==================== block 1
==> src/rtl/four_bit_full_adder.sv <==
// Registered 4-bit ripple-carry adder with carry, signed-overflow and zero flags.
// Optional input register stage (REG_INPUTS=1) adds one cycle of latency.
module four_bit_full_adder #(
    parameter int REG_INPUTS = 0
) (
    input  logic       clk,
    input  logic       rst,
    input  logic [3:0] A,
    input  logic [3:0] B,
    input  logic       Cin,
    input  logic       in_valid,
    output logic [3:0] Sum,
    output logic       Cout,
    output logic       Ovf,
    output logic       Zero,
    output logic       out_valid
);

    logic [3:0] a_core;
    logic [3:0] b_core;
    logic       cin_core;
    logic       valid_core;

    generate
        if (REG_INPUTS != 0) begin : g_in_reg
            logic [3:0] a_reg;
            logic [3:0] b_reg;
            logic       cin_reg;
            logic       valid_reg;

            // Clearing valid_reg on reset is what drops an add that is in flight.
            always_ff @(posedge clk) begin
                if (rst) begin
                    a_reg     <= '0;
                    b_reg     <= '0;
                    cin_reg   <= 1'b0;
                    valid_reg <= 1'b0;
                end else begin
                    a_reg     <= A;
                    b_reg     <= B;
                    cin_reg   <= Cin;
                    valid_reg <= in_valid;
                end
            end

            assign a_core     = a_reg;
            assign b_core     = b_reg;
            assign cin_core   = cin_reg;
            assign valid_core = valid_reg;
        end else begin : g_in_comb
            assign a_core     = A;
            assign b_core     = B;
            assign cin_core   = Cin;
            assign valid_core = in_valid;
        end
    endgenerate

    logic [4:0] carry;
    logic [3:0] sum_next;

    assign carry[0] = cin_core;

    generate
        for (genvar gi = 0; gi < 4; gi++) begin : g_fa
            assign sum_next[gi]  = a_core[gi] ^ b_core[gi] ^ carry[gi];
            assign carry[gi + 1] = (a_core[gi] & b_core[gi])
                                 | ((a_core[gi] ^ b_core[gi]) & carry[gi]);
        end
    endgenerate

    logic [3:0] sum_reg;
    logic       cout_reg;
    logic       ovf_reg;
    logic       zero_reg;
    logic       valid_reg_out;

    // Result registers only load on a qualified add; otherwise they hold.
    always_ff @(posedge clk) begin
        if (rst) begin
            sum_reg       <= '0;
            cout_reg      <= 1'b0;
            ovf_reg       <= 1'b0;
            zero_reg      <= 1'b0;
            valid_reg_out <= 1'b0;
        end else begin
            valid_reg_out <= valid_core;
            if (valid_core) begin
                sum_reg  <= sum_next;
                cout_reg <= carry[4];
                ovf_reg  <= carry[3] ^ carry[4];
                zero_reg <= ~|sum_next;
            end
        end
    end

    assign Sum       = sum_reg;
    assign Cout      = cout_reg;
    assign Ovf       = ovf_reg;
    assign Zero      = zero_reg;
    assign out_valid = valid_reg_out;

endmodule

==> config.mk <==
export PLATFORM = sky130hd
export DESIGN_NAME = four_bit_full_adder
export DESIGN_NICKNAME = d
export VERILOG_FILES = /design/src/rtl/four_bit_full_adder.sv
export SDC_FILE = /design/constraint.sdc
export NUM_CORES = 1
export LEC_CHECK = 0
export ABC_CLOCK_PERIOD_IN_PS = 5800
export CAP_MARGIN = 20
export CORE_AREA = 2 2 39 41
export DETAILED_ROUTE_END_ITERATION = 8
export DIE_AREA = 0 0 41 43
export SYNTH_ARGS = -nofsm -noshare
export SYNTH_HDL_FRONTEND = slang
export SYNTH_SLANG_ARGS = --single-unit
export TNS_END_PERCENT = 5
==> constraint.sdc <==
create_clock -name clk -period 5.8 [get_ports clk]
set_input_delay 1.16 -clock clk [delete_from_list [all_inputs] [get_ports clk]]
set_output_delay 1.16 -clock clk [all_outputs]
set_load 0.05 [all_outputs]
### Cells colored by class, block 1

Fill, decap, tap and diode cells in gray.
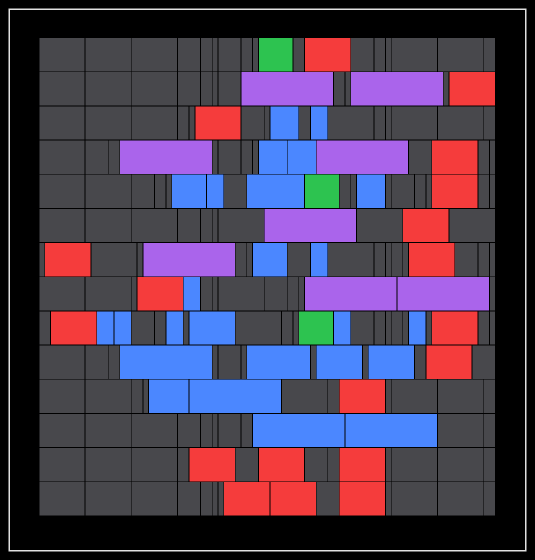
| color | class | cells |
|---|---|---|
| green | cells driving clock nets | 3 |
| blue | all other logic | 25 |
| red | other buffers and delay cells | 19 |
| purple | flip-flops | 8 |

==> impl_metrics.xml <==
<?xml version="1.0" encoding="UTF-8"?>
<metrics>
  <group name="floorplanning">
    <metric name="chip_area" unit="sq um">1760</metric>
    <metric name="core_region_area" unit="sq um">1380</metric>
    <metric name="die_y" unit="um">43</metric>
    <metric name="fp-utilization" unit="">0.280</metric>
  </group>
  <group name="layout">
    <metric name="logic_gate_count" unit="">21</metric>
    <metric name="nonClockInverterCount" unit="">4</metric>
    <metric name="relative_area_change_from_synthesis_to_final_layout" unit="%">57.7</metric>
    <metric name="design.final.nets" unit="">73</metric>
    <metric name="finalInstanceArea" unit="sq um">612</metric>
    <metric name="largest_class" unit="">combinational gates</metric>
    <metric name="number_of_flip_flops_under_the_largest_register_name" unit="">4</metric>
    <metric name="nFlopsAndLatches" unit="">8</metric>
  </group>
  <group name="global_routing">
    <metric name="grt_antenna_before_repair" unit="">0</metric>
  </group>
  <group name="power">
    <metric name="seq_power" unit="mW">0.0620</metric>
    <metric name="pwr.group.clock" unit="mW">0.0424</metric>
    <metric name="static-leakage-power" unit="nW">0.250</metric>
    <metric name="netSwitchingFraction" unit="">0.321</metric>
  </group>
  <group name="run_status">
    <metric name="run_status" unit="">finished clean</metric>
  </group>
  <group name="yosys">
    <metric name="syn-num-nets" unit="">51</metric>
    <metric name="yosys-stat-area" unit="sq um">388</metric>
    <metric name="simple_gate_share" unit="">0.132</metric>
    <metric name="synth.area.top_cells" unit="">sky130_fd_sc_hd__dfxtp_1 41%, sky130_fd_sc_hd__fa_1 21%, sky130_fd_sc_hd__mux2i_1 7.7%</metric>
    <metric name="netlist.top_cell.by_area" unit="">sky130_fd_sc_hd__dfxtp_1</metric>
    <metric name="synth_sequential_area_ratio" unit="">0.413</metric>
    <metric name="synthTopCellsByCount" unit="">8 x sky130_fd_sc_hd__dfxtp_1, 5 x sky130_fd_sc_hd__nor2_1, 4 x sky130_fd_sc_hd__fa_1, 4 x sky130_fd_sc_hd__inv_1</metric>
    <metric name="netlist.top_cell.by_instances" unit="">sky130_fd_sc_hd__dfxtp_1</metric>
  </group>
  <group name="setup_path">
    <metric name="rrSetupSlack" unit="ps">5170</metric>
  </group>
  <group name="placement">
    <metric name="placed_cells_incl_taps" unit="">68</metric>
  </group>
  <group name="timing">
    <metric name="max_slew_headroom" unit="">0.661</metric>
    <metric name="final.setup_skew" unit="ps">0</metric>
    <metric name="setup_violations" unit="">0</metric>
    <metric name="fin_ws" unit="ps">2330</metric>
    <metric name="final_hold_viol_count" unit="">0</metric>
  </group>
  <group name="run">
    <metric name="warning_count" unit="">26</metric>
  </group>
  <group name="drt">
    <metric name="dr.pass1.iters" unit="">2</metric>
    <metric name="final_antenna_net_count" unit="">0</metric>
    <metric name="wire_per_inst" unit="um">10.1</metric>
  </group>
  <group name="cts">
    <metric name="cts-buffers-inserted" unit="">3</metric>
    <metric name="cts_root_buffer" unit="">sky130_fd_sc_hd__clkbuf_4</metric>
  </group>
</metrics>

==================== block 2
### Cells colored by class, block 2

Fill, decap, tap and diode cells in gray.
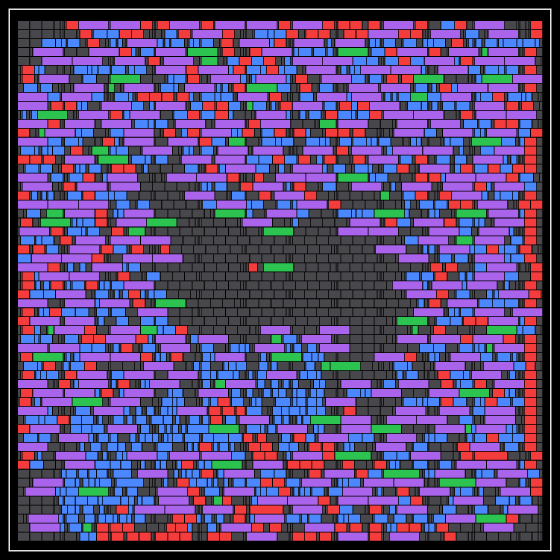
### Clock wires, drivers and flops, block 2

Bar = 50 um.
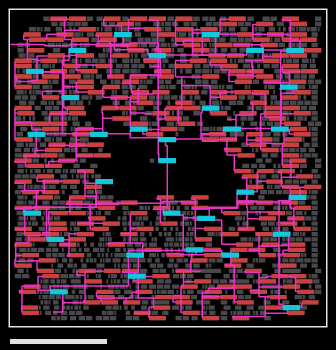
### Sequential cells grouped by signal name, block 2

Bar = 50 um. Other sequential cells in the stronger gray, the rest of the logic in the fainter gray.
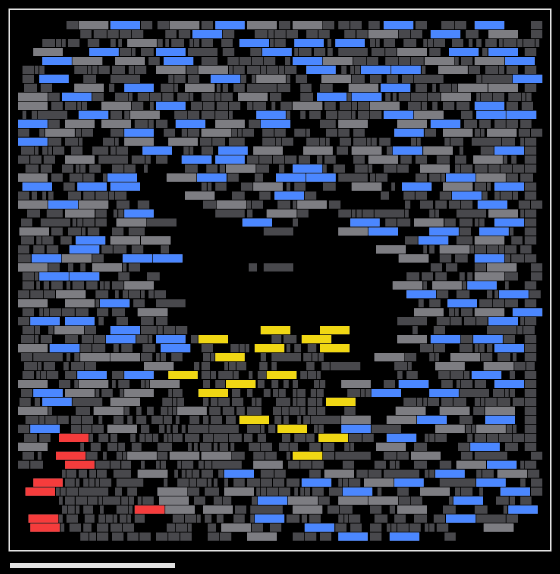
==> src/rtl/inbuf_pkg.sv <==
// Shared types and helpers for the input-buffer prefetch controller.
package inbuf_pkg;

    localparam int unsigned STALL_W_DEF = 16;
    localparam int unsigned LANE_W_DEF  = 32;

    typedef logic [LANE_W_DEF-1:0] lane_data_t;

    // Encoding equals the number of valid lines held (active + shadow).
    typedef enum logic [1:0] {
        EMPTY       = 2'd0,
        ACTIVE_ONLY = 2'd1,
        BOTH        = 2'd2
    } slot_state_t;

    function automatic int unsigned clamp_m(input int unsigned m, input int unsigned m_max);
        if (m < 2) return 2;
        if (m > m_max) return m_max;
        return m;
    endfunction

endpackage

==> src/rtl/inbuf_use_counter.sv <==
// Counts engine uses of the active line against a latched per-line limit.
module inbuf_use_counter #(
    parameter int unsigned M_W = 8
) (
    input  logic           clk,
    input  logic           rst,
    input  logic           clr_i,
    input  logic           load_i,
    input  logic [M_W-1:0] lim_i,
    input  logic           inc_i,
    input  logic           val_d_i,
    output logic           last_use_o,
    output logic           retire_c_o
);

    logic [M_W-1:0] cnt_q, cnt_d;
    logic [M_W-1:0] lim_q, lim_d;
    logic           last_q, last_d;

    assign retire_c_o = inc_i & last_q;
    assign last_use_o = last_q;

    // last_use is precomputed from next-state so it is a plain flop output.
    always_comb begin
        lim_d  = load_i ? lim_i : lim_q;
        cnt_d  = cnt_q;
        if (retire_c_o) begin
            cnt_d = '0;
        end else if (inc_i) begin
            cnt_d = cnt_q + M_W'(1);
        end
        last_d = val_d_i & (cnt_d == M_W'(lim_d - M_W'(1)));
        if (clr_i) begin
            lim_d  = '0;
            cnt_d  = '0;
            last_d = 1'b0;
        end
    end

    always_ff @(posedge clk or posedge rst) begin
        if (rst) begin
            cnt_q  <= '0;
            lim_q  <= '0;
            last_q <= 1'b0;
        end else begin
            cnt_q  <= cnt_d;
            lim_q  <= lim_d;
            last_q <= last_d;
        end
    end

endmodule

==> src/rtl/inbuf_prefetch_cntl.sv <==
// Multi-lane input-buffer controller: active/shadow line buffer with prefetch,
// per-line use counting, underrun and stall accounting.
module inbuf_prefetch_cntl
    import inbuf_pkg::*;
#(
    parameter int unsigned LANES   = 4,
    parameter int unsigned LANE_W  = LANE_W_DEF,
    parameter int unsigned M_MAX   = 128,
    parameter int unsigned M_W     = $clog2(M_MAX + 1),
    parameter int unsigned STALL_W = STALL_W_DEF
) (
    input  logic                    clk,
    input  logic                    rst,
    input  logic                    eng_rst,
    input  logic                    cntl_en,
    input  logic [M_W-1:0]          m_reg,
    input  logic [LANES-1:0]        fifo_empty,
    output logic [LANES-1:0]        fifo_rd_rq,
    input  logic [LANES*LANE_W-1:0] fifo_rd_data,
    output logic [LANES*LANE_W-1:0] eng_data,
    output logic                    eng_data_val,
    input  logic                    eng_data_used,
    output logic                    eng_last_use,
    output logic [STALL_W-1:0]      stall_cnt,
    output logic                    err_underrun,
    output logic                    busy
);

    localparam int unsigned DATA_W = LANES * LANE_W;

    slot_state_t        slot_q, slot_d;
    logic [DATA_W-1:0]  act_q, act_d, shd_q, shd_d;
    logic               inflight_q, inflight_d;
    logic               cntl_en_q;
    logic               first_seen_q, first_seen_d;
    logic               err_q, err_d;
    logic               val_q, busy_q;
    logic [STALL_W-1:0] stall_q, stall_d;

    logic               rd_c, rise_c, inc_c, retire_c, room_c;
    logic [1:0]         occ_c, rem_c, cnt_d;
    logic [M_W-1:0]     lim_c;

    assign rise_c = cntl_en & ~cntl_en_q;
    assign inc_c  = eng_data_used & val_q;
    assign lim_c  = M_W'(clamp_m(32'(m_reg), M_MAX));
    assign occ_c  = 2'(slot_q) + {1'b0, inflight_q};
    assign rem_c  = 2'(slot_q) - {1'b0, retire_c};

    // A free slot exists when occupancy (lines + in-flight) minus a retiring line is below two.
    assign room_c     = {1'b0, occ_c} < (3'd2 + {2'b0, retire_c});
    assign rd_c       = cntl_en & ~(|fifo_empty) & room_c & ~eng_rst;
    assign fifo_rd_rq = {LANES{rd_c}};

    inbuf_use_counter #(.M_W(M_W)) u_use_cnt (
        .clk        (clk),
        .rst        (rst),
        .clr_i      (eng_rst),
        .load_i     (rise_c),
        .lim_i      (lim_c),
        .inc_i      (inc_c),
        .val_d_i    (slot_d != EMPTY),
        .last_use_o (eng_last_use),
        .retire_c_o (retire_c)
    );

    always_comb begin
        act_d        = act_q;
        shd_d        = shd_q;
        cnt_d        = rem_c;
        inflight_d   = rd_c;
        first_seen_d = first_seen_q | inflight_q;
        err_d        = err_q | (eng_data_used & ~val_q);
        stall_d      = stall_q;
        if (retire_c && (slot_q == BOTH)) begin
            act_d = shd_q;
        end
        // Landing line fills active if nothing remains after retire, else shadow.
        if (inflight_q) begin
            cnt_d = rem_c + 2'd1;
            if (rem_c == 2'd0) begin
                act_d = fifo_rd_data;
            end else begin
                shd_d = fifo_rd_data;
            end
        end
        slot_d = slot_state_t'(cnt_d);
        if (cntl_en && !val_q && first_seen_q && !(&stall_q)) begin
            stall_d = stall_q + STALL_W'(1);
        end
        if (eng_rst) begin
            slot_d       = EMPTY;
            inflight_d   = 1'b0;
            first_seen_d = 1'b0;
            err_d        = 1'b0;
            stall_d      = '0;
        end
    end

    always_ff @(posedge clk or posedge rst) begin
        if (rst) begin
            slot_q       <= EMPTY;
            act_q        <= '0;
            shd_q        <= '0;
            inflight_q   <= 1'b0;
            cntl_en_q    <= 1'b0;
            first_seen_q <= 1'b0;
            err_q        <= 1'b0;
            stall_q      <= '0;
            val_q        <= 1'b0;
            busy_q       <= 1'b0;
        end else begin
            slot_q       <= slot_d;
            act_q        <= act_d;
            shd_q        <= shd_d;
            inflight_q   <= inflight_d;
            cntl_en_q    <= cntl_en & ~eng_rst;
            first_seen_q <= first_seen_d;
            err_q        <= err_d;
            stall_q      <= stall_d;
            val_q        <= (slot_d != EMPTY);
            busy_q       <= (slot_d != EMPTY) | inflight_d;
        end
    end

    assign eng_data     = act_q;
    assign eng_data_val = val_q;
    assign stall_cnt    = stall_q;
    assign err_underrun = err_q;
    assign busy         = busy_q;

endmodule
==> config.mk <==
export PLATFORM = sky130hd
export DESIGN_NAME = inbuf_prefetch_cntl
export DESIGN_NICKNAME = d
export VERILOG_FILES = /design/src/rtl/inbuf_pkg.sv /design/src/rtl/inbuf_use_counter.sv /design/src/rtl/inbuf_prefetch_cntl.sv
export SDC_FILE = /design/constraint.sdc
export NUM_CORES = 1
export LEC_CHECK = 0
export CAP_MARGIN = 10
export CORE_MARGIN = 2
export CORE_UTILIZATION = 51
export DETAILED_ROUTE_END_ITERATION = 10
export PLACE_DENSITY = 0.81
export SLEW_MARGIN = 20
export SYNTH_ARGS = -nofsm -noshare
export SYNTH_HDL_FRONTEND = slang
export SYNTH_HIERARCHICAL = 1
export SYNTH_SLANG_ARGS = --single-unit
==> constraint.sdc <==
create_clock -name clk -period 13.18 [get_ports clk]
set_clock_uncertainty 0.2 [all_clocks]
set_input_delay 3.295 -clock clk [delete_from_list [all_inputs] [get_ports clk]]
set_output_delay 3.295 -clock clk [all_outputs]
set_load 0.02 [all_outputs]
==> impl_metrics.xml <==
<?xml version="1.0" encoding="UTF-8"?>
<metrics>
  <group name="timing">
    <metric name="hold_slack" unit="ps">304</metric>
    <metric name="setup_violations" unit="">0</metric>
  </group>
  <group name="drt">
    <metric name="vias" unit="">9294</metric>
    <metric name="detail_route.vias_per_cell" unit="">5.39</metric>
    <metric name="dr.pass1.iters" unit="">4</metric>
  </group>
  <group name="cts">
    <metric name="post-cts-setup-buffer-count" unit="">0</metric>
    <metric name="post_cts_resized" unit="">0</metric>
    <metric name="clock-sinks" unit="">297</metric>
  </group>
  <group name="layout">
    <metric name="diodes" unit="">2</metric>
    <metric name="clock_area_frac" unit="">0.0623</metric>
    <metric name="buffer_area_frac" unit="">0.179</metric>
  </group>
  <group name="global_routing">
    <metric name="grt_antenna_before_repair" unit="">0</metric>
  </group>
  <group name="placement">
    <metric name="io_buffers" unit="">296</metric>
    <metric name="dpl_cell_area" unit="sq um">16200</metric>
  </group>
  <group name="setup_path">
    <metric name="worst_r2r_path_depth" unit="">9</metric>
  </group>
  <group name="run_status">
    <metric name="run_status" unit="">finished clean</metric>
  </group>
  <group name="power">
    <metric name="pwr.group.clock" unit="mW">0.898</metric>
    <metric name="static-leakage-power" unit="nW">7.87</metric>
  </group>
  <group name="worst_hold_path">
    <metric name="whs_endpoint" unit="">shd_q[2]$_DFFE_PP0P_</metric>
  </group>
  <group name="yosys">
    <metric name="edf_count" unit="">0</metric>
  </group>
</metrics>
About 'Cells colored by class' of block 2:
| color | class | cells |
|---|---|---|
| purple | flip-flops | 297 |
| red | other buffers and delay cells | 308 |
| blue | all other logic | 729 |
| green | clock drivers and dummy loads | 57 |

About 'Clock wires, drivers and flops' of block 2:
[magenta] clock wires | length: 3490 um
[red] flip-flops | count: 297
[cyan] cells driving clock nets | count: 31
flops lie: spread over the die
routed clock nets: 32

About 'Sequential cells grouped by signal name' of block 2:
| color | name in the netlist | flops |
|---|---|---|
| yellow | `stall_cnt` | 16 |
| red | `u_use_cnt/lim_q` | 8 |
| blue | `eng_data` | 128 |
not colored: 145


==================== block 3
### The clock network, block 3

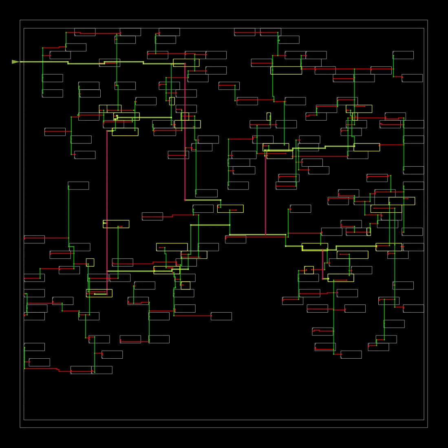
$ cat src/rtl/motor_pwm_driver.sv
// Purpose: turns the 3-bit motor command into H-bridge pins with soft-start, reversal dead time and STOP cut-off.
// Latency: cmd_q +1, pins/duty +2, ena/enb +3 cycles from the input edge.
// Backpressure: none; the command is sampled every cycle and the outputs drive board pins directly.

module motor_pwm_side #(
  parameter int DEAD_CYCLES   = 100000,
  parameter int RAMP_INTERVAL = 50000,
  parameter int RAMP_STEP     = 8
) (
  input  logic       clk,
  input  logic       rst,
  input  logic       tgt_on,
  input  logic       tgt_fwd,
  input  logic [7:0] tgt_duty,
  input  logic [7:0] pwm_cnt,
  output logic       pin_fwd,
  output logic       pin_rev,
  output logic       en,
  output logic       dead
);
  typedef enum logic [1:0] {S_OFF, S_DEAD, S_RUN} state_t;

  localparam logic [19:0] DEAD_LAST = 20'(DEAD_CYCLES - 1);
  localparam logic [19:0] RAMP_LAST = 20'(RAMP_INTERVAL - 1);

  state_t      state;
  logic        cur_fwd;
  logic [7:0]  duty;
  logic [19:0] dead_cnt;
  logic [19:0] ramp_cnt;
  logic [8:0]  duty_inc;
  logic [7:0]  duty_ramped;

  // Ninth bit keeps the step from wrapping before it is clamped to the target.
  assign duty_inc    = {1'b0, duty} + 9'(RAMP_STEP);
  assign duty_ramped = (duty_inc > {1'b0, tgt_duty}) ? tgt_duty : duty_inc[7:0];
  assign dead        = (state == S_DEAD);

  always_ff @(posedge clk) begin
    if (rst) begin
      state    <= S_OFF;
      cur_fwd  <= 1'b0;
      duty     <= 8'd0;
      dead_cnt <= 20'd0;
      ramp_cnt <= 20'd0;
      pin_fwd  <= 1'b0;
      pin_rev  <= 1'b0;
      en       <= 1'b0;
    end else begin
      en <= (duty > pwm_cnt);
      case (state)
        S_OFF: begin
          if (tgt_on) begin
            state    <= S_RUN;
            cur_fwd  <= tgt_fwd;
            duty     <= 8'd0;
            ramp_cnt <= 20'd0;
            pin_fwd  <= tgt_fwd;
            pin_rev  <= !tgt_fwd;
          end
        end
        S_RUN: begin
          if (!tgt_on) begin
            state   <= S_OFF;
            duty    <= 8'd0;
            pin_fwd <= 1'b0;
            pin_rev <= 1'b0;
          end else if (tgt_fwd != cur_fwd) begin
            state    <= S_DEAD;
            duty     <= 8'd0;
            pin_fwd  <= 1'b0;
            pin_rev  <= 1'b0;
            dead_cnt <= 20'd0;
          end else if (tgt_duty > duty) begin
            if (ramp_cnt == RAMP_LAST) begin
              duty     <= duty_ramped;
              ramp_cnt <= 20'd0;
            end else begin
              ramp_cnt <= ramp_cnt + 20'd1;
            end
          end else begin
            duty     <= tgt_duty;
            ramp_cnt <= 20'd0;
          end
        end
        S_DEAD: begin
          // Target is only looked at on exit; a changing target never restarts the coast.
          if (!tgt_on) begin
            state    <= S_OFF;
            dead_cnt <= 20'd0;
          end else if (dead_cnt == DEAD_LAST) begin
            state    <= S_RUN;
            cur_fwd  <= tgt_fwd;
            duty     <= 8'd0;
            ramp_cnt <= 20'd0;
            dead_cnt <= 20'd0;
            pin_fwd  <= tgt_fwd;
            pin_rev  <= !tgt_fwd;
          end else begin
            dead_cnt <= dead_cnt + 20'd1;
          end
        end
        default: begin
          state   <= S_OFF;
          duty    <= 8'd0;
          pin_fwd <= 1'b0;
          pin_rev <= 1'b0;
        end
      endcase
    end
  end
endmodule

module motor_pwm_driver #(
  parameter int PWM_DIV       = 16,
  parameter int DEAD_CYCLES   = 100000,
  parameter int RAMP_INTERVAL = 50000,
  parameter int RAMP_STEP     = 8,
  parameter int DUTY_STRAIGHT = 200,
  parameter int DUTY_TURN     = 160
) (
  input  logic       clk,
  input  logic       rst,
  input  logic [2:0] auto_motor_state,
  output logic       in1,
  output logic       in2,
  output logic       in3,
  output logic       in4,
  output logic       ena,
  output logic       enb,
  output logic       dead_active
);
  localparam logic [7:0]  DUTY_S   = 8'(DUTY_STRAIGHT);
  localparam logic [7:0]  DUTY_T   = 8'(DUTY_TURN);
  localparam logic [19:0] DIV_LAST = 20'(PWM_DIV - 1);

  logic [2:0]  cmd_q;
  logic [19:0] div_cnt;
  logic [7:0]  pwm_cnt;
  logic        l_on, l_fwd, r_on, r_fwd;
  logic [7:0]  tgt_duty;
  logic        dead_l, dead_r;

  always_ff @(posedge clk) begin
    if (rst) begin
      cmd_q   <= 3'd0;
      div_cnt <= 20'd0;
      pwm_cnt <= 8'd0;
    end else begin
      cmd_q <= auto_motor_state;
      if (div_cnt == DIV_LAST) begin
        div_cnt <= 20'd0;
        pwm_cnt <= pwm_cnt + 8'd1;
      end else begin
        div_cnt <= div_cnt + 20'd1;
      end
    end
  end

  // Codes 5..7 fall through to the all-off default, same as STOP.
  always_comb begin
    l_on     = 1'b0;
    l_fwd    = 1'b0;
    r_on     = 1'b0;
    r_fwd    = 1'b0;
    tgt_duty = 8'd0;
    case (cmd_q)
      3'd1: begin l_on = 1'b1; l_fwd = 1'b1; r_on = 1'b1; r_fwd = 1'b1; tgt_duty = DUTY_S; end
      3'd2: begin l_on = 1'b1; l_fwd = 1'b0; r_on = 1'b1; r_fwd = 1'b0; tgt_duty = DUTY_S; end
      3'd3: begin l_on = 1'b1; l_fwd = 1'b0; r_on = 1'b1; r_fwd = 1'b1; tgt_duty = DUTY_T; end
      3'd4: begin l_on = 1'b1; l_fwd = 1'b1; r_on = 1'b1; r_fwd = 1'b0; tgt_duty = DUTY_T; end
      default: ;
    endcase
  end

  motor_pwm_side #(
    .DEAD_CYCLES(DEAD_CYCLES), .RAMP_INTERVAL(RAMP_INTERVAL), .RAMP_STEP(RAMP_STEP)
  ) u_left (
    .clk(clk), .rst(rst), .tgt_on(l_on), .tgt_fwd(l_fwd), .tgt_duty(tgt_duty),
    .pwm_cnt(pwm_cnt), .pin_fwd(in1), .pin_rev(in2), .en(ena), .dead(dead_l)
  );

  motor_pwm_side #(
    .DEAD_CYCLES(DEAD_CYCLES), .RAMP_INTERVAL(RAMP_INTERVAL), .RAMP_STEP(RAMP_STEP)
  ) u_right (
    .clk(clk), .rst(rst), .tgt_on(r_on), .tgt_fwd(r_fwd), .tgt_duty(tgt_duty),
    .pwm_cnt(pwm_cnt), .pin_fwd(in3), .pin_rev(in4), .en(enb), .dead(dead_r)
  );

  assign dead_active = dead_l | dead_r;
endmodule

$ cat config.mk
export PLATFORM = sky130hd
export DESIGN_NAME = motor_pwm_driver
export DESIGN_NICKNAME = d
export VERILOG_FILES = /design/src/rtl/motor_pwm_driver.sv
export SDC_FILE = /design/constraint.sdc
export NUM_CORES = 1
export LEC_CHECK = 0
export CORE_MARGIN = 1
export CORE_UTILIZATION = 40
export DETAILED_ROUTE_END_ITERATION = 7
export GPL_TIMING_DRIVEN = 0
export PLACE_DENSITY = 0.67
export SETUP_SLACK_MARGIN = 0.02
export SYNTH_ARGS = -nofsm -noshare
export SYNTH_HDL_FRONTEND = slang
export SYNTH_HIERARCHICAL = 1
export SYNTH_SLANG_ARGS = --single-unit
$ cat constraint.sdc
create_clock -name clk -period 3.03 [get_ports clk]
set_clock_uncertainty 0.15 [all_clocks]
set_input_delay 0.909 -clock clk [delete_from_list [all_inputs] [get_ports clk]]
set_output_delay 0.909 -clock clk [all_outputs]
set_load 0.005 [all_outputs]
==> impl_metrics.xml <==
<?xml version="1.0" encoding="UTF-8"?>
<metrics>
  <group name="yosys">
    <metric name="syn_inst" unit="">966</metric>
    <metric name="netlist.top_cell.by_instances" unit="">sky130_fd_sc_hd__dfxtp_1</metric>
  </group>
  <group name="timing">
    <metric name="hold_slack" unit="ps">320</metric>
    <metric name="tightestPinTransition" unit="ps">743</metric>
    <metric name="timing.fmax" unit="MHz">342</metric>
  </group>
  <group name="layout">
    <metric name="buffers" unit="">48</metric>
    <metric name="sh_comb_area" unit="">0.540</metric>
    <metric name="final_layout_top_logic_cells" unit="">134 x sky130_fd_sc_hd__nor2_1, 134 x sky130_fd_sc_hd__dfxtp_1, 71 x sky130_fd_sc_hd__inv_1</metric>
    <metric name="buffer_area_frac" unit="">0.0364</metric>
  </group>
  <group name="power">
    <metric name="seq_power" unit="mW">1.90</metric>
    <metric name="power.switching" unit="mW">1.20</metric>
    <metric name="irDropWorstVdd" unit="mV">0.365</metric>
    <metric name="static-leakage-power" unit="nW">3.53</metric>
    <metric name="pwr.group.clock" unit="mW">2.20</metric>
    <metric name="power" unit="mW">4.71</metric>
    <metric name="maxPowerGroup" unit="">the clock network</metric>
  </group>
  <group name="global_routing">
    <metric name="grt_first_pass_wirelength" unit="mm">29.4</metric>
    <metric name="first_global_vias" unit="">6433</metric>
    <metric name="grt_max_degree" unit="">17</metric>
  </group>
  <group name="drt">
    <metric name="met2_layer_wire_length_in_the_routed_design" unit="mm">7.94</metric>
  </group>
  <group name="placement">
    <metric name="worst_setup_slack_post_dpl" unit="ps">-539</metric>
    <metric name="gp_congestion" unit="">0.846</metric>
    <metric name="placed_cells_incl_taps" unit="">1265</metric>
  </group>
  <group name="run_status">
    <metric name="run_status" unit="">finished clean</metric>
  </group>
  <group name="floorplanning">
    <metric name="number_of_placed_i_o_pins" unit="">12</metric>
  </group>
  <group name="setup_path">
    <metric name="endpoint_kind" unit="">output port</metric>
    <metric name="cell_count_along_the_critical_path" unit="">4</metric>
  </group>
  <group name="cts">
    <metric name="post_cts_resized" unit="">9</metric>
    <metric name="cts_root_buffer" unit="">sky130_fd_sc_hd__clkbuf_16</metric>
  </group>
  <group name="run">
    <metric name="warning_count" unit="">34</metric>
  </group>
</metrics>
Notes on 'The clock network' of block 3 above:
clock latency on the worst-skew pair: 430 ps
sequential cell count of the final layout: 139
number of buffers created by CTS: 17


==================== block 4
==> src/rtl/pipeline_ctrl.sv <==
// Pipeline hazard controller: arbitrates EX jumps, multi-cycle busy and load-use stalls into
// PC/IF-ID/ID-EX hold flags and a PC redirect. Optional perf counters under CTRL_PERF_CNT_EN.
module pipeline_ctrl #(
  parameter int FLUSH_CYCLES = 2,
  parameter int ADDR_WIDTH   = 32
) (
  input  logic                  clk,
  input  logic                  rst,
  input  logic                  ex_jump_flag_in,
  input  logic [ADDR_WIDTH-1:0] ex_jump_addr_in,
  input  logic                  ex_busy_in,
  input  logic                  ex_load_in,
  input  logic [4:0]            ex_write_addr_in,
  input  logic [4:0]            id_reg1_addr_in,
  input  logic [4:0]            id_reg2_addr_in,
  output logic                  ctrl_jump_flag_out,
  output logic [ADDR_WIDTH-1:0] ctrl_jump_addr_out,
  output logic                  ctrl_pc_hold_out,
  output logic                  ctrl_ifd_hold_out,
  output logic                  ctrl_idd_hold_out,
  output logic [1:0]            ctrl_state_out
`ifdef CTRL_PERF_CNT_EN
  ,
  output logic [31:0]           ctrl_stall_cnt_out,
  output logic [31:0]           ctrl_flush_cnt_out
`endif
);

  typedef enum logic [1:0] {
    RUN   = 2'd0,
    FLUSH = 2'd1,
    STALL = 2'd2,
    BUSY  = 2'd3
  } state_e;

  localparam logic [3:0] FLUSH_INIT = 4'(FLUSH_CYCLES - 1);

  state_e                state_q, state_d;
  logic [3:0]            cnt_q, cnt_d;
  logic [ADDR_WIDTH-1:0] addr_q, addr_d;
  logic                  load_use;
  logic                  jump_c, pc_hold_c, ifd_hold_c, idd_hold_c;
  logic [ADDR_WIDTH-1:0] jaddr_c;

  assign load_use = ex_load_in && (ex_write_addr_in != 5'd0) &&
                    ((ex_write_addr_in == id_reg1_addr_in) ||
                     (ex_write_addr_in == id_reg2_addr_in));

  always_comb begin
    state_d    = state_q;
    cnt_d      = cnt_q;
    addr_d     = addr_q;
    jump_c     = 1'b0;
    pc_hold_c  = 1'b0;
    ifd_hold_c = 1'b0;
    idd_hold_c = 1'b0;
    jaddr_c    = addr_q;
    if (state_q == FLUSH) begin
      // The instruction now in EX is already squashed, so any request it raises is ignored.
      ifd_hold_c = 1'b1;
      idd_hold_c = 1'b1;
      cnt_d      = cnt_q - 4'd1;
      if (cnt_q <= 4'd1) begin
        state_d = RUN;
        cnt_d   = 4'd0;
      end
    end else if (ex_jump_flag_in) begin
      jump_c     = 1'b1;
      jaddr_c    = ex_jump_addr_in;
      addr_d     = ex_jump_addr_in;
      ifd_hold_c = 1'b1;
      idd_hold_c = 1'b1;
      if (FLUSH_CYCLES > 1) begin
        state_d = FLUSH;
        cnt_d   = FLUSH_INIT;
      end else begin
        state_d = RUN;
      end
    end else if (ex_busy_in) begin
      pc_hold_c  = 1'b1;
      ifd_hold_c = 1'b1;
      idd_hold_c = 1'b1;
      state_d    = BUSY;
    end else if (load_use && (state_q != BUSY)) begin
      pc_hold_c  = 1'b1;
      ifd_hold_c = 1'b1;
      idd_hold_c = 1'b1;
      state_d    = STALL;
    end else begin
      state_d = RUN;
    end
  end

  always_ff @(posedge clk or negedge rst) begin
    if (!rst) begin
      state_q <= RUN;
      cnt_q   <= 4'd0;
      addr_q  <= '0;
    end else begin
      state_q <= state_d;
      cnt_q   <= cnt_d;
      addr_q  <= addr_d;
    end
  end

  // Flags are combinational from EX, so they are gated while reset is asserted.
  assign ctrl_jump_flag_out = rst & jump_c;
  assign ctrl_jump_addr_out = rst ? jaddr_c : '0;
  assign ctrl_pc_hold_out   = rst & pc_hold_c;
  assign ctrl_ifd_hold_out  = rst & ifd_hold_c;
  assign ctrl_idd_hold_out  = rst & idd_hold_c;
  assign ctrl_state_out     = state_q;

`ifdef CTRL_PERF_CNT_EN
  logic [31:0] stall_cnt_q, flush_cnt_q;

  always_ff @(posedge clk or negedge rst) begin
    if (!rst) begin
      stall_cnt_q <= 32'd0;
      flush_cnt_q <= 32'd0;
    end else begin
      if (pc_hold_c) stall_cnt_q <= stall_cnt_q + 32'd1;
      if (jump_c)    flush_cnt_q <= flush_cnt_q + 32'd1;
    end
  end

  assign ctrl_stall_cnt_out = stall_cnt_q;
  assign ctrl_flush_cnt_out = flush_cnt_q;
`endif

endmodule

==> config.mk <==
export PLATFORM = sky130hd
export DESIGN_NAME = pipeline_ctrl
export DESIGN_NICKNAME = d
export VERILOG_FILES = /design/src/rtl/pipeline_ctrl.sv
export SDC_FILE = /design/constraint.sdc
export NUM_CORES = 1
export LEC_CHECK = 0
export CORE_ASPECT_RATIO = 1.1
export CORE_MARGIN = 3
export CORE_UTILIZATION = 39
export DETAILED_ROUTE_END_ITERATION = 10
export PLACE_DENSITY = 0.76
export RECOVER_POWER = 100
export SKIP_CTS_REPAIR_TIMING = 1
export SYNTH_ARGS = -nofsm -noshare
export SYNTH_HDL_FRONTEND = slang
export SYNTH_SLANG_ARGS = --single-unit
==> constraint.sdc <==
create_clock -name clk -period 2.24 [get_ports clk]
set_input_delay 0.448 -clock clk [delete_from_list [all_inputs] [get_ports clk]]
set_output_delay 0.448 -clock clk [all_outputs]
set_load 0.05 [all_outputs]
### Wiring by layer, block 4

Bar = 20 um. Two of the layers only.
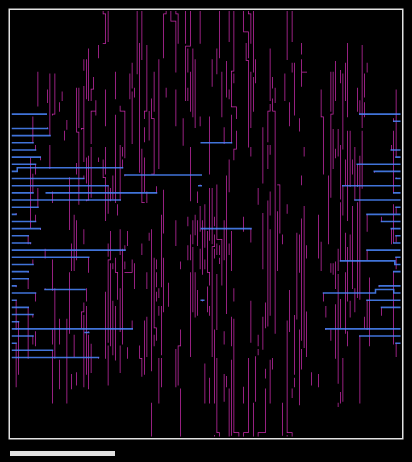
| color | layer | wire length |
|---|---|---|
| magenta | met2 | 2580 um |
| blue | met3 | 438 um |

==> impl_metrics.xml <==
<?xml version="1.0" encoding="UTF-8"?>
<metrics>
  <group name="run_status">
    <metric name="run_status" unit="">finished clean</metric>
  </group>
  <group name="layout">
    <metric name="sh_comb_area" unit="">0.313</metric>
    <metric name="sh_seq_area" unit="">0.264</metric>
    <metric name="design.final.nets" unit="">339</metric>
    <metric name="number_of_flip_flops_under_the_largest_register_name" unit="">32</metric>
    <metric name="final_layout_top_logic_cell" unit="">sky130_fd_sc_hd__clkdlybuf4s50_1</metric>
    <metric name="buffers" unit="">124</metric>
    <metric name="logic_gate_count" unit="">113</metric>
  </group>
  <group name="setup_path">
    <metric name="cp_max_fo" unit="">8</metric>
    <metric name="timing.critical_path.slowest_cell_delay" unit="ps">400</metric>
    <metric name="critPathSlowestCell" unit="">sky130_fd_sc_hd__dfrtp_1</metric>
    <metric name="worst_setup_path_endpoint" unit="">ctrl_jump_addr_out[10]</metric>
  </group>
  <group name="global_routing">
    <metric name="top_usage_layer" unit="">met2</metric>
    <metric name="gr-total-overflow" unit="">0</metric>
    <metric name="grt_antenna_before_repair" unit="">0</metric>
    <metric name="grt_max_degree" unit="">51</metric>
    <metric name="first_global_vias" unit="">1610</metric>
  </group>
  <group name="drt">
    <metric name="drcViolationCount" unit="">0</metric>
    <metric name="detail_route.vias_per_cell" unit="">4.80</metric>
    <metric name="met2_layer_wire_length_in_the_routed_design" unit="mm">2.58</metric>
  </group>
  <group name="timing">
    <metric name="fin_ws" unit="ps">22.9</metric>
    <metric name="setup_violations" unit="">0</metric>
    <metric name="timing.fmax" unit="MHz">451</metric>
    <metric name="max_slew_headroom" unit="">0.565</metric>
  </group>
  <group name="cts">
    <metric name="clock_tree.htree_level_count" unit="">2</metric>
    <metric name="cts_root_buffer" unit="">sky130_fd_sc_hd__clkbuf_8</metric>
    <metric name="tritoncts" unit="">built</metric>
  </group>
  <group name="placement">
    <metric name="io_buffers" unit="">89</metric>
    <metric name="dpl_cell_area" unit="sq um">3100</metric>
    <metric name="gp_congestion" unit="">0.737</metric>
    <metric name="place_hpwl" unit="mm">3.42</metric>
  </group>
  <group name="power">
    <metric name="netSwitchingFraction" unit="">0.385</metric>
    <metric name="clockPowerShare" unit="">0.104</metric>
  </group>
  <group name="yosys">
    <metric name="yosys-stat-cells" unit="">162</metric>
    <metric name="syn-num-nets" unit="">216</metric>
    <metric name="post_synth_mux_area_share" unit="">0.233</metric>
    <metric name="synth_compound_gate_area_share" unit="">0.0404</metric>
    <metric name="synth-async-reset-ratio" unit="">1.00</metric>
  </group>
  <group name="worst_hold_path">
    <metric name="worst_hold_path_type" unit="">input pin to asynchronous set/reset pin</metric>
  </group>
  <group name="floorplanning">
    <metric name="number_of_placed_i_o_pins" unit="">90</metric>
    <metric name="core_region_area" unit="sq um">4810</metric>
  </group>
</metrics>

==================== block 5
### Cells colored by class, block 5

Fill, decap, tap and diode cells in gray.
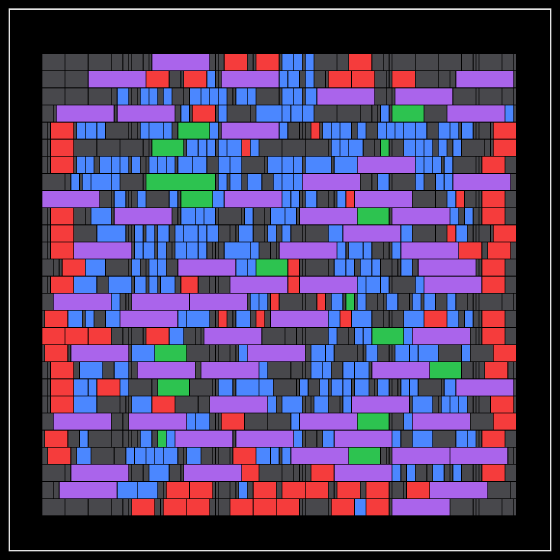
### Sequential cells grouped by signal name, block 5

Bar = 20 um. Other sequential cells in the stronger gray, the rest of the logic in the fainter gray.
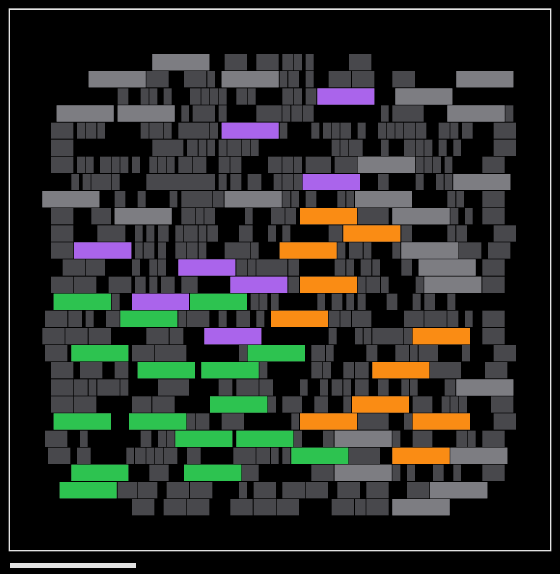
**src/rtl/pattern_stim_driver.sv**
```systemverilog
// LFSR stimulus generator and 16-bit MISR response compactor for the merged pattern netlists.
// Optional PATTERN_STIM_RESP_MASK_EN adds resp_mask to exclude response bits from the signature.
module pattern_stim_driver #(
    parameter int unsigned IN_W       = 11,
    parameter int unsigned OUT_W      = 9,
    parameter int unsigned SETTLE_CYC = 2,
    parameter int unsigned CNT_W      = 8
) (
    input  logic               blif_clk_net,
    input  logic               blif_reset_net,
    input  logic               start,
    input  logic [IN_W-1:0]    seed,
    input  logic [CNT_W-1:0]   num_vec,
    output logic [IN_W-1:0]    stim,
    output logic               stim_valid,
    input  logic [OUT_W-1:0]   resp,
`ifdef PATTERN_STIM_RESP_MASK_EN
    input  logic [OUT_W-1:0]   resp_mask,
`endif
    output logic               busy,
    output logic               done,
    output logic [15:0]        signature,
    output logic [CNT_W-1:0]   vec_cnt
);

    localparam int unsigned SC_W = (SETTLE_CYC > 1) ? $clog2(SETTLE_CYC) : 1;

    typedef enum logic [2:0] {
        S_IDLE,
        S_LOAD,
        S_DRIVE,
        S_SETTLE,
        S_CAPTURE,
        S_DONE
    } state_t;

    state_t            state, state_nxt;
    logic [IN_W-1:0]   lfsr;
    logic [15:0]       sig;
    logic [SC_W-1:0]   settle_cnt;
    logic [CNT_W-1:0]  num_vec_q;
    logic [CNT_W-1:0]  vec_cnt_inc;
    logic [OUT_W-1:0]  resp_eff;
    logic [15:0]       sig_nxt;
    logic [IN_W-1:0]   lfsr_nxt;

`ifdef PATTERN_STIM_RESP_MASK_EN
    assign resp_eff = resp & ~resp_mask;
`else
    assign resp_eff = resp;
`endif

    // MISR x^16+x^15+x^13+x^4+1, LFSR x^11+x^9+1
    assign sig_nxt     = {sig[14:0], sig[15] ^ sig[14] ^ sig[12] ^ sig[3]} ^ 16'(resp_eff);
    assign lfsr_nxt    = {lfsr[IN_W-2:0], lfsr[IN_W-1] ^ lfsr[IN_W-3]};
    assign vec_cnt_inc = vec_cnt + CNT_W'(1);

    always_ff @(posedge blif_clk_net or posedge blif_reset_net) begin
        if (blif_reset_net) state <= S_IDLE;
        else                state <= state_nxt;
    end

    always_comb begin
        state_nxt = state;
        case (state)
            S_IDLE:    if (start) state_nxt = S_LOAD;
            S_LOAD:    state_nxt = (num_vec == '0) ? S_DONE : S_DRIVE;
            S_DRIVE:   state_nxt = S_SETTLE;
            S_SETTLE:  if (settle_cnt == '0) state_nxt = S_CAPTURE;
            S_CAPTURE: state_nxt = (vec_cnt_inc == num_vec_q) ? S_DONE : S_DRIVE;
            S_DONE:    state_nxt = S_IDLE;
            default:   state_nxt = S_IDLE;
        endcase
    end

    always_ff @(posedge blif_clk_net or posedge blif_reset_net) begin
        if (blif_reset_net) begin
            lfsr       <= '0;
            sig        <= '0;
            vec_cnt    <= '0;
            settle_cnt <= '0;
            num_vec_q  <= '0;
            stim       <= '0;
            stim_valid <= 1'b0;
        end else begin
            case (state)
                S_LOAD: begin
                    lfsr      <= (seed == '0) ? IN_W'(1) : seed;
                    sig       <= '0;
                    vec_cnt   <= '0;
                    num_vec_q <= num_vec;
                end
                S_DRIVE: begin
                    stim       <= lfsr;
                    stim_valid <= 1'b1;
                    settle_cnt <= SC_W'(SETTLE_CYC - 1);
                end
                S_SETTLE: begin
                    if (settle_cnt != '0) settle_cnt <= settle_cnt - SC_W'(1);
                end
                S_CAPTURE: begin
                    sig     <= sig_nxt;
                    lfsr    <= lfsr_nxt;
                    vec_cnt <= vec_cnt_inc;
                end
                S_DONE: begin
                    stim_valid <= 1'b0;
                end
                default: ;
            endcase
        end
    end

    assign busy      = (state != S_IDLE);
    assign done      = (state == S_DONE);
    assign signature = sig;

endmodule

```
**config.mk**
```make
export PLATFORM = sky130hd
export DESIGN_NAME = pattern_stim_driver
export DESIGN_NICKNAME = d
export VERILOG_FILES = /design/src/rtl/pattern_stim_driver.sv
export SDC_FILE = /design/constraint.sdc
export NUM_CORES = 1
export LEC_CHECK = 0
export ABC_AREA = 1
export CORE_MARGIN = 5
export CORE_UTILIZATION = 49
export CTS_CLUSTER_DIAMETER = 60
export DETAILED_ROUTE_END_ITERATION = 7
export GPL_TIMING_DRIVEN = 0
export HOLD_SLACK_MARGIN = 0.05
export PLACE_DENSITY_LB_ADDON = 0.12
export RECOVER_POWER = 50
export SYNTH_ARGS = -nofsm -noshare
export SYNTH_HDL_FRONTEND = slang
export SYNTH_SLANG_ARGS = --single-unit
```
**constraint.sdc**
```tcl
create_clock -name blif_clk_net -period 2.3 [get_ports blif_clk_net]
set_input_delay 0.46 -clock blif_clk_net [delete_from_list [all_inputs] [get_ports blif_clk_net]]
set_output_delay 0.46 -clock blif_clk_net [all_outputs]
set_load 0.005 [all_outputs]
```
==> impl_metrics.xml <==
<?xml version="1.0" encoding="UTF-8"?>
<metrics>
  <group name="cts">
    <metric name="cts_buffer_depth" unit="">2</metric>
    <metric name="insertion_delay" unit="ps">330</metric>
  </group>
  <group name="yosys">
    <metric name="synthTopCellsByCount" unit="">75 x sky130_fd_sc_hd__nand2_1, 59 x sky130_fd_sc_hd__dfrtp_1, 41 x sky130_fd_sc_hd__inv_1</metric>
    <metric name="syn_inst" unit="">332</metric>
    <metric name="simple_gate_share" unit="">0.232</metric>
  </group>
  <group name="setup_path">
    <metric name="critPathSlowestCell" unit="">sky130_fd_sc_hd__clkdlybuf4s50_1</metric>
    <metric name="timing.critical_path.cells" unit="">inv_1, nor3_1, clkdlybuf4s50_1</metric>
    <metric name="cp.arrival" unit="ps">1570</metric>
  </group>
  <group name="drt">
    <metric name="met2_layer_wire_length_in_the_routed_design" unit="mm">3.27</metric>
    <metric name="wl_met3" unit="um">420</metric>
    <metric name="total_detailed_routing_wirelength" unit="mm">6.91</metric>
    <metric name="wire_per_inst" unit="um">14.1</metric>
  </group>
  <group name="global_routing">
    <metric name="met2_usage" unit="">0.318</metric>
    <metric name="grt_usage" unit="">0.196</metric>
  </group>
  <group name="layout">
    <metric name="final-seq-area" unit="sq um">1480</metric>
    <metric name="layout.cells.non_filler" unit="">489</metric>
  </group>
  <group name="worst_hold_path">
    <metric name="cell_count_of_the_worst_hold_path" unit="">2</metric>
  </group>
  <group name="timing">
    <metric name="setup_violations" unit="">0</metric>
    <metric name="finalSetupTns" unit="ps">0</metric>
  </group>
  <group name="power">
    <metric name="power" unit="mW">2.50</metric>
    <metric name="irDropWorstVdd" unit="mV">0.509</metric>
    <metric name="combinational_gate_power" unit="mW">0.346</metric>
  </group>
  <group name="run_status">
    <metric name="run_status" unit="">finished clean</metric>
  </group>
  <group name="floorplanning">
    <metric name="tap-cell-count" unit="">72</metric>
  </group>
</metrics>
## Picture notes: 'Cells colored by class' of block 5
| color | class | cells |
|---|---|---|
| green | clock drivers and dummy loads | 16 |
| red | other buffers and delay cells | 82 |
| blue | all other logic | 260 |
| purple | flip-flops | 59 |

## Picture notes: 'Sequential cells grouped by signal name' of block 5
| color | name in the netlist | flops |
|---|---|---|
| orange | `lfsr` | 11 |
| green | `signature` | 16 |
| purple | `vec_cnt` | 8 |
not colored: 24


==================== block 6
### The clock network, block 6

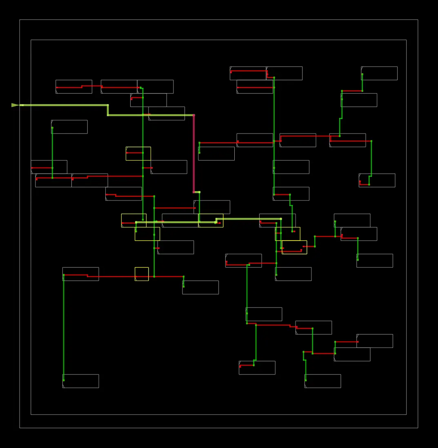
### Sequential cells grouped by signal name, block 6

Bar = 20 um. Other sequential cells in the stronger gray, the rest of the logic in the fainter gray.
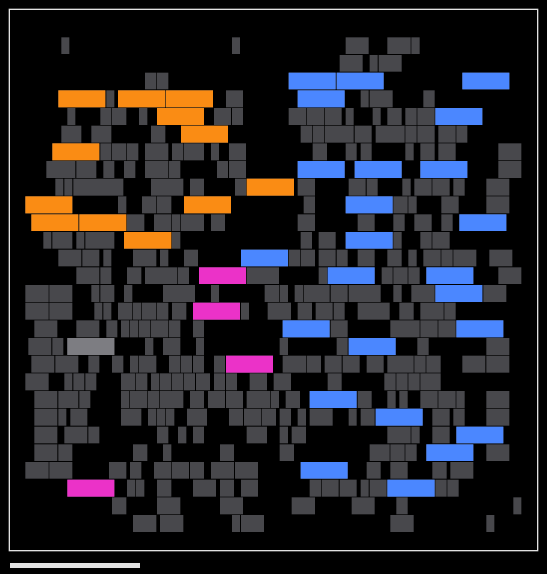
### Wiring by layer, block 6

Bar = 20 um. Two of the layers only.
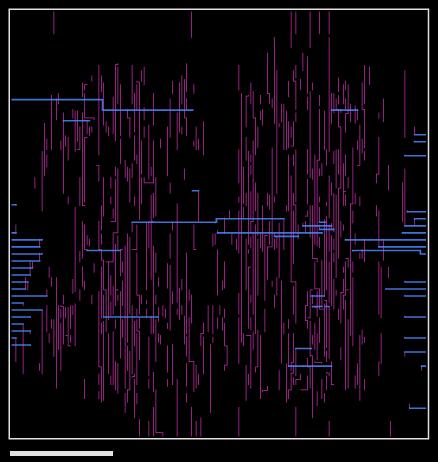
===== config.mk =====
export PLATFORM = sky130hd
export DESIGN_NAME = rc4_key_search_ctrl
export DESIGN_NICKNAME = d
export VERILOG_FILES = /design/src/rtl/rc4_pkg.sv /design/src/rtl/rc4_phase_watchdog.sv /design/src/rtl/rc4_key_search_ctrl.sv
export SDC_FILE = /design/constraint.sdc
export NUM_CORES = 1
export LEC_CHECK = 0
export CAP_MARGIN = 20
export CORE_AREA = 2 2 79 81
export DETAILED_ROUTE_END_ITERATION = 16
export DIE_AREA = 0 0 81 83
export GPL_ROUTABILITY_DRIVEN = 0
export PLACE_DENSITY = 0.71
export SYNTH_ARGS = -nofsm -noshare
export SYNTH_HDL_FRONTEND = slang
export SYNTH_HIERARCHICAL = 1
export SYNTH_SLANG_ARGS = --single-unit

===== constraint.sdc =====
create_clock -name clk -period 6.4 [get_ports clk]
set_clock_uncertainty 0.1 [all_clocks]
set_input_delay 0.64 -clock clk [delete_from_list [all_inputs] [get_ports clk]]
set_output_delay 0.64 -clock clk [all_outputs]
set_load 0.05 [all_outputs]

===== src/rtl/rc4_pkg.sv =====
// Shared types and constants for the RC4 key-search sequencer.
package rc4_pkg;

    typedef enum logic [3:0] {
        ST_IDLE,
        ST_INIT_GO,
        ST_INIT_WAIT,
        ST_KSA_GO,
        ST_KSA_WAIT,
        ST_DEC_GO,
        ST_DEC_WAIT,
        ST_DEC_ABORT,
        ST_CHECK,
        ST_NEXT_KEY,
        ST_FOUND,
        ST_FAIL,
        ST_ERR
    } search_state_e;

    typedef enum logic [1:0] {
        OWN_NONE = 2'd0,
        OWN_INIT = 2'd1,
        OWN_KSA  = 2'd2,
        OWN_DEC  = 2'd3
    } mem_owner_e;

    localparam logic [7:0] CHAR_LO     = 8'h61;
    localparam logic [7:0] CHAR_HI     = 8'h7A;
    localparam logic [7:0] CHAR_SP     = 8'h20;
    localparam logic [1:0] SEL_DEC_OUT = 2'd3;

    // A plaintext byte is acceptable if it is a lowercase letter or a space.
    function automatic logic is_clean_char(input logic [7:0] c);
        return ((c >= CHAR_LO) && (c <= CHAR_HI)) || (c == CHAR_SP);
    endfunction

endpackage


===== src/rtl/rc4_phase_watchdog.sv =====
// Cycle counter that bounds how long the sequencer waits on one phase FSM.
module rc4_phase_watchdog #(
    parameter int TIMEOUT_CYC = 4096
) (
    input  logic clk,
    input  logic reset,
    input  logic clear,
    input  logic enable,
    output logic expired
);

    localparam int CNT_W = $clog2(TIMEOUT_CYC);

    logic [CNT_W-1:0] cnt_q;
    logic [CNT_W-1:0] cnt_d;

    always_comb begin
        cnt_d = cnt_q;
        if (clear) begin
            cnt_d = '0;
        end else if (enable) begin
            cnt_d = cnt_q + CNT_W'(1);
        end
    end

    always_ff @(posedge clk) begin
        if (reset) begin
            cnt_q <= '0;
        end else begin
            cnt_q <= cnt_d;
        end
    end

    // Fires on the cycle whose edge would carry the count to TIMEOUT_CYC-1.
    assign expired = enable && !clear && (cnt_q == CNT_W'(TIMEOUT_CYC - 2));

endmodule


===== src/rtl/rc4_key_search_ctrl.sv =====
// Top-level sequencer for RC4 brute-force key search (INIT -> KSA -> DECRYPT per key).
// Optional early abort on the first bad plaintext byte: define KEY_SEARCH_EARLY_ABORT_EN.
module rc4_key_search_ctrl
    import rc4_pkg::*;
#(
    parameter int               KEY_W       = 24,
    parameter logic [KEY_W-1:0] KEY_START   = 24'h000000,
    parameter logic [KEY_W-1:0] KEY_LAST    = 24'h3FFFFF,
    parameter int               MSG_LEN     = 32,
    parameter int               TIMEOUT_CYC = 4096
) (
    input  logic             clk,
    input  logic             reset,
    input  logic             start,
    output logic [KEY_W-1:0] key_out,
    output logic             init_start,
    input  logic             init_finish,
    output logic             ksa_start,
    input  logic             ksa_finish,
    output logic             dec_start,
    input  logic             dec_finish,
    output logic [4:0]       dec_iterations,
    output logic             dec_abort,
    output logic [1:0]       mem_owner,
    input  logic             mon_wen,
    input  logic [1:0]       mon_sel,
    input  logic [7:0]       mon_data,
    output logic             busy,
    output logic             found,
    output logic             failed,
    output logic             timeout_err
);

    search_state_e    state_q;
    search_state_e    state_d;
    logic [KEY_W-1:0] key_q;
    logic [KEY_W-1:0] key_d;
    logic             bad_q;
    logic             bad_d;

    logic       wd_clear;
    logic       wd_enable;
    logic       wd_expired;
    logic       bad_write;
    logic       abort_hit;
    mem_owner_e owner;

    assign bad_write = mon_wen && (mon_sel == SEL_DEC_OUT) && !is_clean_char(mon_data);

`ifdef KEY_SEARCH_EARLY_ABORT_EN
    assign abort_hit = bad_write;
    assign dec_abort = (state_q == ST_DEC_ABORT);
`else
    assign abort_hit = 1'b0;
    assign dec_abort = 1'b0;
`endif

    assign wd_clear  = (state_q == ST_INIT_GO) || (state_q == ST_KSA_GO) || (state_q == ST_DEC_GO);
    assign wd_enable = (state_q == ST_INIT_WAIT) || (state_q == ST_KSA_WAIT) || (state_q == ST_DEC_WAIT);

    rc4_phase_watchdog #(
        .TIMEOUT_CYC (TIMEOUT_CYC)
    ) u_watchdog (
        .clk     (clk),
        .reset   (reset),
        .clear   (wd_clear),
        .enable  (wd_enable),
        .expired (wd_expired)
    );

    always_comb begin
        state_d = state_q;
        key_d   = key_q;
        bad_d   = bad_q;
        unique case (state_q)
            ST_IDLE, ST_FOUND, ST_FAIL, ST_ERR: begin
                if (start) begin
                    state_d = ST_INIT_GO;
                    key_d   = KEY_START;
                end
            end
            ST_INIT_GO: state_d = ST_INIT_WAIT;
            // A finish pulse in the expiry cycle still counts as success.
            ST_INIT_WAIT: begin
                if (init_finish) begin
                    state_d = ST_KSA_GO;
                end else if (wd_expired) begin
                    state_d = ST_ERR;
                end
            end
            ST_KSA_GO: state_d = ST_KSA_WAIT;
            ST_KSA_WAIT: begin
                if (ksa_finish) begin
                    state_d = ST_DEC_GO;
                end else if (wd_expired) begin
                    state_d = ST_ERR;
                end
            end
            ST_DEC_GO: begin
                bad_d   = 1'b0;
                state_d = ST_DEC_WAIT;
            end
            ST_DEC_WAIT: begin
                if (bad_write) begin
                    bad_d = 1'b1;
                end
                if (abort_hit) begin
                    state_d = ST_DEC_ABORT;
                end else if (dec_finish) begin
                    state_d = ST_CHECK;
                end else if (wd_expired) begin
                    state_d = ST_ERR;
                end
            end
            ST_DEC_ABORT: state_d = ST_NEXT_KEY;
            ST_CHECK: state_d = bad_q ? ST_NEXT_KEY : ST_FOUND;
            ST_NEXT_KEY: begin
                if (key_q == KEY_LAST) begin
                    state_d = ST_FAIL;
                end else begin
                    key_d   = key_q + KEY_W'(1);
                    state_d = ST_INIT_GO;
                end
            end
            default: state_d = ST_IDLE;
        endcase
    end

    always_ff @(posedge clk) begin
        if (reset) begin
            state_q <= ST_IDLE;
            key_q   <= KEY_START;
            bad_q   <= 1'b0;
        end else begin
            state_q <= state_d;
            key_q   <= key_d;
            bad_q   <= bad_d;
        end
    end

    always_comb begin
        owner = OWN_NONE;
        unique case (state_q)
            ST_INIT_GO, ST_INIT_WAIT:              owner = OWN_INIT;
            ST_KSA_GO, ST_KSA_WAIT:                owner = OWN_KSA;
            ST_DEC_GO, ST_DEC_WAIT, ST_DEC_ABORT:  owner = OWN_DEC;
            default:                               owner = OWN_NONE;
        endcase
    end

    assign mem_owner      = owner;
    assign key_out        = key_q;
    assign dec_iterations = 5'(MSG_LEN - 1);
    assign init_start     = (state_q == ST_INIT_GO);
    assign ksa_start      = (state_q == ST_KSA_GO);
    assign dec_start      = (state_q == ST_DEC_GO);
    assign found          = (state_q == ST_FOUND);
    assign failed         = (state_q == ST_FAIL);
    assign timeout_err    = (state_q == ST_ERR);
    assign busy           = !((state_q == ST_IDLE) || (state_q == ST_FOUND) ||
                              (state_q == ST_FAIL) || (state_q == ST_ERR));

endmodule


==> impl_metrics.xml <==
<?xml version="1.0" encoding="UTF-8"?>
<metrics>
  <group name="yosys">
    <metric name="top_area_frac" unit="">0.318</metric>
    <metric name="synth_compound_gate_area_share" unit="">0.213</metric>
    <metric name="logic_family" unit="">simple AND/OR/NAND/NOR gates</metric>
    <metric name="edf_count" unit="">0</metric>
    <metric name="netlist.top_cell.by_area" unit="">sky130_fd_sc_hd__dfxtp_1</metric>
    <metric name="syn_inst" unit="">337</metric>
    <metric name="yosys_most_used_dff" unit="">sky130_fd_sc_hd__dfxtp_1</metric>
  </group>
  <group name="drt">
    <metric name="wl_met1" unit="mm">2.82</metric>
    <metric name="wl_met3" unit="um">301</metric>
    <metric name="detail_route.vias_per_cell" unit="">5.81</metric>
  </group>
  <group name="layout">
    <metric name="relative_area_change_from_synthesis_to_final_layout" unit="%">22.4</metric>
    <metric name="n_fill_cell" unit="">585</metric>
    <metric name="sh_comb_area" unit="">0.513</metric>
    <metric name="diodes" unit="">0</metric>
    <metric name="nonClockInverterCount" unit="">8</metric>
    <metric name="number_of_flip_flops_under_the_largest_register_name" unit="">24</metric>
    <metric name="final_layout_top_logic_cells" unit="">49 x sky130_fd_sc_hd__clkdlybuf4s50_1, 41 x sky130_fd_sc_hd__dfxtp_1, 31 x sky130_fd_sc_hd__a21oi_1</metric>
  </group>
  <group name="run">
    <metric name="timing.max_cap.violations" unit="">0</metric>
  </group>
  <group name="global_routing">
    <metric name="grt_max_degree" unit="">35</metric>
  </group>
  <group name="placement">
    <metric name="io_buffers" unit="">49</metric>
    <metric name="place_hpwl" unit="mm">4.37</metric>
  </group>
  <group name="worst_hold_path">
    <metric name="whs_endpoint" unit="">u_watchdog/cnt_q[11]$_SDFFE_PP0P_</metric>
    <metric name="holdCritStartpoint" unit="">u_watchdog/cnt_q[11]$_SDFFE_PP0P_</metric>
  </group>
  <group name="power">
    <metric name="p_seq_frac" unit="">0.402</metric>
    <metric name="clockPowerShare" unit="">0.228</metric>
    <metric name="netSwitchingFraction" unit="">0.409</metric>
  </group>
  <group name="floorplanning">
    <metric name="chip_area" unit="sq um">6720</metric>
  </group>
  <group name="setup_path">
    <metric name="cpLargestDelayFamily" unit="">buffers and inverters</metric>
    <metric name="critPathLaunch" unit="">state_q[1]$_SDFFE_PP0P_</metric>
    <metric name="cp.arrival" unit="ps">2500</metric>
  </group>
  <group name="cts">
    <metric name="clock_tree.htree_level_count" unit="">2</metric>
    <metric name="clock-sinks" unit="">41</metric>
  </group>
  <group name="run_status">
    <metric name="run_status" unit="">finished clean</metric>
  </group>
  <group name="timing">
    <metric name="fin_ws" unit="ps">3160</metric>
    <metric name="timing_max_transition_violations_final" unit="">0</metric>
    <metric name="period_needed" unit="ps">3240</metric>
  </group>
</metrics>
Notes on 'The clock network' of block 6 above:
Clock net power: 0.175 mW
clock latency on the worst-skew pair: 280 ps
count of clock-net buffers in the final layout: 6

Notes on 'Sequential cells grouped by signal name' of block 6 above:
| color | name in the netlist | flops |
|---|---|---|
| blue | `key_out` | 24 |
| magenta | `state_q` | 4 |
| orange | `u_watchdog/cnt_q` | 12 |
not colored: 1

Notes on 'Wiring by layer' of block 6 above:
| color | layer | wire length |
|---|---|---|
| blue | met3 | 302 um |
| magenta | met2 | 2890 um |


==================== block 7
### The clock network, block 7

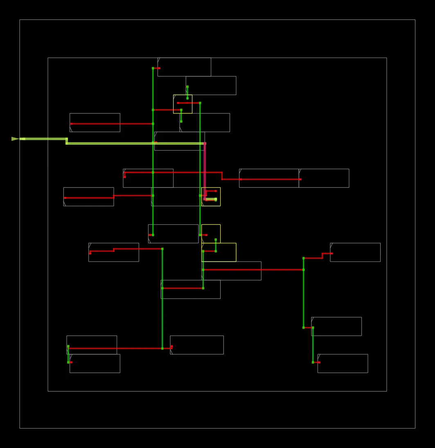
### src/rtl/cbx_ccff_loader.sv
// cbx_ccff_loader: configuration-chain sequencer for cbx/cby tiles.
// Streams WORD_W-bit bitstream words LSB-first into a tile ccff chain.
//
// Ports:
//   prog_clk, prog_reset_n   clock, synchronous active-low reset
//   start, abort             begin / cancel a load
//   cfg_data/valid/ready     bitstream word handshake
//   ccff_head, ccff_tail     chain serial in / serial out
//   chain_clk_en             chain clock-gate enable (shifts next edge)
//   busy, done, bit_count    load status
// Optional build macro CCFF_READBACK_EN adds rb_data/rb_valid, which
// repack the old chain contents leaving on ccff_tail into words.

module cbx_ccff_loader #(
    parameter int CHAIN_LEN = 24,
    parameter int WORD_W    = 8,
    parameter int CNT_W     = 5
) (
    input  logic              prog_clk,
    input  logic              prog_reset_n,
    input  logic              start,
    input  logic              abort,
    input  logic [WORD_W-1:0] cfg_data,
    input  logic              cfg_valid,
    output logic              cfg_ready,
    output logic              ccff_head,
    input  logic              ccff_tail,
    output logic              chain_clk_en,
    output logic              busy,
    output logic              done,
    output logic [CNT_W-1:0]  bit_count
`ifdef CCFF_READBACK_EN
    ,
    output logic [WORD_W-1:0] rb_data,
    output logic              rb_valid
`endif
);

    localparam int IDX_W = (WORD_W > 1) ? $clog2(WORD_W) : 1;
    localparam logic [IDX_W-1:0] IDX_LAST = IDX_W'(WORD_W - 1);
    localparam logic [CNT_W-1:0] CNT_LAST = CNT_W'(CHAIN_LEN - 1);

    typedef enum logic [1:0] {
        IDLE  = 2'd0,
        FETCH = 2'd1,
        SHIFT = 2'd2,
        DONE  = 2'd3
    } state_t;

    state_t            state;
    logic [WORD_W-1:0] shreg;
    logic [WORD_W-1:0] shreg_nxt;
    logic [IDX_W-1:0]  word_idx;
    logic              last_bit;
    logic              last_idx;

    assign cfg_ready = (state == FETCH);
    assign busy      = (state != IDLE);
    assign shreg_nxt = shreg >> 1;
    assign last_bit  = (bit_count == CNT_LAST);
    assign last_idx  = (word_idx == IDX_LAST);

    // ccff_head/chain_clk_en are registered, so they are loaded on the
    // edge that enters (or stays in) SHIFT and default low elsewhere.
    always_ff @(posedge prog_clk) begin
        if (!prog_reset_n) begin
            state        <= IDLE;
            shreg        <= '0;
            word_idx     <= '0;
            bit_count    <= '0;
            ccff_head    <= 1'b0;
            chain_clk_en <= 1'b0;
            done         <= 1'b0;
        end else begin
            done         <= 1'b0;
            chain_clk_en <= 1'b0;
            ccff_head    <= 1'b0;
            unique case (state)
                IDLE: begin
                    if (start) begin
                        bit_count <= '0;
                        state     <= FETCH;
                    end
                end
                FETCH: begin
                    if (abort) begin
                        state <= IDLE;
                    end else if (cfg_valid) begin
                        shreg        <= cfg_data;
                        word_idx     <= '0;
                        ccff_head    <= cfg_data[0];
                        chain_clk_en <= 1'b1;
                        state        <= SHIFT;
                    end
                end
                SHIFT: begin
                    if (abort) begin
                        state <= IDLE;
                    end else begin
                        shreg     <= shreg_nxt;
                        bit_count <= bit_count + CNT_W'(1);
                        word_idx  <= word_idx + IDX_W'(1);
                        // Last chain bit wins over a word boundary so a
                        // partial final word never requests a new fetch.
                        if (last_bit) begin
                            done  <= 1'b1;
                            state <= DONE;
                        end else if (last_idx) begin
                            state <= FETCH;
                        end else begin
                            ccff_head    <= shreg_nxt[0];
                            chain_clk_en <= 1'b1;
                        end
                    end
                end
                DONE: begin
                    state <= IDLE;
                end
                default: begin
                    state <= IDLE;
                end
            endcase
        end
    end

`ifdef CCFF_READBACK_EN
    logic [WORD_W-1:0] rb_acc;
    logic [WORD_W-1:0] rb_word;

    // ccff_tail is the bit the chain drops on this cycle's shift edge.
    assign rb_word = rb_acc | (WORD_W'(ccff_tail) << word_idx);

    always_ff @(posedge prog_clk) begin
        if (!prog_reset_n) begin
            rb_acc   <= '0;
            rb_data  <= '0;
            rb_valid <= 1'b0;
        end else begin
            rb_valid <= 1'b0;
            if (state == IDLE) begin
                rb_acc <= '0;
            end else if (state == SHIFT && !abort) begin
                if (last_bit || last_idx) begin
                    rb_data  <= rb_word;
                    rb_valid <= 1'b1;
                    rb_acc   <= '0;
                end else begin
                    rb_acc <= rb_word;
                end
            end
        end
    end
`else
    logic unused_tail;
    assign unused_tail = ccff_tail;
`endif

endmodule

### config.mk
export PLATFORM = sky130hd
export DESIGN_NAME = cbx_ccff_loader
export DESIGN_NICKNAME = d
export VERILOG_FILES = /design/src/rtl/cbx_ccff_loader.sv
export SDC_FILE = /design/constraint.sdc
export NUM_CORES = 1
export LEC_CHECK = 0
export CORE_AREA = 4 4 54 56
export CTS_CLUSTER_DIAMETER = 200
export DETAILED_ROUTE_END_ITERATION = 6
export DIE_AREA = 0 0 58 60
export HOLD_SLACK_MARGIN = 0.15
export PLACE_DENSITY = 0.81
export SLEW_MARGIN = 20
export SYNTH_ARGS = -nofsm -noshare
export SYNTH_HDL_FRONTEND = slang
export SYNTH_SLANG_ARGS = --single-unit
### constraint.sdc
create_clock -name prog_clk -period 1.4 [get_ports prog_clk]
set_input_delay 0.28 -clock prog_clk [delete_from_list [all_inputs] [get_ports prog_clk]]
set_output_delay 0.28 -clock prog_clk [all_outputs]
set_load 0.02 [all_outputs]
==> impl_metrics.xml <==
<?xml version="1.0" encoding="UTF-8"?>
<metrics>
  <group name="run_status">
    <metric name="run_status" unit="">complete, but fails checks</metric>
    <metric name="violations" unit="">setup timing</metric>
  </group>
  <group name="drt">
    <metric name="vias" unit="">927</metric>
    <metric name="routed.top_layer" unit="">met4</metric>
  </group>
  <group name="layout">
    <metric name="final_core_util" unit="">0.695</metric>
    <metric name="buffer_area_frac" unit="">0.259</metric>
    <metric name="diodes" unit="">0</metric>
    <metric name="buffers" unit="">45</metric>
    <metric name="design.final.nets" unit="">175</metric>
    <metric name="nonClockInverterCount" unit="">7</metric>
    <metric name="logic_gate_count" unit="">78</metric>
  </group>
  <group name="setup_path">
    <metric name="cp.arrival" unit="ps">1720</metric>
    <metric name="cp_max_fo" unit="">4</metric>
    <metric name="cpLargestDelayFamily" unit="">AND-OR/OR-AND gates</metric>
    <metric name="critPathSlowestCell" unit="">sky130_fd_sc_hd__dfxtp_4</metric>
  </group>
  <group name="power">
    <metric name="seq_power" unit="mW">0.600</metric>
    <metric name="clockPowerShare" unit="">0.245</metric>
    <metric name="p_seq_frac" unit="">0.443</metric>
  </group>
  <group name="timing">
    <metric name="fin_ws" unit="ps">-114</metric>
    <metric name="grt_setup_unrepaired" unit="">true</metric>
    <metric name="max_slew_headroom" unit="">0.655</metric>
    <metric name="tightestPinTransition" unit="ps">518</metric>
    <metric name="setup_violations" unit="">17</metric>
    <metric name="timing.fmax" unit="MHz">661</metric>
  </group>
  <group name="global_routing">
    <metric name="grt_first_pass_wirelength" unit="mm">4.30</metric>
    <metric name="grt_max_degree" unit="">14</metric>
    <metric name="grt_antenna_before_repair" unit="">0</metric>
    <metric name="gr-total-overflow" unit="">0</metric>
  </group>
  <group name="cts">
    <metric name="tritoncts" unit="">built</metric>
    <metric name="post_cts_resized" unit="">34</metric>
    <metric name="clk_pin_slew" unit="ps">110</metric>
  </group>
  <group name="placement">
    <metric name="worst_setup_slack_post_dpl" unit="ps">-283</metric>
  </group>
  <group name="yosys">
    <metric name="netlist.top_cell.by_instances" unit="">sky130_fd_sc_hd__dfxtp_1</metric>
    <metric name="synth_sequential_area_ratio" unit="">0.389</metric>
    <metric name="post_synth_instance_area" unit="sq um">1030</metric>
  </group>
  <group name="floorplanning">
    <metric name="fp.dieW" unit="um">58</metric>
  </group>
</metrics>
## Picture notes: 'The clock network' of block 7
number of buffers created by CTS: 3
sequential cell count of the final layout: 20
Clock net power: 0.331 mW


==================== block 8
### src/rtl/d_seq_detector.sv
// Serial 1011 pattern detector (overlapping) fed by the upstream flop's o_q.
// Emits a registered one-cycle match pulse and keeps a saturating match count.
// i_enable freezes the stream; i_cnt_clr clears only the counter.
module d_seq_detector #(
   parameter int CNT_WIDTH = 8
) (
   input  logic                 i_clk,
   input  logic                 i_clr,
   input  logic                 i_enable,
   input  logic                 i_d,
   input  logic                 i_cnt_clr,
   output logic                 o_match,
   output logic [CNT_WIDTH-1:0] o_match_cnt,
   output logic [1:0]           o_state
);

   typedef enum logic [1:0] {
      S_IDLE = 2'd0,
      S_1    = 2'd1,
      S_10   = 2'd2,
      S_101  = 2'd3
   } state_t;

   state_t               state, state_nxt;
   logic                 match_nxt;
   logic [CNT_WIDTH-1:0] cnt, cnt_nxt;

   // Next state, match pulse and counter update; counter clear beats increment
   always_comb begin
      state_nxt = state;
      match_nxt = 1'b0;
      cnt_nxt   = cnt;
      if (i_enable) begin
         case (state)
            S_IDLE: state_nxt = i_d ? S_1   : S_IDLE;
            S_1:    state_nxt = i_d ? S_1   : S_10;
            S_10:   state_nxt = i_d ? S_101 : S_IDLE;
            S_101: begin
               // trailing 1 of a match is the first 1 of the next pattern
               state_nxt = i_d ? S_1 : S_10;
               match_nxt = i_d;
            end
            default: state_nxt = S_IDLE;
         endcase
      end
      if (match_nxt && (cnt != {CNT_WIDTH{1'b1}}))
         cnt_nxt = cnt + CNT_WIDTH'(1);
      if (i_cnt_clr)
         cnt_nxt = '0;
   end

   // State, pulse and counter registers with asynchronous clear
   always_ff @(posedge i_clk or posedge i_clr) begin
      if (i_clr) begin
         state   <= S_IDLE;
         o_match <= 1'b0;
         cnt     <= '0;
      end else begin
         state   <= state_nxt;
         o_match <= match_nxt;
         cnt     <= cnt_nxt;
      end
   end

   assign o_match_cnt = cnt;
   assign o_state     = state;

endmodule

### config.mk
export PLATFORM = sky130hd
export DESIGN_NAME = d_seq_detector
export DESIGN_NICKNAME = d
export VERILOG_FILES = /design/src/rtl/d_seq_detector.sv
export SDC_FILE = /design/constraint.sdc
export NUM_CORES = 1
export LEC_CHECK = 0
export ABC_AREA = 1
export CELL_PAD_IN_SITES_DETAIL_PLACEMENT = 0
export CELL_PAD_IN_SITES_GLOBAL_PLACEMENT = 1
export CORE_MARGIN = 2
export CORE_UTILIZATION = 35
export DETAILED_ROUTE_END_ITERATION = 10
export PLACE_DENSITY_LB_ADDON = 0.12
export SETUP_SLACK_MARGIN = 0.4
export SYNTH_ARGS = -nofsm -noshare
export SYNTH_HDL_FRONTEND = slang
export SYNTH_SLANG_ARGS = --single-unit
### constraint.sdc
create_clock -name i_clk -period 3.5 [get_ports i_clk]
set_input_delay 1.05 -clock i_clk [delete_from_list [all_inputs] [get_ports i_clk]]
set_output_delay 1.05 -clock i_clk [all_outputs]
set_load 0.03 [all_outputs]
==> impl_metrics.xml <==
<?xml version="1.0" encoding="UTF-8"?>
<metrics>
  <group name="run_status">
    <metric name="run_status" unit="">finished clean</metric>
  </group>
  <group name="timing">
    <metric name="tightestPinTransition" unit="ps">437</metric>
    <metric name="grt_setup_unrepaired" unit="">false</metric>
    <metric name="max_slew_headroom" unit="">0.708</metric>
  </group>
  <group name="power">
    <metric name="maxPowerGroup" unit="">sequential cells</metric>
    <metric name="static-leakage-power" unit="nW">0.407</metric>
    <metric name="p_seq_frac" unit="">0.504</metric>
    <metric name="netSwitchingFraction" unit="">0.280</metric>
  </group>
  <group name="cts">
    <metric name="clk_pin_slew" unit="ps">80</metric>
    <metric name="cts_buffer_depth" unit="">2</metric>
    <metric name="clock_tree.htree_level_count" unit="">1</metric>
  </group>
  <group name="global_routing">
    <metric name="grtUsageMet1" unit="">0.229</metric>
    <metric name="gr-total-overflow" unit="">0</metric>
    <metric name="grt_antenna_before_repair" unit="">0</metric>
    <metric name="grt_usage" unit="">0.145</metric>
  </group>
  <group name="yosys">
    <metric name="yosys_most_used_dff" unit="">sky130_fd_sc_hd__dfrtp_1</metric>
    <metric name="synth_compound_gate_area_share" unit="">0.0670</metric>
    <metric name="syn_avg_cell_area" unit="sq um">7.26</metric>
    <metric name="yosys_register_bits" unit="">11</metric>
    <metric name="post_synth_instance_area" unit="sq um">653</metric>
    <metric name="simple_gate_share" unit="">0.398</metric>
    <metric name="yosys-stat-cells" unit="">90</metric>
    <metric name="synth_sequential_area_ratio" unit="">0.421</metric>
    <metric name="syn-num-nets" unit="">96</metric>
  </group>
  <group name="layout">
    <metric name="comb_area" unit="sq um">317</metric>
    <metric name="final_core_util" unit="">0.493</metric>
    <metric name="sh_comb_area" unit="">0.368</metric>
  </group>
  <group name="placement">
    <metric name="placed_cells_incl_taps" unit="">130</metric>
    <metric name="place_hpwl" unit="mm">1.06</metric>
    <metric name="gp_congestion" unit="">0.778</metric>
    <metric name="dpl_cell_area" unit="sq um">835</metric>
  </group>
  <group name="setup_path">
    <metric name="cp_max_fo" unit="">6</metric>
    <metric name="worstReg2RegEnd" unit="">o_match_cnt[7]$_DFFE_PP0P_</metric>
    <metric name="worst-endpoint-required" unit="ps">2450</metric>
    <metric name="timing.critical_path.slowest_cell_delay" unit="ps">710</metric>
  </group>
  <group name="run">
    <metric name="warning_count" unit="">26</metric>
  </group>
  <group name="drt">
    <metric name="wire_per_inst" unit="um">10.2</metric>
  </group>
  <group name="floorplanning">
    <metric name="core_region_area" unit="sq um">1750</metric>
  </group>
</metrics>
### Sequential cells grouped by signal name, block 8

Bar = 10 um. Other sequential cells in the stronger gray, the rest of the logic in the fainter gray.
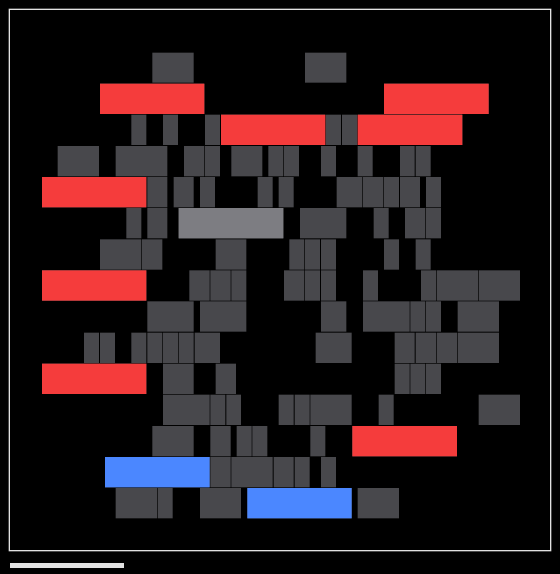
| color | name in the netlist | flops |
|---|---|---|
| blue | `o_state` | 2 |
| red | `o_match_cnt` | 8 |
not colored: 1

### Cells colored by class, block 8

Fill, decap, tap and diode cells in gray.
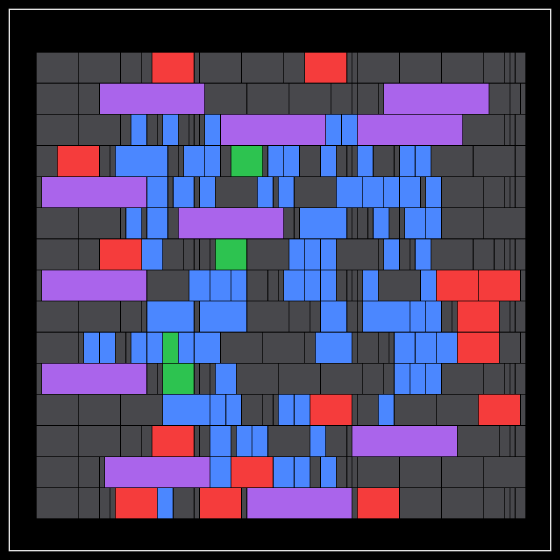
| color | class | cells |
|---|---|---|
| red | other buffers and delay cells | 15 |
| green | clock drivers and dummy loads | 4 |
| purple | flip-flops | 11 |
| blue | all other logic | 79 |


==================== block 9
### Clock wires, drivers and flops, block 9

Bar = 20 um.
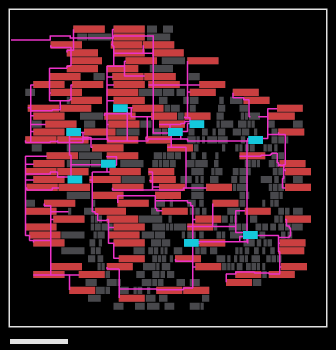
### Sequential cells grouped by signal name, block 9

Bar = 20 um. Other sequential cells in the stronger gray, the rest of the logic in the fainter gray.
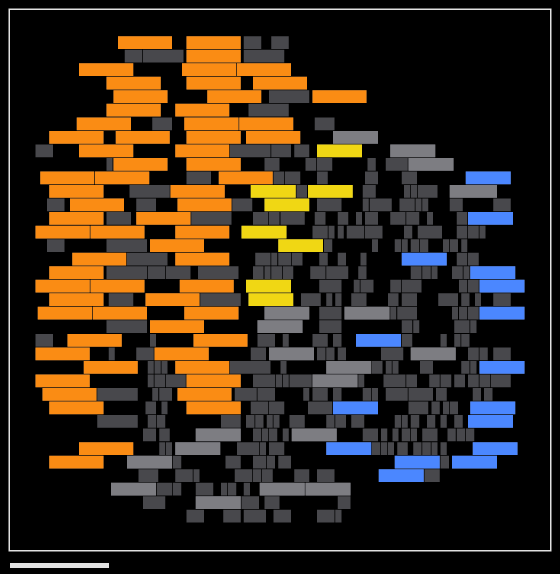
### Wiring by layer, block 9

Bar = 20 um. Two of the layers only.
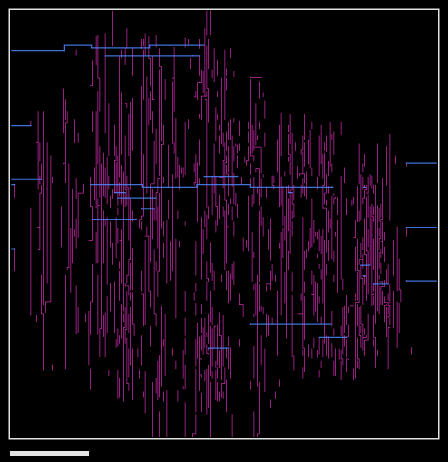
$ cat src/rtl/uart_tx_fifo.sv
// uart_tx_fifo: buffered 8N1 UART transmitter.
// Bytes enter a small FIFO over a valid/ready handshake. An IDLE/START/DATA/STOP
// state machine pops them one at a time and shifts them out LSB first on a
// registered, idle-high serial line. After each stop bit it pulses tx_done for
// one cycle.
module uart_tx_fifo #(
  parameter int DIVISOR    = 347,
  parameter int FIFO_DEPTH = 8
) (
  input  logic       wb_clk_i,
  input  logic       wb_rst_i,
  input  logic [7:0] tx_data,
  input  logic       tx_valid,
  output logic       tx_ready,
  output logic       tx,
  output logic       busy,
  output logic       tx_done,
  output logic [4:0] fifo_count
);

  localparam int          PTR_W     = (FIFO_DEPTH > 1) ? $clog2(FIFO_DEPTH) : 1;
  localparam logic [15:0] LAST_TICK = 16'(DIVISOR - 1);
  localparam logic [15:0] DONE_TICK = 16'(DIVISOR - 2);
  localparam logic [4:0]  DEPTH_CNT = 5'(FIFO_DEPTH);

  typedef enum logic [1:0] {
    IDLE,
    START,
    DATA,
    STOP
  } state_t;

  state_t           state;
  logic [7:0]       fifo_mem [FIFO_DEPTH];
  logic [PTR_W-1:0] wr_ptr;
  logic [PTR_W-1:0] rd_ptr;
  logic [4:0]       count;
  logic [15:0]      baud_cnt;
  logic [2:0]       bit_idx;
  logic [7:0]       shift_reg;
  logic             push;
  logic             pop;
  logic             bit_end;

  // A full FIFO refuses pushes. A pop in that same cycle cannot help until the
  // registered count drops on the next edge.
  assign tx_ready   = (count < DEPTH_CNT);
  assign push       = tx_valid && tx_ready;
  assign pop        = (state == IDLE) && (count != 5'd0);
  assign bit_end    = (baud_cnt == LAST_TICK);
  assign fifo_count = count;

  // Byte storage. It has no reset because the pointers alone decide which entries are valid.
  always_ff @(posedge wb_clk_i) begin
    if (push) begin
      fifo_mem[wr_ptr] <= tx_data;
    end
  end

  // FIFO pointers wrap naturally at the power-of-two depth. A simultaneous push and pop leaves the count unchanged.
  always_ff @(posedge wb_clk_i or posedge wb_rst_i) begin
    if (wb_rst_i) begin
      wr_ptr <= '0;
      rd_ptr <= '0;
      count  <= 5'd0;
    end else begin
      if (push) begin
        wr_ptr <= wr_ptr + PTR_W'(1);
      end
      if (pop) begin
        rd_ptr <= rd_ptr + PTR_W'(1);
      end
      case ({push, pop})
        2'b10:   count <= count + 5'd1;
        2'b01:   count <= count - 5'd1;
        default: ;
      endcase
    end
  end

  // Frame sequencer with registered line/busy/done outputs. tx_done is set one
  // tick early so that it is high exactly during the last stop-bit cycle.
  always_ff @(posedge wb_clk_i or posedge wb_rst_i) begin
    if (wb_rst_i) begin
      state     <= IDLE;
      tx        <= 1'b1;
      busy      <= 1'b0;
      tx_done   <= 1'b0;
      baud_cnt  <= 16'd0;
      bit_idx   <= 3'd0;
      shift_reg <= 8'd0;
    end else begin
      tx_done <= 1'b0;
      case (state)
        IDLE: begin
          tx   <= 1'b1;
          busy <= 1'b0;
          if (pop) begin
            shift_reg <= fifo_mem[rd_ptr];
            baud_cnt  <= 16'd0;
            bit_idx   <= 3'd0;
            tx        <= 1'b0;
            busy      <= 1'b1;
            state     <= START;
          end
        end
        START: begin
          if (bit_end) begin
            baud_cnt <= 16'd0;
            bit_idx  <= 3'd0;
            tx       <= shift_reg[0];
            state    <= DATA;
          end else begin
            baud_cnt <= baud_cnt + 16'd1;
          end
        end
        DATA: begin
          if (bit_end) begin
            baud_cnt <= 16'd0;
            if (bit_idx == 3'd7) begin
              tx    <= 1'b1;
              state <= STOP;
            end else begin
              shift_reg <= {1'b0, shift_reg[7:1]};
              tx        <= shift_reg[1];
              bit_idx   <= bit_idx + 3'd1;
            end
          end else begin
            baud_cnt <= baud_cnt + 16'd1;
          end
        end
        STOP: begin
          if (baud_cnt == DONE_TICK) begin
            tx_done <= 1'b1;
          end
          if (bit_end) begin
            baud_cnt <= 16'd0;
            busy     <= 1'b0;
            state    <= IDLE;
          end else begin
            baud_cnt <= baud_cnt + 16'd1;
          end
        end
        default: begin
          state <= IDLE;
        end
      endcase
    end
  end

endmodule

$ cat config.mk
export PLATFORM = sky130hd
export DESIGN_NAME = uart_tx_fifo
export DESIGN_NICKNAME = d
export VERILOG_FILES = /design/src/rtl/uart_tx_fifo.sv
export SDC_FILE = /design/constraint.sdc
export NUM_CORES = 1
export LEC_CHECK = 0
export ABC_AREA = 0
export CORE_MARGIN = 5
export CORE_UTILIZATION = 50
export CTS_CLUSTER_SIZE = 12
export DETAILED_ROUTE_END_ITERATION = 6
export HOLD_SLACK_MARGIN = 0.06
export PLACE_DENSITY = 0.68
export SLEW_MARGIN = 20
export SYNTH_ARGS = -nofsm -noshare
export SYNTH_HDL_FRONTEND = slang
export SYNTH_SLANG_ARGS = --single-unit
$ cat constraint.sdc
create_clock -name wb_clk_i -period 3.9 [get_ports wb_clk_i]
set_input_delay 0.39 -clock wb_clk_i [delete_from_list [all_inputs] [get_ports wb_clk_i]]
set_output_delay 0.39 -clock wb_clk_i [all_outputs]
set_load 0.02 [all_outputs]
==> impl_metrics.xml <==
<?xml version="1.0" encoding="UTF-8"?>
<metrics>
  <group name="global_routing">
    <metric name="grt_usage" unit="">0.166</metric>
    <metric name="grt_use_met3" unit="">0.0382</metric>
    <metric name="top_usage_layer" unit="">met2</metric>
    <metric name="gr-total-overflow" unit="">0</metric>
    <metric name="grt_antenna_before_repair" unit="">0</metric>
  </group>
  <group name="yosys">
    <metric name="top_area_frac" unit="">0.396</metric>
    <metric name="synth_xor_xnor_area_share" unit="">0.0198</metric>
    <metric name="yosys_most_used_dff" unit="">sky130_fd_sc_hd__edfxtp_1</metric>
    <metric name="synth_compound_gate_area_share" unit="">0.0961</metric>
    <metric name="netlist.top_cell.by_instances" unit="">sky130_fd_sc_hd__edfxtp_1</metric>
    <metric name="simple_gate_share" unit="">0.103</metric>
    <metric name="netlist.top_cell.by_area" unit="">sky130_fd_sc_hd__edfxtp_1</metric>
    <metric name="synthesis.yosys.warnings" unit="">0</metric>
    <metric name="syn_inst" unit="">364</metric>
    <metric name="yosys_register_bits" unit="">107</metric>
    <metric name="synth_sequential_area_ratio" unit="">0.618</metric>
  </group>
  <group name="power">
    <metric name="netSwitchingFraction" unit="">0.365</metric>
    <metric name="power.switching" unit="mW">1.35</metric>
    <metric name="power_density" unit="nW/um^2">690</metric>
    <metric name="irDropWorstVdd" unit="mV">0.387</metric>
  </group>
  <group name="setup_path">
    <metric name="endpoint_kind" unit="">flop</metric>
    <metric name="startpoint_type" unit="">flop</metric>
    <metric name="cp_max_fo" unit="">9</metric>
    <metric name="timing.critical_path.cells" unit="">or4_1, o21ai_0, inv_1, ha_1, xor2_1, ha_1, o211a_1, o31ai_1, a31oi_1, xor2_1</metric>
    <metric name="critPathSlowestCell" unit="">sky130_fd_sc_hd__or4_1</metric>
    <metric name="worst-endpoint-required" unit="ps">4150</metric>
    <metric name="timing.critical_path.slowest_cell_delay" unit="ps">580</metric>
  </group>
  <group name="layout">
    <metric name="layout-drive-gt1-share" unit="">0.126</metric>
    <metric name="layout.clock_buffers" unit="">10</metric>
    <metric name="number_of_flip_flops_under_the_largest_register_name" unit="">64</metric>
    <metric name="finalInstanceArea" unit="sq um">5360</metric>
  </group>
  <group name="floorplanning">
    <metric name="number_of_placed_i_o_pins" unit="">20</metric>
    <metric name="chip_area" unit="sq um">11800</metric>
    <metric name="die_y" unit="um">109</metric>
  </group>
  <group name="timing">
    <metric name="finalSetupTns" unit="ps">0</metric>
    <metric name="final.setup_skew" unit="ps">12.2</metric>
  </group>
  <group name="placement">
    <metric name="placed_cells_incl_taps" unit="">505</metric>
  </group>
  <group name="cts">
    <metric name="cts-buffers-inserted" unit="">9</metric>
    <metric name="clock-sinks" unit="">107</metric>
  </group>
  <group name="drt">
    <metric name="dr.pass1.iters" unit="">4</metric>
    <metric name="wl_met3" unit="um">250</metric>
  </group>
  <group name="run_status">
    <metric name="run_status" unit="">finished clean</metric>
  </group>
</metrics>
About 'Clock wires, drivers and flops' of block 9:
[cyan] cells driving clock nets | count: 9
[red] flip-flops | count: 107
[magenta] clock wires | length: 1150 um
routed clock nets: 10
flops lie: spread over the die

About 'Sequential cells grouped by signal name' of block 9:
| color | name in the netlist | flops |
|---|---|---|
| orange | `fifo_mem` | 64 |
| yellow | `shift_reg` | 8 |
| blue | `baud_cnt` | 16 |
not colored: 19

About 'Wiring by layer' of block 9:
| color | layer | wire length |
|---|---|---|
| magenta | met2 | 4680 um |
| blue | met3 | 250 um |


==================== block 10
### Sequential cells grouped by signal name, block 10

Bar = 50 um. Other sequential cells in the stronger gray, the rest of the logic in the fainter gray.
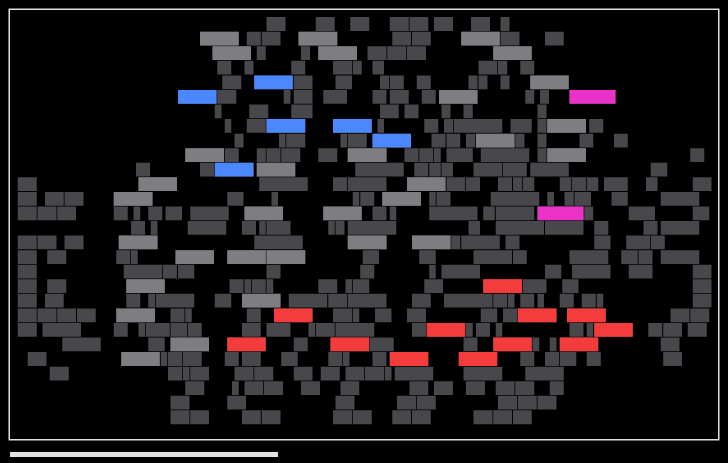
### Cells colored by class, block 10

Fill, decap, tap and diode cells in gray.
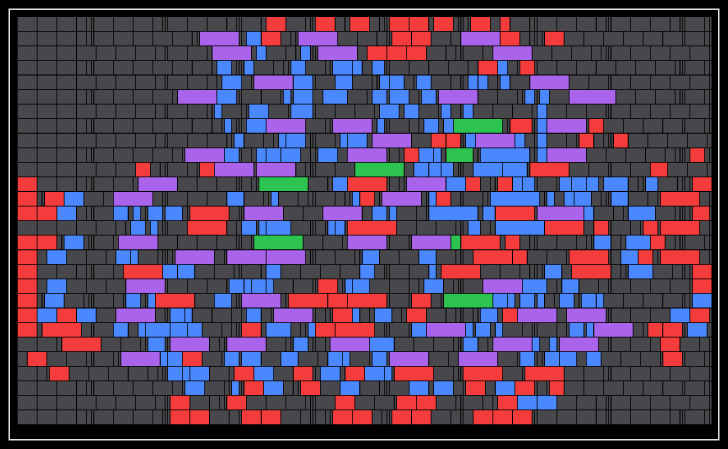
### The clock network, block 10

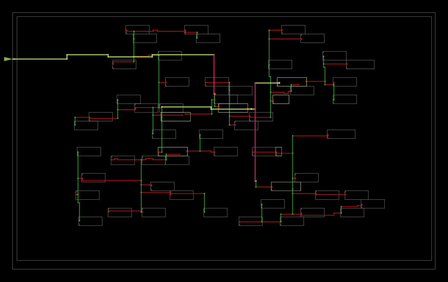
<file path="src/rtl/alu_pkg.sv">
// Shared types for the ALU request sequencer: ALU command encoding, sequencer states
// and the ALU word width.
package alu_pkg;

    localparam int WORD_W = 6;

    typedef enum logic [1:0] {
        ADD  = 2'b00,
        RROT = 2'b01,
        NAND = 2'b10,
        NOP  = 2'b11
    } alu_cmd_t;

    typedef enum logic [1:0] {
        IDLE,
        LO,
        HI,
        RESP
    } seq_state_t;

    // Only ADD and NAND have a meaningful two-word form; others run as a single pass.
    function automatic logic is_two_word(alu_cmd_t cmd, logic wide);
        return wide && ((cmd == ADD) || (cmd == NAND));
    endfunction

endpackage

</file>
<file path="src/rtl/alu_req_arbiter.sv">
// Request arbiter: valid vector + last-grant pointer -> one-hot grant and its index.
// ALU_SEQ_RR_EN selects round-robin; otherwise fixed priority with the lowest index winning.
module alu_req_arbiter #(
    parameter  int NREQ = 2,
    localparam int ID_W = $clog2(NREQ)
) (
    input  logic [NREQ-1:0] valid,
    input  logic [ID_W-1:0] ptr,
    output logic [NREQ-1:0] grant,
    output logic [ID_W-1:0] grant_id
);

`ifdef ALU_SEQ_RR_EN
    function automatic logic [ID_W-1:0] wrap_id(int v);
        return ID_W'(v % NREQ);
    endfunction

    // Walk from farthest to nearest after the pointer so the nearest valid requester wins.
    always_comb begin
        // NOTE: every output gets a default first so no latch is inferred on idle paths.
        grant    = '0;
        grant_id = '0;
        for (int i = NREQ; i >= 1; i--) begin
            if (valid[wrap_id(int'(ptr) + i)]) begin
                grant    = '0;
                grant[wrap_id(int'(ptr) + i)] = 1'b1;
                grant_id = wrap_id(int'(ptr) + i);
            end
        end
    end
`else
    logic unused_ptr;
    assign unused_ptr = ^ptr;

    always_comb begin
        // NOTE: every output gets a default first so no latch is inferred on idle paths.
        grant    = '0;
        grant_id = '0;
        for (int i = NREQ - 1; i >= 0; i--) begin
            if (valid[i]) begin
                grant    = '0;
                grant[i] = 1'b1;
                grant_id = ID_W'(i);
            end
        end
    end
`endif

endmodule

</file>
<file path="src/rtl/alu_req_sequencer.sv">
// Shares one WORD_W-bit ALU between NREQ requesters, chaining carry for two-word ADD/NAND.
// Define ALU_SEQ_RR_EN for round-robin arbitration; default is fixed priority.
module alu_req_sequencer #(
    parameter  int NREQ   = 2,
    parameter  int WORD_W = alu_pkg::WORD_W,
    localparam int ID_W   = $clog2(NREQ)
) (
    input  logic                     clk,
    input  logic                     reset,
    input  logic [NREQ-1:0]          req_valid,
    output logic [NREQ-1:0]          req_ready,
    input  logic [2*NREQ-1:0]        req_cmd,
    input  logic [NREQ-1:0]          req_wide,
    input  logic [2*WORD_W*NREQ-1:0] req_a,
    input  logic [2*WORD_W*NREQ-1:0] req_b,
    output logic [1:0]               alu_cmd,
    output logic [WORD_W-1:0]        alu_inA,
    output logic [WORD_W-1:0]        alu_inB,
    output logic                     alu_sc_i,
    input  logic [WORD_W-1:0]        alu_rslt,
    input  logic                     alu_sc_o,
    output logic                     rsp_valid,
    input  logic                     rsp_ready,
    output logic [ID_W-1:0]          rsp_id,
    output logic [2*WORD_W-1:0]      rsp_rslt,
    output logic                     rsp_sc,
    output logic                     rsp_zero
);
    import alu_pkg::*;

    seq_state_t          state_q, state_d;
    alu_cmd_t            cmd_q;
    logic                wide_q;
    logic [2*WORD_W-1:0] a_q, b_q;
    logic [ID_W-1:0]     id_q;
    logic [WORD_W-1:0]   lo_q;
    logic                carry_q;

    logic [NREQ-1:0]     grant;
    logic [ID_W-1:0]     grant_id;
    logic [ID_W-1:0]     arb_ptr;
    alu_cmd_t            grant_cmd;

    assign grant_cmd = alu_cmd_t'(req_cmd[int'(grant_id)*2 +: 2]);

`ifdef ALU_SEQ_RR_EN
    logic [ID_W-1:0] ptr_q;
    assign arb_ptr = ptr_q;

    // Pointer holds the last granted id; reset value makes requester 0 win first.
    always_ff @(posedge clk) begin
        if (reset) begin
            ptr_q <= ID_W'(NREQ - 1);
        end else if (state_q == IDLE && |req_valid) begin
            ptr_q <= grant_id;
        end
    end
`else
    assign arb_ptr = '0;
`endif

    alu_req_arbiter #(.NREQ(NREQ)) u_arbiter (
        .valid    (req_valid),
        .ptr      (arb_ptr),
        .grant    (grant),
        .grant_id (grant_id)
    );

    always_comb begin
        state_d   = state_q;
        req_ready = '0;
        alu_cmd   = NOP;
        alu_inA   = '0;
        alu_inB   = '0;
        alu_sc_i  = 1'b0;
        case (state_q)
            IDLE: begin
                if (|req_valid) begin
                    req_ready = grant;
                    state_d   = LO;
                end
            end
            LO: begin
                alu_cmd = cmd_q;
                alu_inA = a_q[WORD_W-1:0];
                alu_inB = b_q[WORD_W-1:0];
                state_d = wide_q ? HI : RESP;
            end
            HI: begin
                alu_cmd  = cmd_q;
                alu_inA  = a_q[2*WORD_W-1:WORD_W];
                alu_inB  = b_q[2*WORD_W-1:WORD_W];
                alu_sc_i = (cmd_q == ADD) ? carry_q : 1'b0;
                state_d  = RESP;
            end
            RESP: begin
                if (rsp_ready) begin
                    state_d = IDLE;
                end
            end
            default: state_d = IDLE;
        endcase
        // A grant during reset would be lost, so none is advertised.
        if (reset) begin
            req_ready = '0;
        end
    end

    assign rsp_valid = (state_q == RESP);
    assign rsp_id    = id_q;

    always_ff @(posedge clk) begin
        // NOTE: non-blocking assignments so every register samples pre-edge values.
        if (reset) begin
            state_q  <= IDLE;
            cmd_q    <= NOP;
            wide_q   <= 1'b0;
            a_q      <= '0;
            b_q      <= '0;
            id_q     <= '0;
            lo_q     <= '0;
            carry_q  <= 1'b0;
            rsp_rslt <= '0;
            rsp_sc   <= 1'b0;
            rsp_zero <= 1'b0;
        end else begin
            state_q <= state_d;
            case (state_q)
                IDLE: begin
                    if (|req_valid) begin
                        cmd_q  <= grant_cmd;
                        wide_q <= is_two_word(grant_cmd, req_wide[grant_id]);
                        a_q    <= req_a[int'(grant_id)*2*WORD_W +: 2*WORD_W];
                        b_q    <= req_b[int'(grant_id)*2*WORD_W +: 2*WORD_W];
                        id_q   <= grant_id;
                    end
                end
                LO: begin
                    lo_q    <= alu_rslt;
                    carry_q <= alu_sc_o;
                    if (!wide_q) begin
                        rsp_rslt <= {{WORD_W{1'b0}}, alu_rslt};
                        rsp_sc   <= alu_sc_o;
                        rsp_zero <= (alu_rslt == '0);
                    end
                end
                HI: begin
                    rsp_rslt <= {alu_rslt, lo_q};
                    rsp_sc   <= alu_sc_o;
                    rsp_zero <= (alu_rslt == '0) && (lo_q == '0);
                end
                default: ;
            endcase
        end
    end

endmodule

</file>
<file path="config.mk">
export PLATFORM = sky130hd
export DESIGN_NAME = alu_req_sequencer
export DESIGN_NICKNAME = d
export VERILOG_FILES = /design/src/rtl/alu_pkg.sv /design/src/rtl/alu_req_arbiter.sv /design/src/rtl/alu_req_sequencer.sv
export SDC_FILE = /design/constraint.sdc
export NUM_CORES = 1
export LEC_CHECK = 0
export CAP_MARGIN = 20
export CORE_ASPECT_RATIO = 0.6
export CORE_UTILIZATION = 25
export DETAILED_ROUTE_END_ITERATION = 8
export PLACE_DENSITY = 0.53
export SLEW_MARGIN = 0
export SYNTH_ARGS = -nofsm -noshare
export SYNTH_HDL_FRONTEND = slang
export SYNTH_HIERARCHICAL = 1
export SYNTH_SLANG_ARGS = --single-unit
export TNS_END_PERCENT = 5
</file>
<file path="constraint.sdc">
create_clock -name clk -period 2.2 [get_ports clk]
set_clock_uncertainty 0.2 [all_clocks]
set_input_delay 0.44 -clock clk [delete_from_list [all_inputs] [get_ports clk]]
set_output_delay 0.44 -clock clk [all_outputs]
set_load 0.05 [all_outputs]
</file>
==> impl_metrics.xml <==
<?xml version="1.0" encoding="UTF-8"?>
<metrics>
  <group name="run_status">
    <metric name="run_status" unit="">finished clean</metric>
  </group>
  <group name="yosys">
    <metric name="syn_inst" unit="">275</metric>
    <metric name="synthesis.yosys.warnings" unit="">6</metric>
  </group>
  <group name="timing">
    <metric name="tightestPinTransition" unit="ps">567</metric>
    <metric name="hold_slack" unit="ps">262</metric>
    <metric name="grt_setup_unrepaired" unit="">true</metric>
    <metric name="timing.fmax" unit="MHz">463</metric>
  </group>
  <group name="cts">
    <metric name="cts_root_buffer" unit="">sky130_fd_sc_hd__clkbuf_16</metric>
    <metric name="hold_buffers" unit="">0</metric>
  </group>
  <group name="setup_path">
    <metric name="timing.critical_path.slowest_cell_delay" unit="ps">360</metric>
    <metric name="cp.arrival" unit="ps">1520</metric>
  </group>
  <group name="layout">
    <metric name="n_fill_cell" unit="">952</metric>
    <metric name="nFlopsAndLatches" unit="">51</metric>
    <metric name="buffer_area_frac" unit="">0.332</metric>
    <metric name="layout.cells.non_filler" unit="">514</metric>
  </group>
  <group name="placement">
    <metric name="io_buffers" unit="">98</metric>
  </group>
</metrics>
Notes on 'Sequential cells grouped by signal name' of block 10 above:
| color | name in the netlist | flops |
|---|---|---|
| red | `b_q` | 12 |
| blue | `lo_q` | 6 |
| magenta | `state_q` | 2 |
not colored: 31

Notes on 'Cells colored by class' of block 10 above:
| color | class | cells |
|---|---|---|
| red | other buffers and delay cells | 123 |
| green | clock drivers and dummy loads | 7 |
| purple | flip-flops | 51 |
| blue | all other logic | 198 |

Notes on 'The clock network' of block 10 above:
clock latency on the worst-skew pair: 280 ps
Clock net power: 0.774 mW
number of buffers created by CTS: 5
number of sinks handled by clock tree synthesis: 51


==================== block 11
### The clock network, block 11

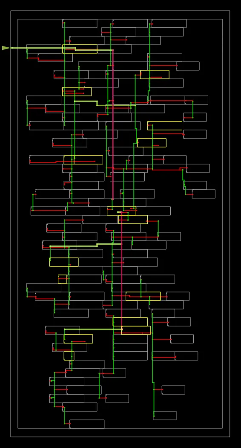
### Clock wires, drivers and flops, block 11

Bar = 20 um.
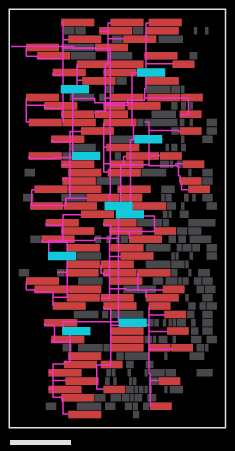
File: src/rtl/fifo_pkg.sv
// rtl/fifo_pkg.sv - shared defaults and width helper for the synchronous FIFO
package fifo_pkg;

  localparam int DEF_DATA_WIDTH = 10;
  localparam int DEF_ADDR_WIDTH = 3;
  localparam int DEF_AF_THRESH  = 6;
  localparam int DEF_AE_THRESH  = 2;

  // Smallest r with 2**r >= value; used to size pointers from the depth.
  function automatic int fifo_clog2(input int value);
    int r;
    r = 0;
    for (int i = 0; i < 31; i++) begin
      if ((1 << i) < value) r = i + 1;
    end
    return r;
  endfunction

endpackage

File: src/rtl/fifo_ram.sv
// rtl/fifo_ram.sv - dual-port register array with a registered, resettable read port
module fifo_ram
  import fifo_pkg::*;
#(
  parameter int DATA_WIDTH = DEF_DATA_WIDTH,
  parameter int ADDR_WIDTH = DEF_ADDR_WIDTH
) (
  input  logic                  clk,
  input  logic                  reset,
  input  logic                  wr_en_i,
  input  logic [ADDR_WIDTH-1:0] wr_addr_i,
  input  logic [DATA_WIDTH-1:0] wr_data_i,
  input  logic                  rd_en_i,
  input  logic [ADDR_WIDTH-1:0] rd_addr_i,
  output logic [DATA_WIDTH-1:0] rd_data_o
);

  localparam int DEPTH = 1 << ADDR_WIDTH;

  logic [DATA_WIDTH-1:0] mem_q [DEPTH];
  logic [DATA_WIDTH-1:0] rd_data_q;

  // Array is never cleared; the FIFO pointers make stale words unreachable.
  always_ff @(posedge clk) begin
    if (wr_en_i) mem_q[wr_addr_i] <= wr_data_i;
  end

  // Non-blocking read of the old word gives read-before-write on a shared address.
  always_ff @(posedge clk) begin
    if (reset) begin
      rd_data_q <= '0;
    end else if (rd_en_i) begin
      rd_data_q <= mem_q[rd_addr_i];
    end
  end

  assign rd_data_o = rd_data_q;

endmodule

File: src/rtl/fifo_sync.sv
// rtl/fifo_sync.sv - synchronous FIFO pointers, count and flags; FIFO_ERR_FLAGS_EN adds sticky overflow/underflow
module fifo_sync
  import fifo_pkg::*;
#(
  parameter int DATA_WIDTH = DEF_DATA_WIDTH,
  parameter int ADDR_WIDTH = DEF_ADDR_WIDTH,
  parameter int AF_THRESH  = DEF_AF_THRESH,
  parameter int AE_THRESH  = DEF_AE_THRESH
) (
  input  logic                  clk,
  input  logic                  reset,
  input  logic                  push,
  input  logic [DATA_WIDTH-1:0] Fifo_Data_in,
  input  logic                  pop,
  output logic [DATA_WIDTH-1:0] Fifo_Data_out,
  output logic                  data_valid,
  output logic                  full,
  output logic                  empty,
  output logic                  almost_full,
  output logic                  almost_empty,
  output logic [ADDR_WIDTH:0]   count,
  output logic                  overflow,
  output logic                  underflow
);

  localparam int DEPTH = 1 << ADDR_WIDTH;
  localparam int PTR_W = fifo_clog2(DEPTH) + 1;
  localparam int CNT_W = ADDR_WIDTH + 1;

  localparam logic [CNT_W-1:0] CNT_ONE   = CNT_W'(1);
  localparam logic [CNT_W-1:0] CNT_DEPTH = CNT_W'(DEPTH);
  localparam logic [CNT_W-1:0] CNT_AF    = CNT_W'(AF_THRESH);
  localparam logic [CNT_W-1:0] CNT_AE    = CNT_W'(AE_THRESH);
  localparam logic [PTR_W-1:0] PTR_ONE   = PTR_W'(1);

  logic [PTR_W-1:0] wr_ptr_q, wr_ptr_d;
  logic [PTR_W-1:0] rd_ptr_q, rd_ptr_d;
  logic [CNT_W-1:0] count_q, count_d;
  logic             data_valid_q;
  logic             wr_ok, rd_ok;

  // A push on full is accepted only when a pop frees the slot in the same cycle.
  assign wr_ok = push && (!full || pop);
  assign rd_ok = pop && !empty;

  always_comb begin
    wr_ptr_d = wr_ptr_q;
    rd_ptr_d = rd_ptr_q;
    count_d  = count_q;
    if (wr_ok) wr_ptr_d = wr_ptr_q + PTR_ONE;
    if (rd_ok) rd_ptr_d = rd_ptr_q + PTR_ONE;
    if (wr_ok && !rd_ok) begin
      count_d = count_q + CNT_ONE;
    end else if (!wr_ok && rd_ok) begin
      count_d = count_q - CNT_ONE;
    end
  end

  always_ff @(posedge clk) begin
    if (reset) begin
      wr_ptr_q     <= '0;
      rd_ptr_q     <= '0;
      count_q      <= '0;
      data_valid_q <= 1'b0;
    end else begin
      wr_ptr_q     <= wr_ptr_d;
      rd_ptr_q     <= rd_ptr_d;
      count_q      <= count_d;
      data_valid_q <= rd_ok;
    end
  end

  fifo_ram #(
    .DATA_WIDTH(DATA_WIDTH),
    .ADDR_WIDTH(ADDR_WIDTH)
  ) u_ram (
    .clk      (clk),
    .reset    (reset),
    .wr_en_i  (wr_ok),
    .wr_addr_i(wr_ptr_q[ADDR_WIDTH-1:0]),
    .wr_data_i(Fifo_Data_in),
    .rd_en_i  (rd_ok),
    .rd_addr_i(rd_ptr_q[ADDR_WIDTH-1:0]),
    .rd_data_o(Fifo_Data_out)
  );

  assign count        = count_q;
  assign data_valid   = data_valid_q;
  assign empty        = (count_q == '0);
  assign full         = (count_q == CNT_DEPTH);
  assign almost_full  = (count_q >= CNT_AF);
  assign almost_empty = (count_q <= CNT_AE);

`ifdef FIFO_ERR_FLAGS_EN
  logic overflow_q, underflow_q;

  always_ff @(posedge clk) begin
    if (reset) begin
      overflow_q  <= 1'b0;
      underflow_q <= 1'b0;
    end else begin
      if (push && full && !pop) overflow_q <= 1'b1;
      if (pop && empty)         underflow_q <= 1'b1;
    end
  end

  assign overflow  = overflow_q;
  assign underflow = underflow_q;
`else
  assign overflow  = 1'b0;
  assign underflow = 1'b0;
`endif

endmodule

File: config.mk
export PLATFORM = sky130hd
export DESIGN_NAME = fifo_sync
export DESIGN_NICKNAME = d
export VERILOG_FILES = /design/src/rtl/fifo_pkg.sv /design/src/rtl/fifo_ram.sv /design/src/rtl/fifo_sync.sv
export SDC_FILE = /design/constraint.sdc
export NUM_CORES = 1
export LEC_CHECK = 0
export CAP_MARGIN = 15
export CORE_ASPECT_RATIO = 2
export CORE_MARGIN = 2
export CORE_UTILIZATION = 45
export CTS_BUF_LIST = sky130_fd_sc_hd__clkbuf_16
export DETAILED_ROUTE_END_ITERATION = 10
export PLACE_DENSITY = 0.67
export RECOVER_POWER = 50
export SLEW_MARGIN = 20
export SYNTH_ARGS = -nofsm -noshare
export SYNTH_HDL_FRONTEND = slang
export SYNTH_SLANG_ARGS = --single-unit
File: constraint.sdc
create_clock -name clk -period 2.57 [get_ports clk]
set_input_delay 0.257 -clock clk [delete_from_list [all_inputs] [get_ports clk]]
set_output_delay 0.257 -clock clk [all_outputs]
set_load 0.005 [all_outputs]
==> impl_metrics.xml <==
<?xml version="1.0" encoding="UTF-8"?>
<metrics>
  <group name="layout">
    <metric name="finalInstanceArea" unit="sq um">4820</metric>
    <metric name="number_of_flip_flops_under_the_largest_register_name" unit="">80</metric>
    <metric name="final-seq-area" unit="sq um">2820</metric>
    <metric name="clock_area_frac" unit="">0.0768</metric>
  </group>
  <group name="yosys">
    <metric name="post_synth_instance_area" unit="sq um">3920</metric>
    <metric name="yosys_register_bits" unit="">101</metric>
  </group>
  <group name="setup_path">
    <metric name="critPathLaunch" unit="">count[2]$_SDFFE_PP0P_</metric>
    <metric name="endpoint_kind" unit="">flop</metric>
    <metric name="cpLargestDelayFamily" unit="">AND-OR/OR-AND gates</metric>
    <metric name="cp_max_fo" unit="">3</metric>
    <metric name="cell_count_along_the_critical_path" unit="">9</metric>
    <metric name="worst_setup_path_endpoint" unit="">count[3]$_SDFFE_PP0P_</metric>
  </group>
  <group name="floorplanning">
    <metric name="fp-utilization" unit="">0.460</metric>
  </group>
  <group name="drt">
    <metric name="wl_met3" unit="um">217</metric>
    <metric name="dr.pass1.iters" unit="">4</metric>
    <metric name="wire_per_inst" unit="um">19.7</metric>
  </group>
  <group name="timing">
    <metric name="tightestPinTransition" unit="ps">853</metric>
  </group>
  <group name="global_routing">
    <metric name="top_usage_layer" unit="">met2</metric>
    <metric name="grt_max_degree" unit="">23</metric>
  </group>
  <group name="run_status">
    <metric name="run_status" unit="">finished clean</metric>
  </group>
  <group name="cts">
    <metric name="tritoncts" unit="">built</metric>
  </group>
  <group name="power">
    <metric name="power_density" unit="nW/um^2">990</metric>
    <metric name="seq_power" unit="mW">1.98</metric>
  </group>
</metrics>
Notes on 'The clock network' of block 11 above:
number of sinks handled by clock tree synthesis: 101
sequential cell count of the final layout: 101
clock latency on the worst-skew pair: 340 ps
final setup skew: 6.39 ps

Notes on 'Clock wires, drivers and flops' of block 11 above:
[red] flip-flops | count: 101
[cyan] cells driving clock nets | count: 9
[magenta] clock wires | length: 1030 um
routed clock nets: 10


==================== block 12
[src/rtl/imem_fetch_unit.sv]
// rtl/imem_fetch_unit.sv - instruction memory with valid/ready fetch port, 2-deep response buffer and load port
module imem_fetch_unit #(
    parameter  int DATA_W = 32,
    parameter  int ADDR_W = 32,
    parameter  int DEPTH  = 64,
    localparam int IDX_W  = (DEPTH > 1) ? $clog2(DEPTH) : 1
) (
    input  logic              i_clk,
    input  logic              i_reset,
    input  logic              i_req_valid,
    input  logic [ADDR_W-1:0] i_req_addr,
    output logic              o_req_ready,
    output logic              o_resp_valid,
    output logic [DATA_W-1:0] o_resp_data,
    output logic [1:0]        o_resp_fault,
    input  logic              i_resp_ready,
    input  logic              i_flush,
    input  logic              i_ld_en,
    input  logic [IDX_W-1:0]  i_ld_index,
    input  logic [DATA_W-1:0] i_ld_data
);

    localparam int BYTES = DATA_W / 8;
    localparam int OFF_W = $clog2(BYTES);

    // Instruction storage; never reset, only written through the load port.
    logic [DATA_W-1:0] r_mem [DEPTH];

    // Response buffer: two slots addressed by a head pointer and an occupancy count.
    logic [DATA_W-1:0] r_fifo_data  [2];
    logic [1:0]        r_fifo_fault [2];
    logic              r_head;
    logic [1:0]        r_count;

    logic [ADDR_W-1:0] w_word_index;
    logic              w_misaligned;
    logic              w_out_of_range;
    logic [1:0]        w_push_fault;
    logic [DATA_W-1:0] w_push_data;
    logic              w_push;
    logic              w_pop;
    logic              w_tail;
    logic              w_ld_in_range;

    // Byte address to word index; range check uses the full address width so high bits never alias.
    assign w_word_index   = i_req_addr >> OFF_W;
    assign w_misaligned   = (i_req_addr & ADDR_W'(BYTES - 1)) != '0;
    assign w_out_of_range = w_word_index >= ADDR_W'(DEPTH);
    assign w_push_fault   = {w_out_of_range, w_misaligned};

    // Faulted fetches return all ones rather than whatever the truncated index would hit.
    assign w_push_data = (w_push_fault != 2'b00) ? '1 : r_mem[w_word_index[IDX_W-1:0]];

    // Acceptance depends only on local state, never on the consumer's ready.
    assign o_req_ready = !i_reset && !i_flush && (r_count < 2'd2);
    assign w_push      = i_req_valid && o_req_ready;
    assign w_pop       = o_resp_valid && i_resp_ready;

    // With one entry held, the free slot is the one opposite the head.
    assign w_tail = r_head ^ r_count[0];

    // Load indices beyond DEPTH only exist when DEPTH is not a power of two.
    generate
        if ((2 ** IDX_W) > DEPTH) begin : g_ld_check
            assign w_ld_in_range = i_ld_index < IDX_W'(DEPTH);
        end else begin : g_ld_full
            assign w_ld_in_range = 1'b1;
        end
    endgenerate

    // Head data is shown only while valid; otherwise the bus idles at all ones / no fault.
    assign o_resp_valid = (r_count != 2'd0);
    assign o_resp_data  = o_resp_valid ? r_fifo_data[r_head]  : '1;
    assign o_resp_fault = o_resp_valid ? r_fifo_fault[r_head] : 2'b00;

    // Program load: write happens at the edge, so a same-cycle fetch captured the old word.
    always_ff @(posedge i_clk) begin
        if (i_ld_en && w_ld_in_range) begin
            r_mem[i_ld_index] <= i_ld_data;
        end
    end

    // Payload slots need no reset; the count alone decides what is visible.
    always_ff @(posedge i_clk) begin
        if (w_push) begin
            r_fifo_data[w_tail]  <= w_push_data;
            r_fifo_fault[w_tail] <= w_push_fault;
        end
    end

    // Occupancy and head pointer; flush empties the buffer and drops any same-cycle pop.
    always_ff @(posedge i_clk or posedge i_reset) begin
        if (i_reset) begin
            r_count <= 2'd0;
            r_head  <= 1'b0;
        end else if (i_flush) begin
            r_count <= 2'd0;
            r_head  <= 1'b0;
        end else begin
            case ({w_push, w_pop})
                2'b10:   r_count <= r_count + 2'd1;
                2'b01: begin
                    r_count <= r_count - 2'd1;
                    r_head  <= ~r_head;
                end
                2'b11:   r_head  <= ~r_head;
                default: r_count <= r_count;
            endcase
        end
    end

endmodule
[config.mk]
export PLATFORM = sky130hd
export DESIGN_NAME = imem_fetch_unit
export DESIGN_NICKNAME = d
export VERILOG_FILES = /design/src/rtl/imem_fetch_unit.sv
export SDC_FILE = /design/constraint.sdc
export NUM_CORES = 2
export LEC_CHECK = 0
export CAP_MARGIN = 10
export CORE_UTILIZATION = 61
export CTS_BUF_LIST = sky130_fd_sc_hd__clkbuf_16
export DETAILED_ROUTE_END_ITERATION = 8
export MAX_ROUTING_LAYER = met4
export PLACE_DENSITY = 0.8
export SLEW_MARGIN = 20
export SYNTH_ARGS = -nofsm -noshare
export SYNTH_HDL_FRONTEND = slang
export SYNTH_SLANG_ARGS = --single-unit
[constraint.sdc]
create_clock -name i_clk -period 5.8 [get_ports i_clk]
set_input_delay 0.58 -clock i_clk [delete_from_list [all_inputs] [get_ports i_clk]]
set_output_delay 0.58 -clock i_clk [all_outputs]
set_load 0.005 [all_outputs]
### The clock network, block 12

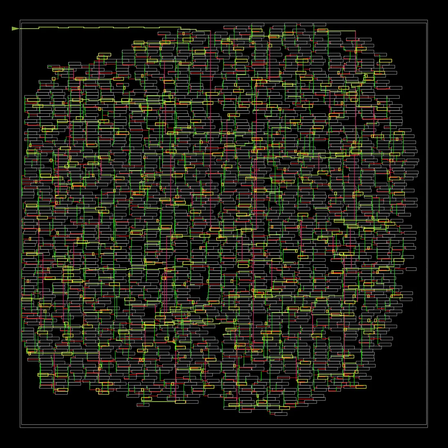
sequential cell count of the final layout: 2119
number of sinks handled by clock tree synthesis: 2119
count of clock-net buffers in the final layout: 202
Clock net power: 12.4 mW

### Cells colored by class, block 12

Fill, decap, tap and diode cells in gray.
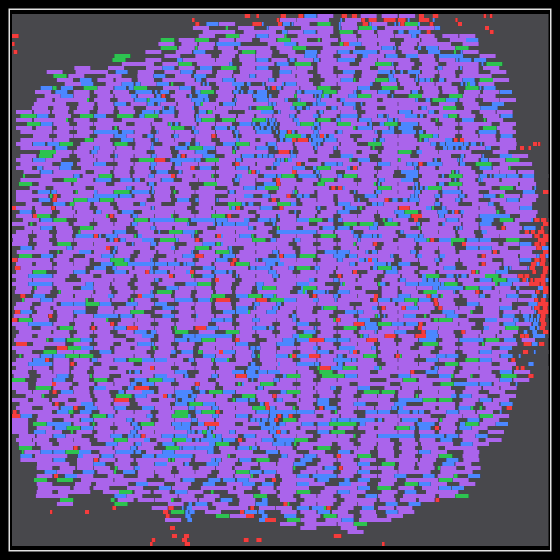
| color | class | cells |
|---|---|---|
| red | other buffers and delay cells | 272 |
| blue | all other logic | 1285 |
| green | clock drivers and dummy loads | 364 |
| purple | flip-flops | 2119 |

==> impl_metrics.xml <==
<?xml version="1.0" encoding="UTF-8"?>
<metrics>
  <group name="run">
    <metric name="warning_count" unit="">28</metric>
  </group>
  <group name="run_status">
    <metric name="run_status" unit="">finished clean</metric>
  </group>
  <group name="cts">
    <metric name="post_cts_resized" unit="">0</metric>
    <metric name="cts_buffer_depth" unit="">3</metric>
  </group>
  <group name="power">
    <metric name="p_comb_frac" unit="">0.054</metric>
    <metric name="netSwitchingFraction" unit="">0.215</metric>
  </group>
  <group name="yosys">
    <metric name="top_area_frac" unit="">0.781</metric>
    <metric name="synthTopCellsByCount" unit="">2116 x sky130_fd_sc_hd__edfxtp_1, 519 x sky130_fd_sc_hd__mux4_2, 178 x sky130_fd_sc_hd__mux2i_1</metric>
    <metric name="yosys_register_bits" unit="">2119</metric>
  </group>
  <group name="layout">
    <metric name="diodes" unit="">9</metric>
    <metric name="sh_seq_area" unit="">0.693</metric>
  </group>
  <group name="timing">
    <metric name="fin_ws" unit="ps">1540</metric>
  </group>
  <group name="placement">
    <metric name="placed_cells_incl_taps" unit="">5428</metric>
  </group>
  <group name="global_routing">
    <metric name="grtUsageMet1" unit="">0.440</metric>
    <metric name="grt_first_pass_wirelength" unit="mm">307</metric>
  </group>
  <group name="drt">
    <metric name="drcViolationCount" unit="">0</metric>
  </group>
  <group name="setup_path">
    <metric name="endpoint_kind" unit="">output port</metric>
  </group>
</metrics>
### Sequential cells grouped by signal name, block 12

Bar = 100 um. Other sequential cells in the stronger gray, the rest of the logic in the fainter gray.
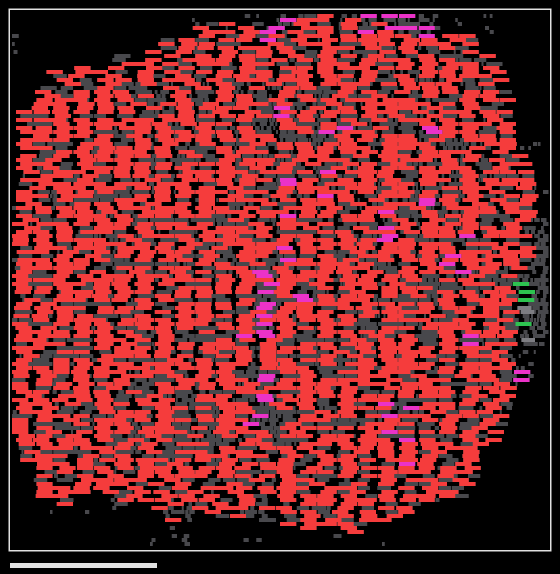
| color | name in the netlist | flops |
|---|---|---|
| magenta | `r_fifo_data` | 64 |
| red | `r_mem` | 2048 |
| green | `r_fifo_fault` | 4 |
not colored: 3



==> gallery <==
Wiring by layer.
Plate I
Bar = 20 um. Two of the layers only.
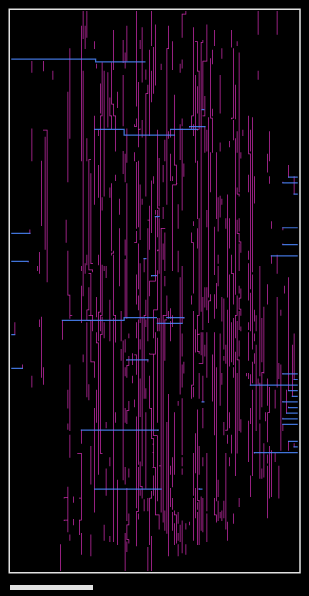
Plate II
Bar = 50 um. Two of the layers only.
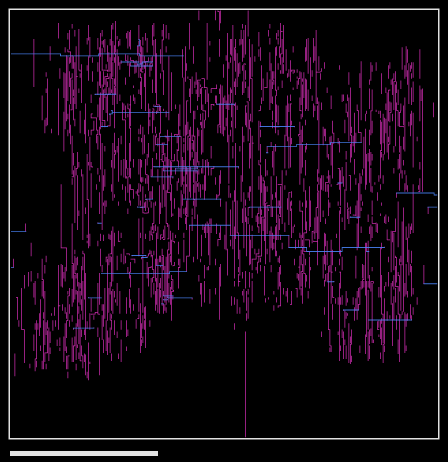
Plate III
Bar = 10 um. Two of the layers only.
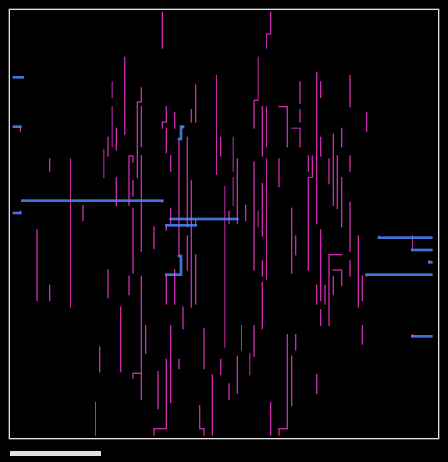
Plate IV
Bar = 50 um. Two of the layers only.
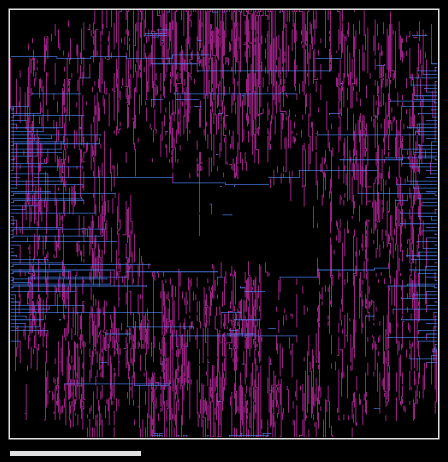
Plate V
Bar = 100 um. Two of the layers only.
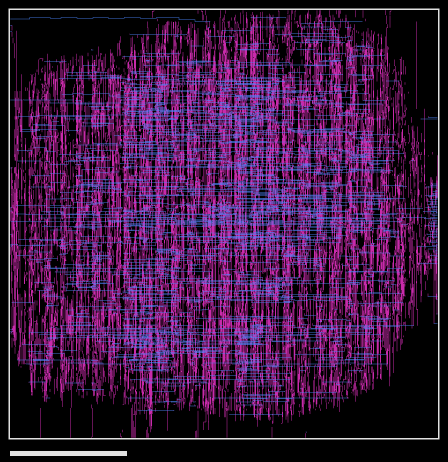
Plate VI
Bar = 10 um. Two of the layers only.
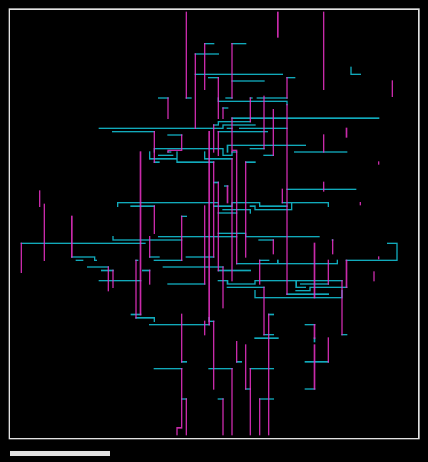
Plate II -> block 3
Plate III -> block 8
Plate V -> block 12
Plate VI -> block 1
Plate I -> block 11
Plate IV -> block 2
Of these, most wire: Plate V
Of these, largest die: Plate V

Key to Plate II:
| color | layer | wire length |
|---|---|---|
| magenta | met2 | 7940 um |
| blue | met3 | 445 um |


==> gallery <==
Wiring by layer.
picture 1
Bar = 20 um. Two of the layers only.
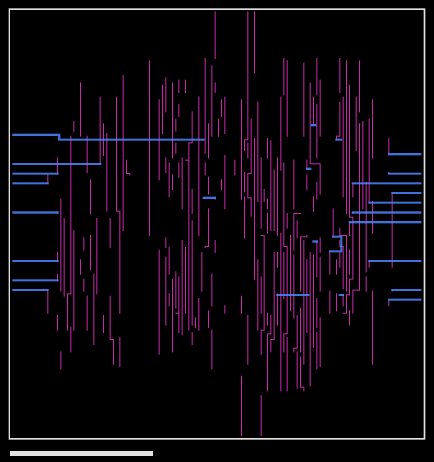
picture 2
Bar = 20 um. Two of the layers only.
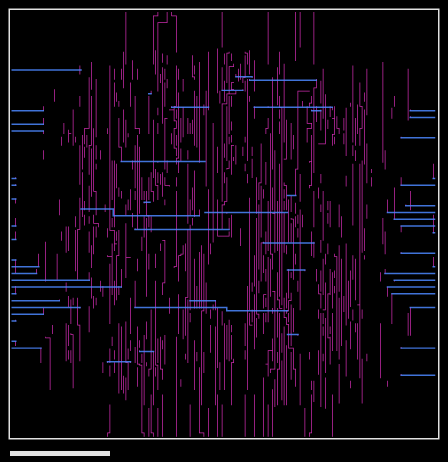
picture 3
Bar = 50 um. Two of the layers only.
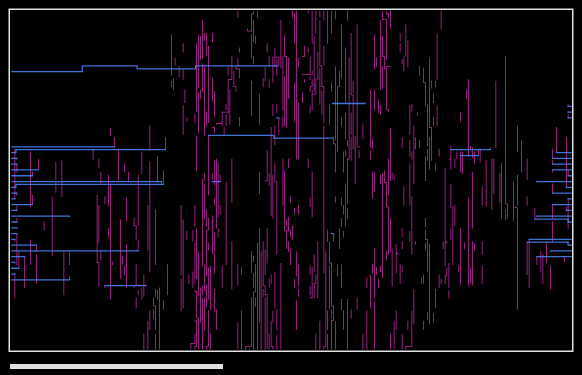
The one with the smallest die is picture 1.
The one with the largest die is picture 3.
- picture 1 = block 7
- picture 3 = block 10
- picture 2 = block 5

Key to picture 3:
| color | layer | wire length |
|---|---|---|
| magenta | met2 | 3170 um |
| blue | met3 | 445 um |

Power figures rest on the tool's default switching activity, not on a simulated workload.
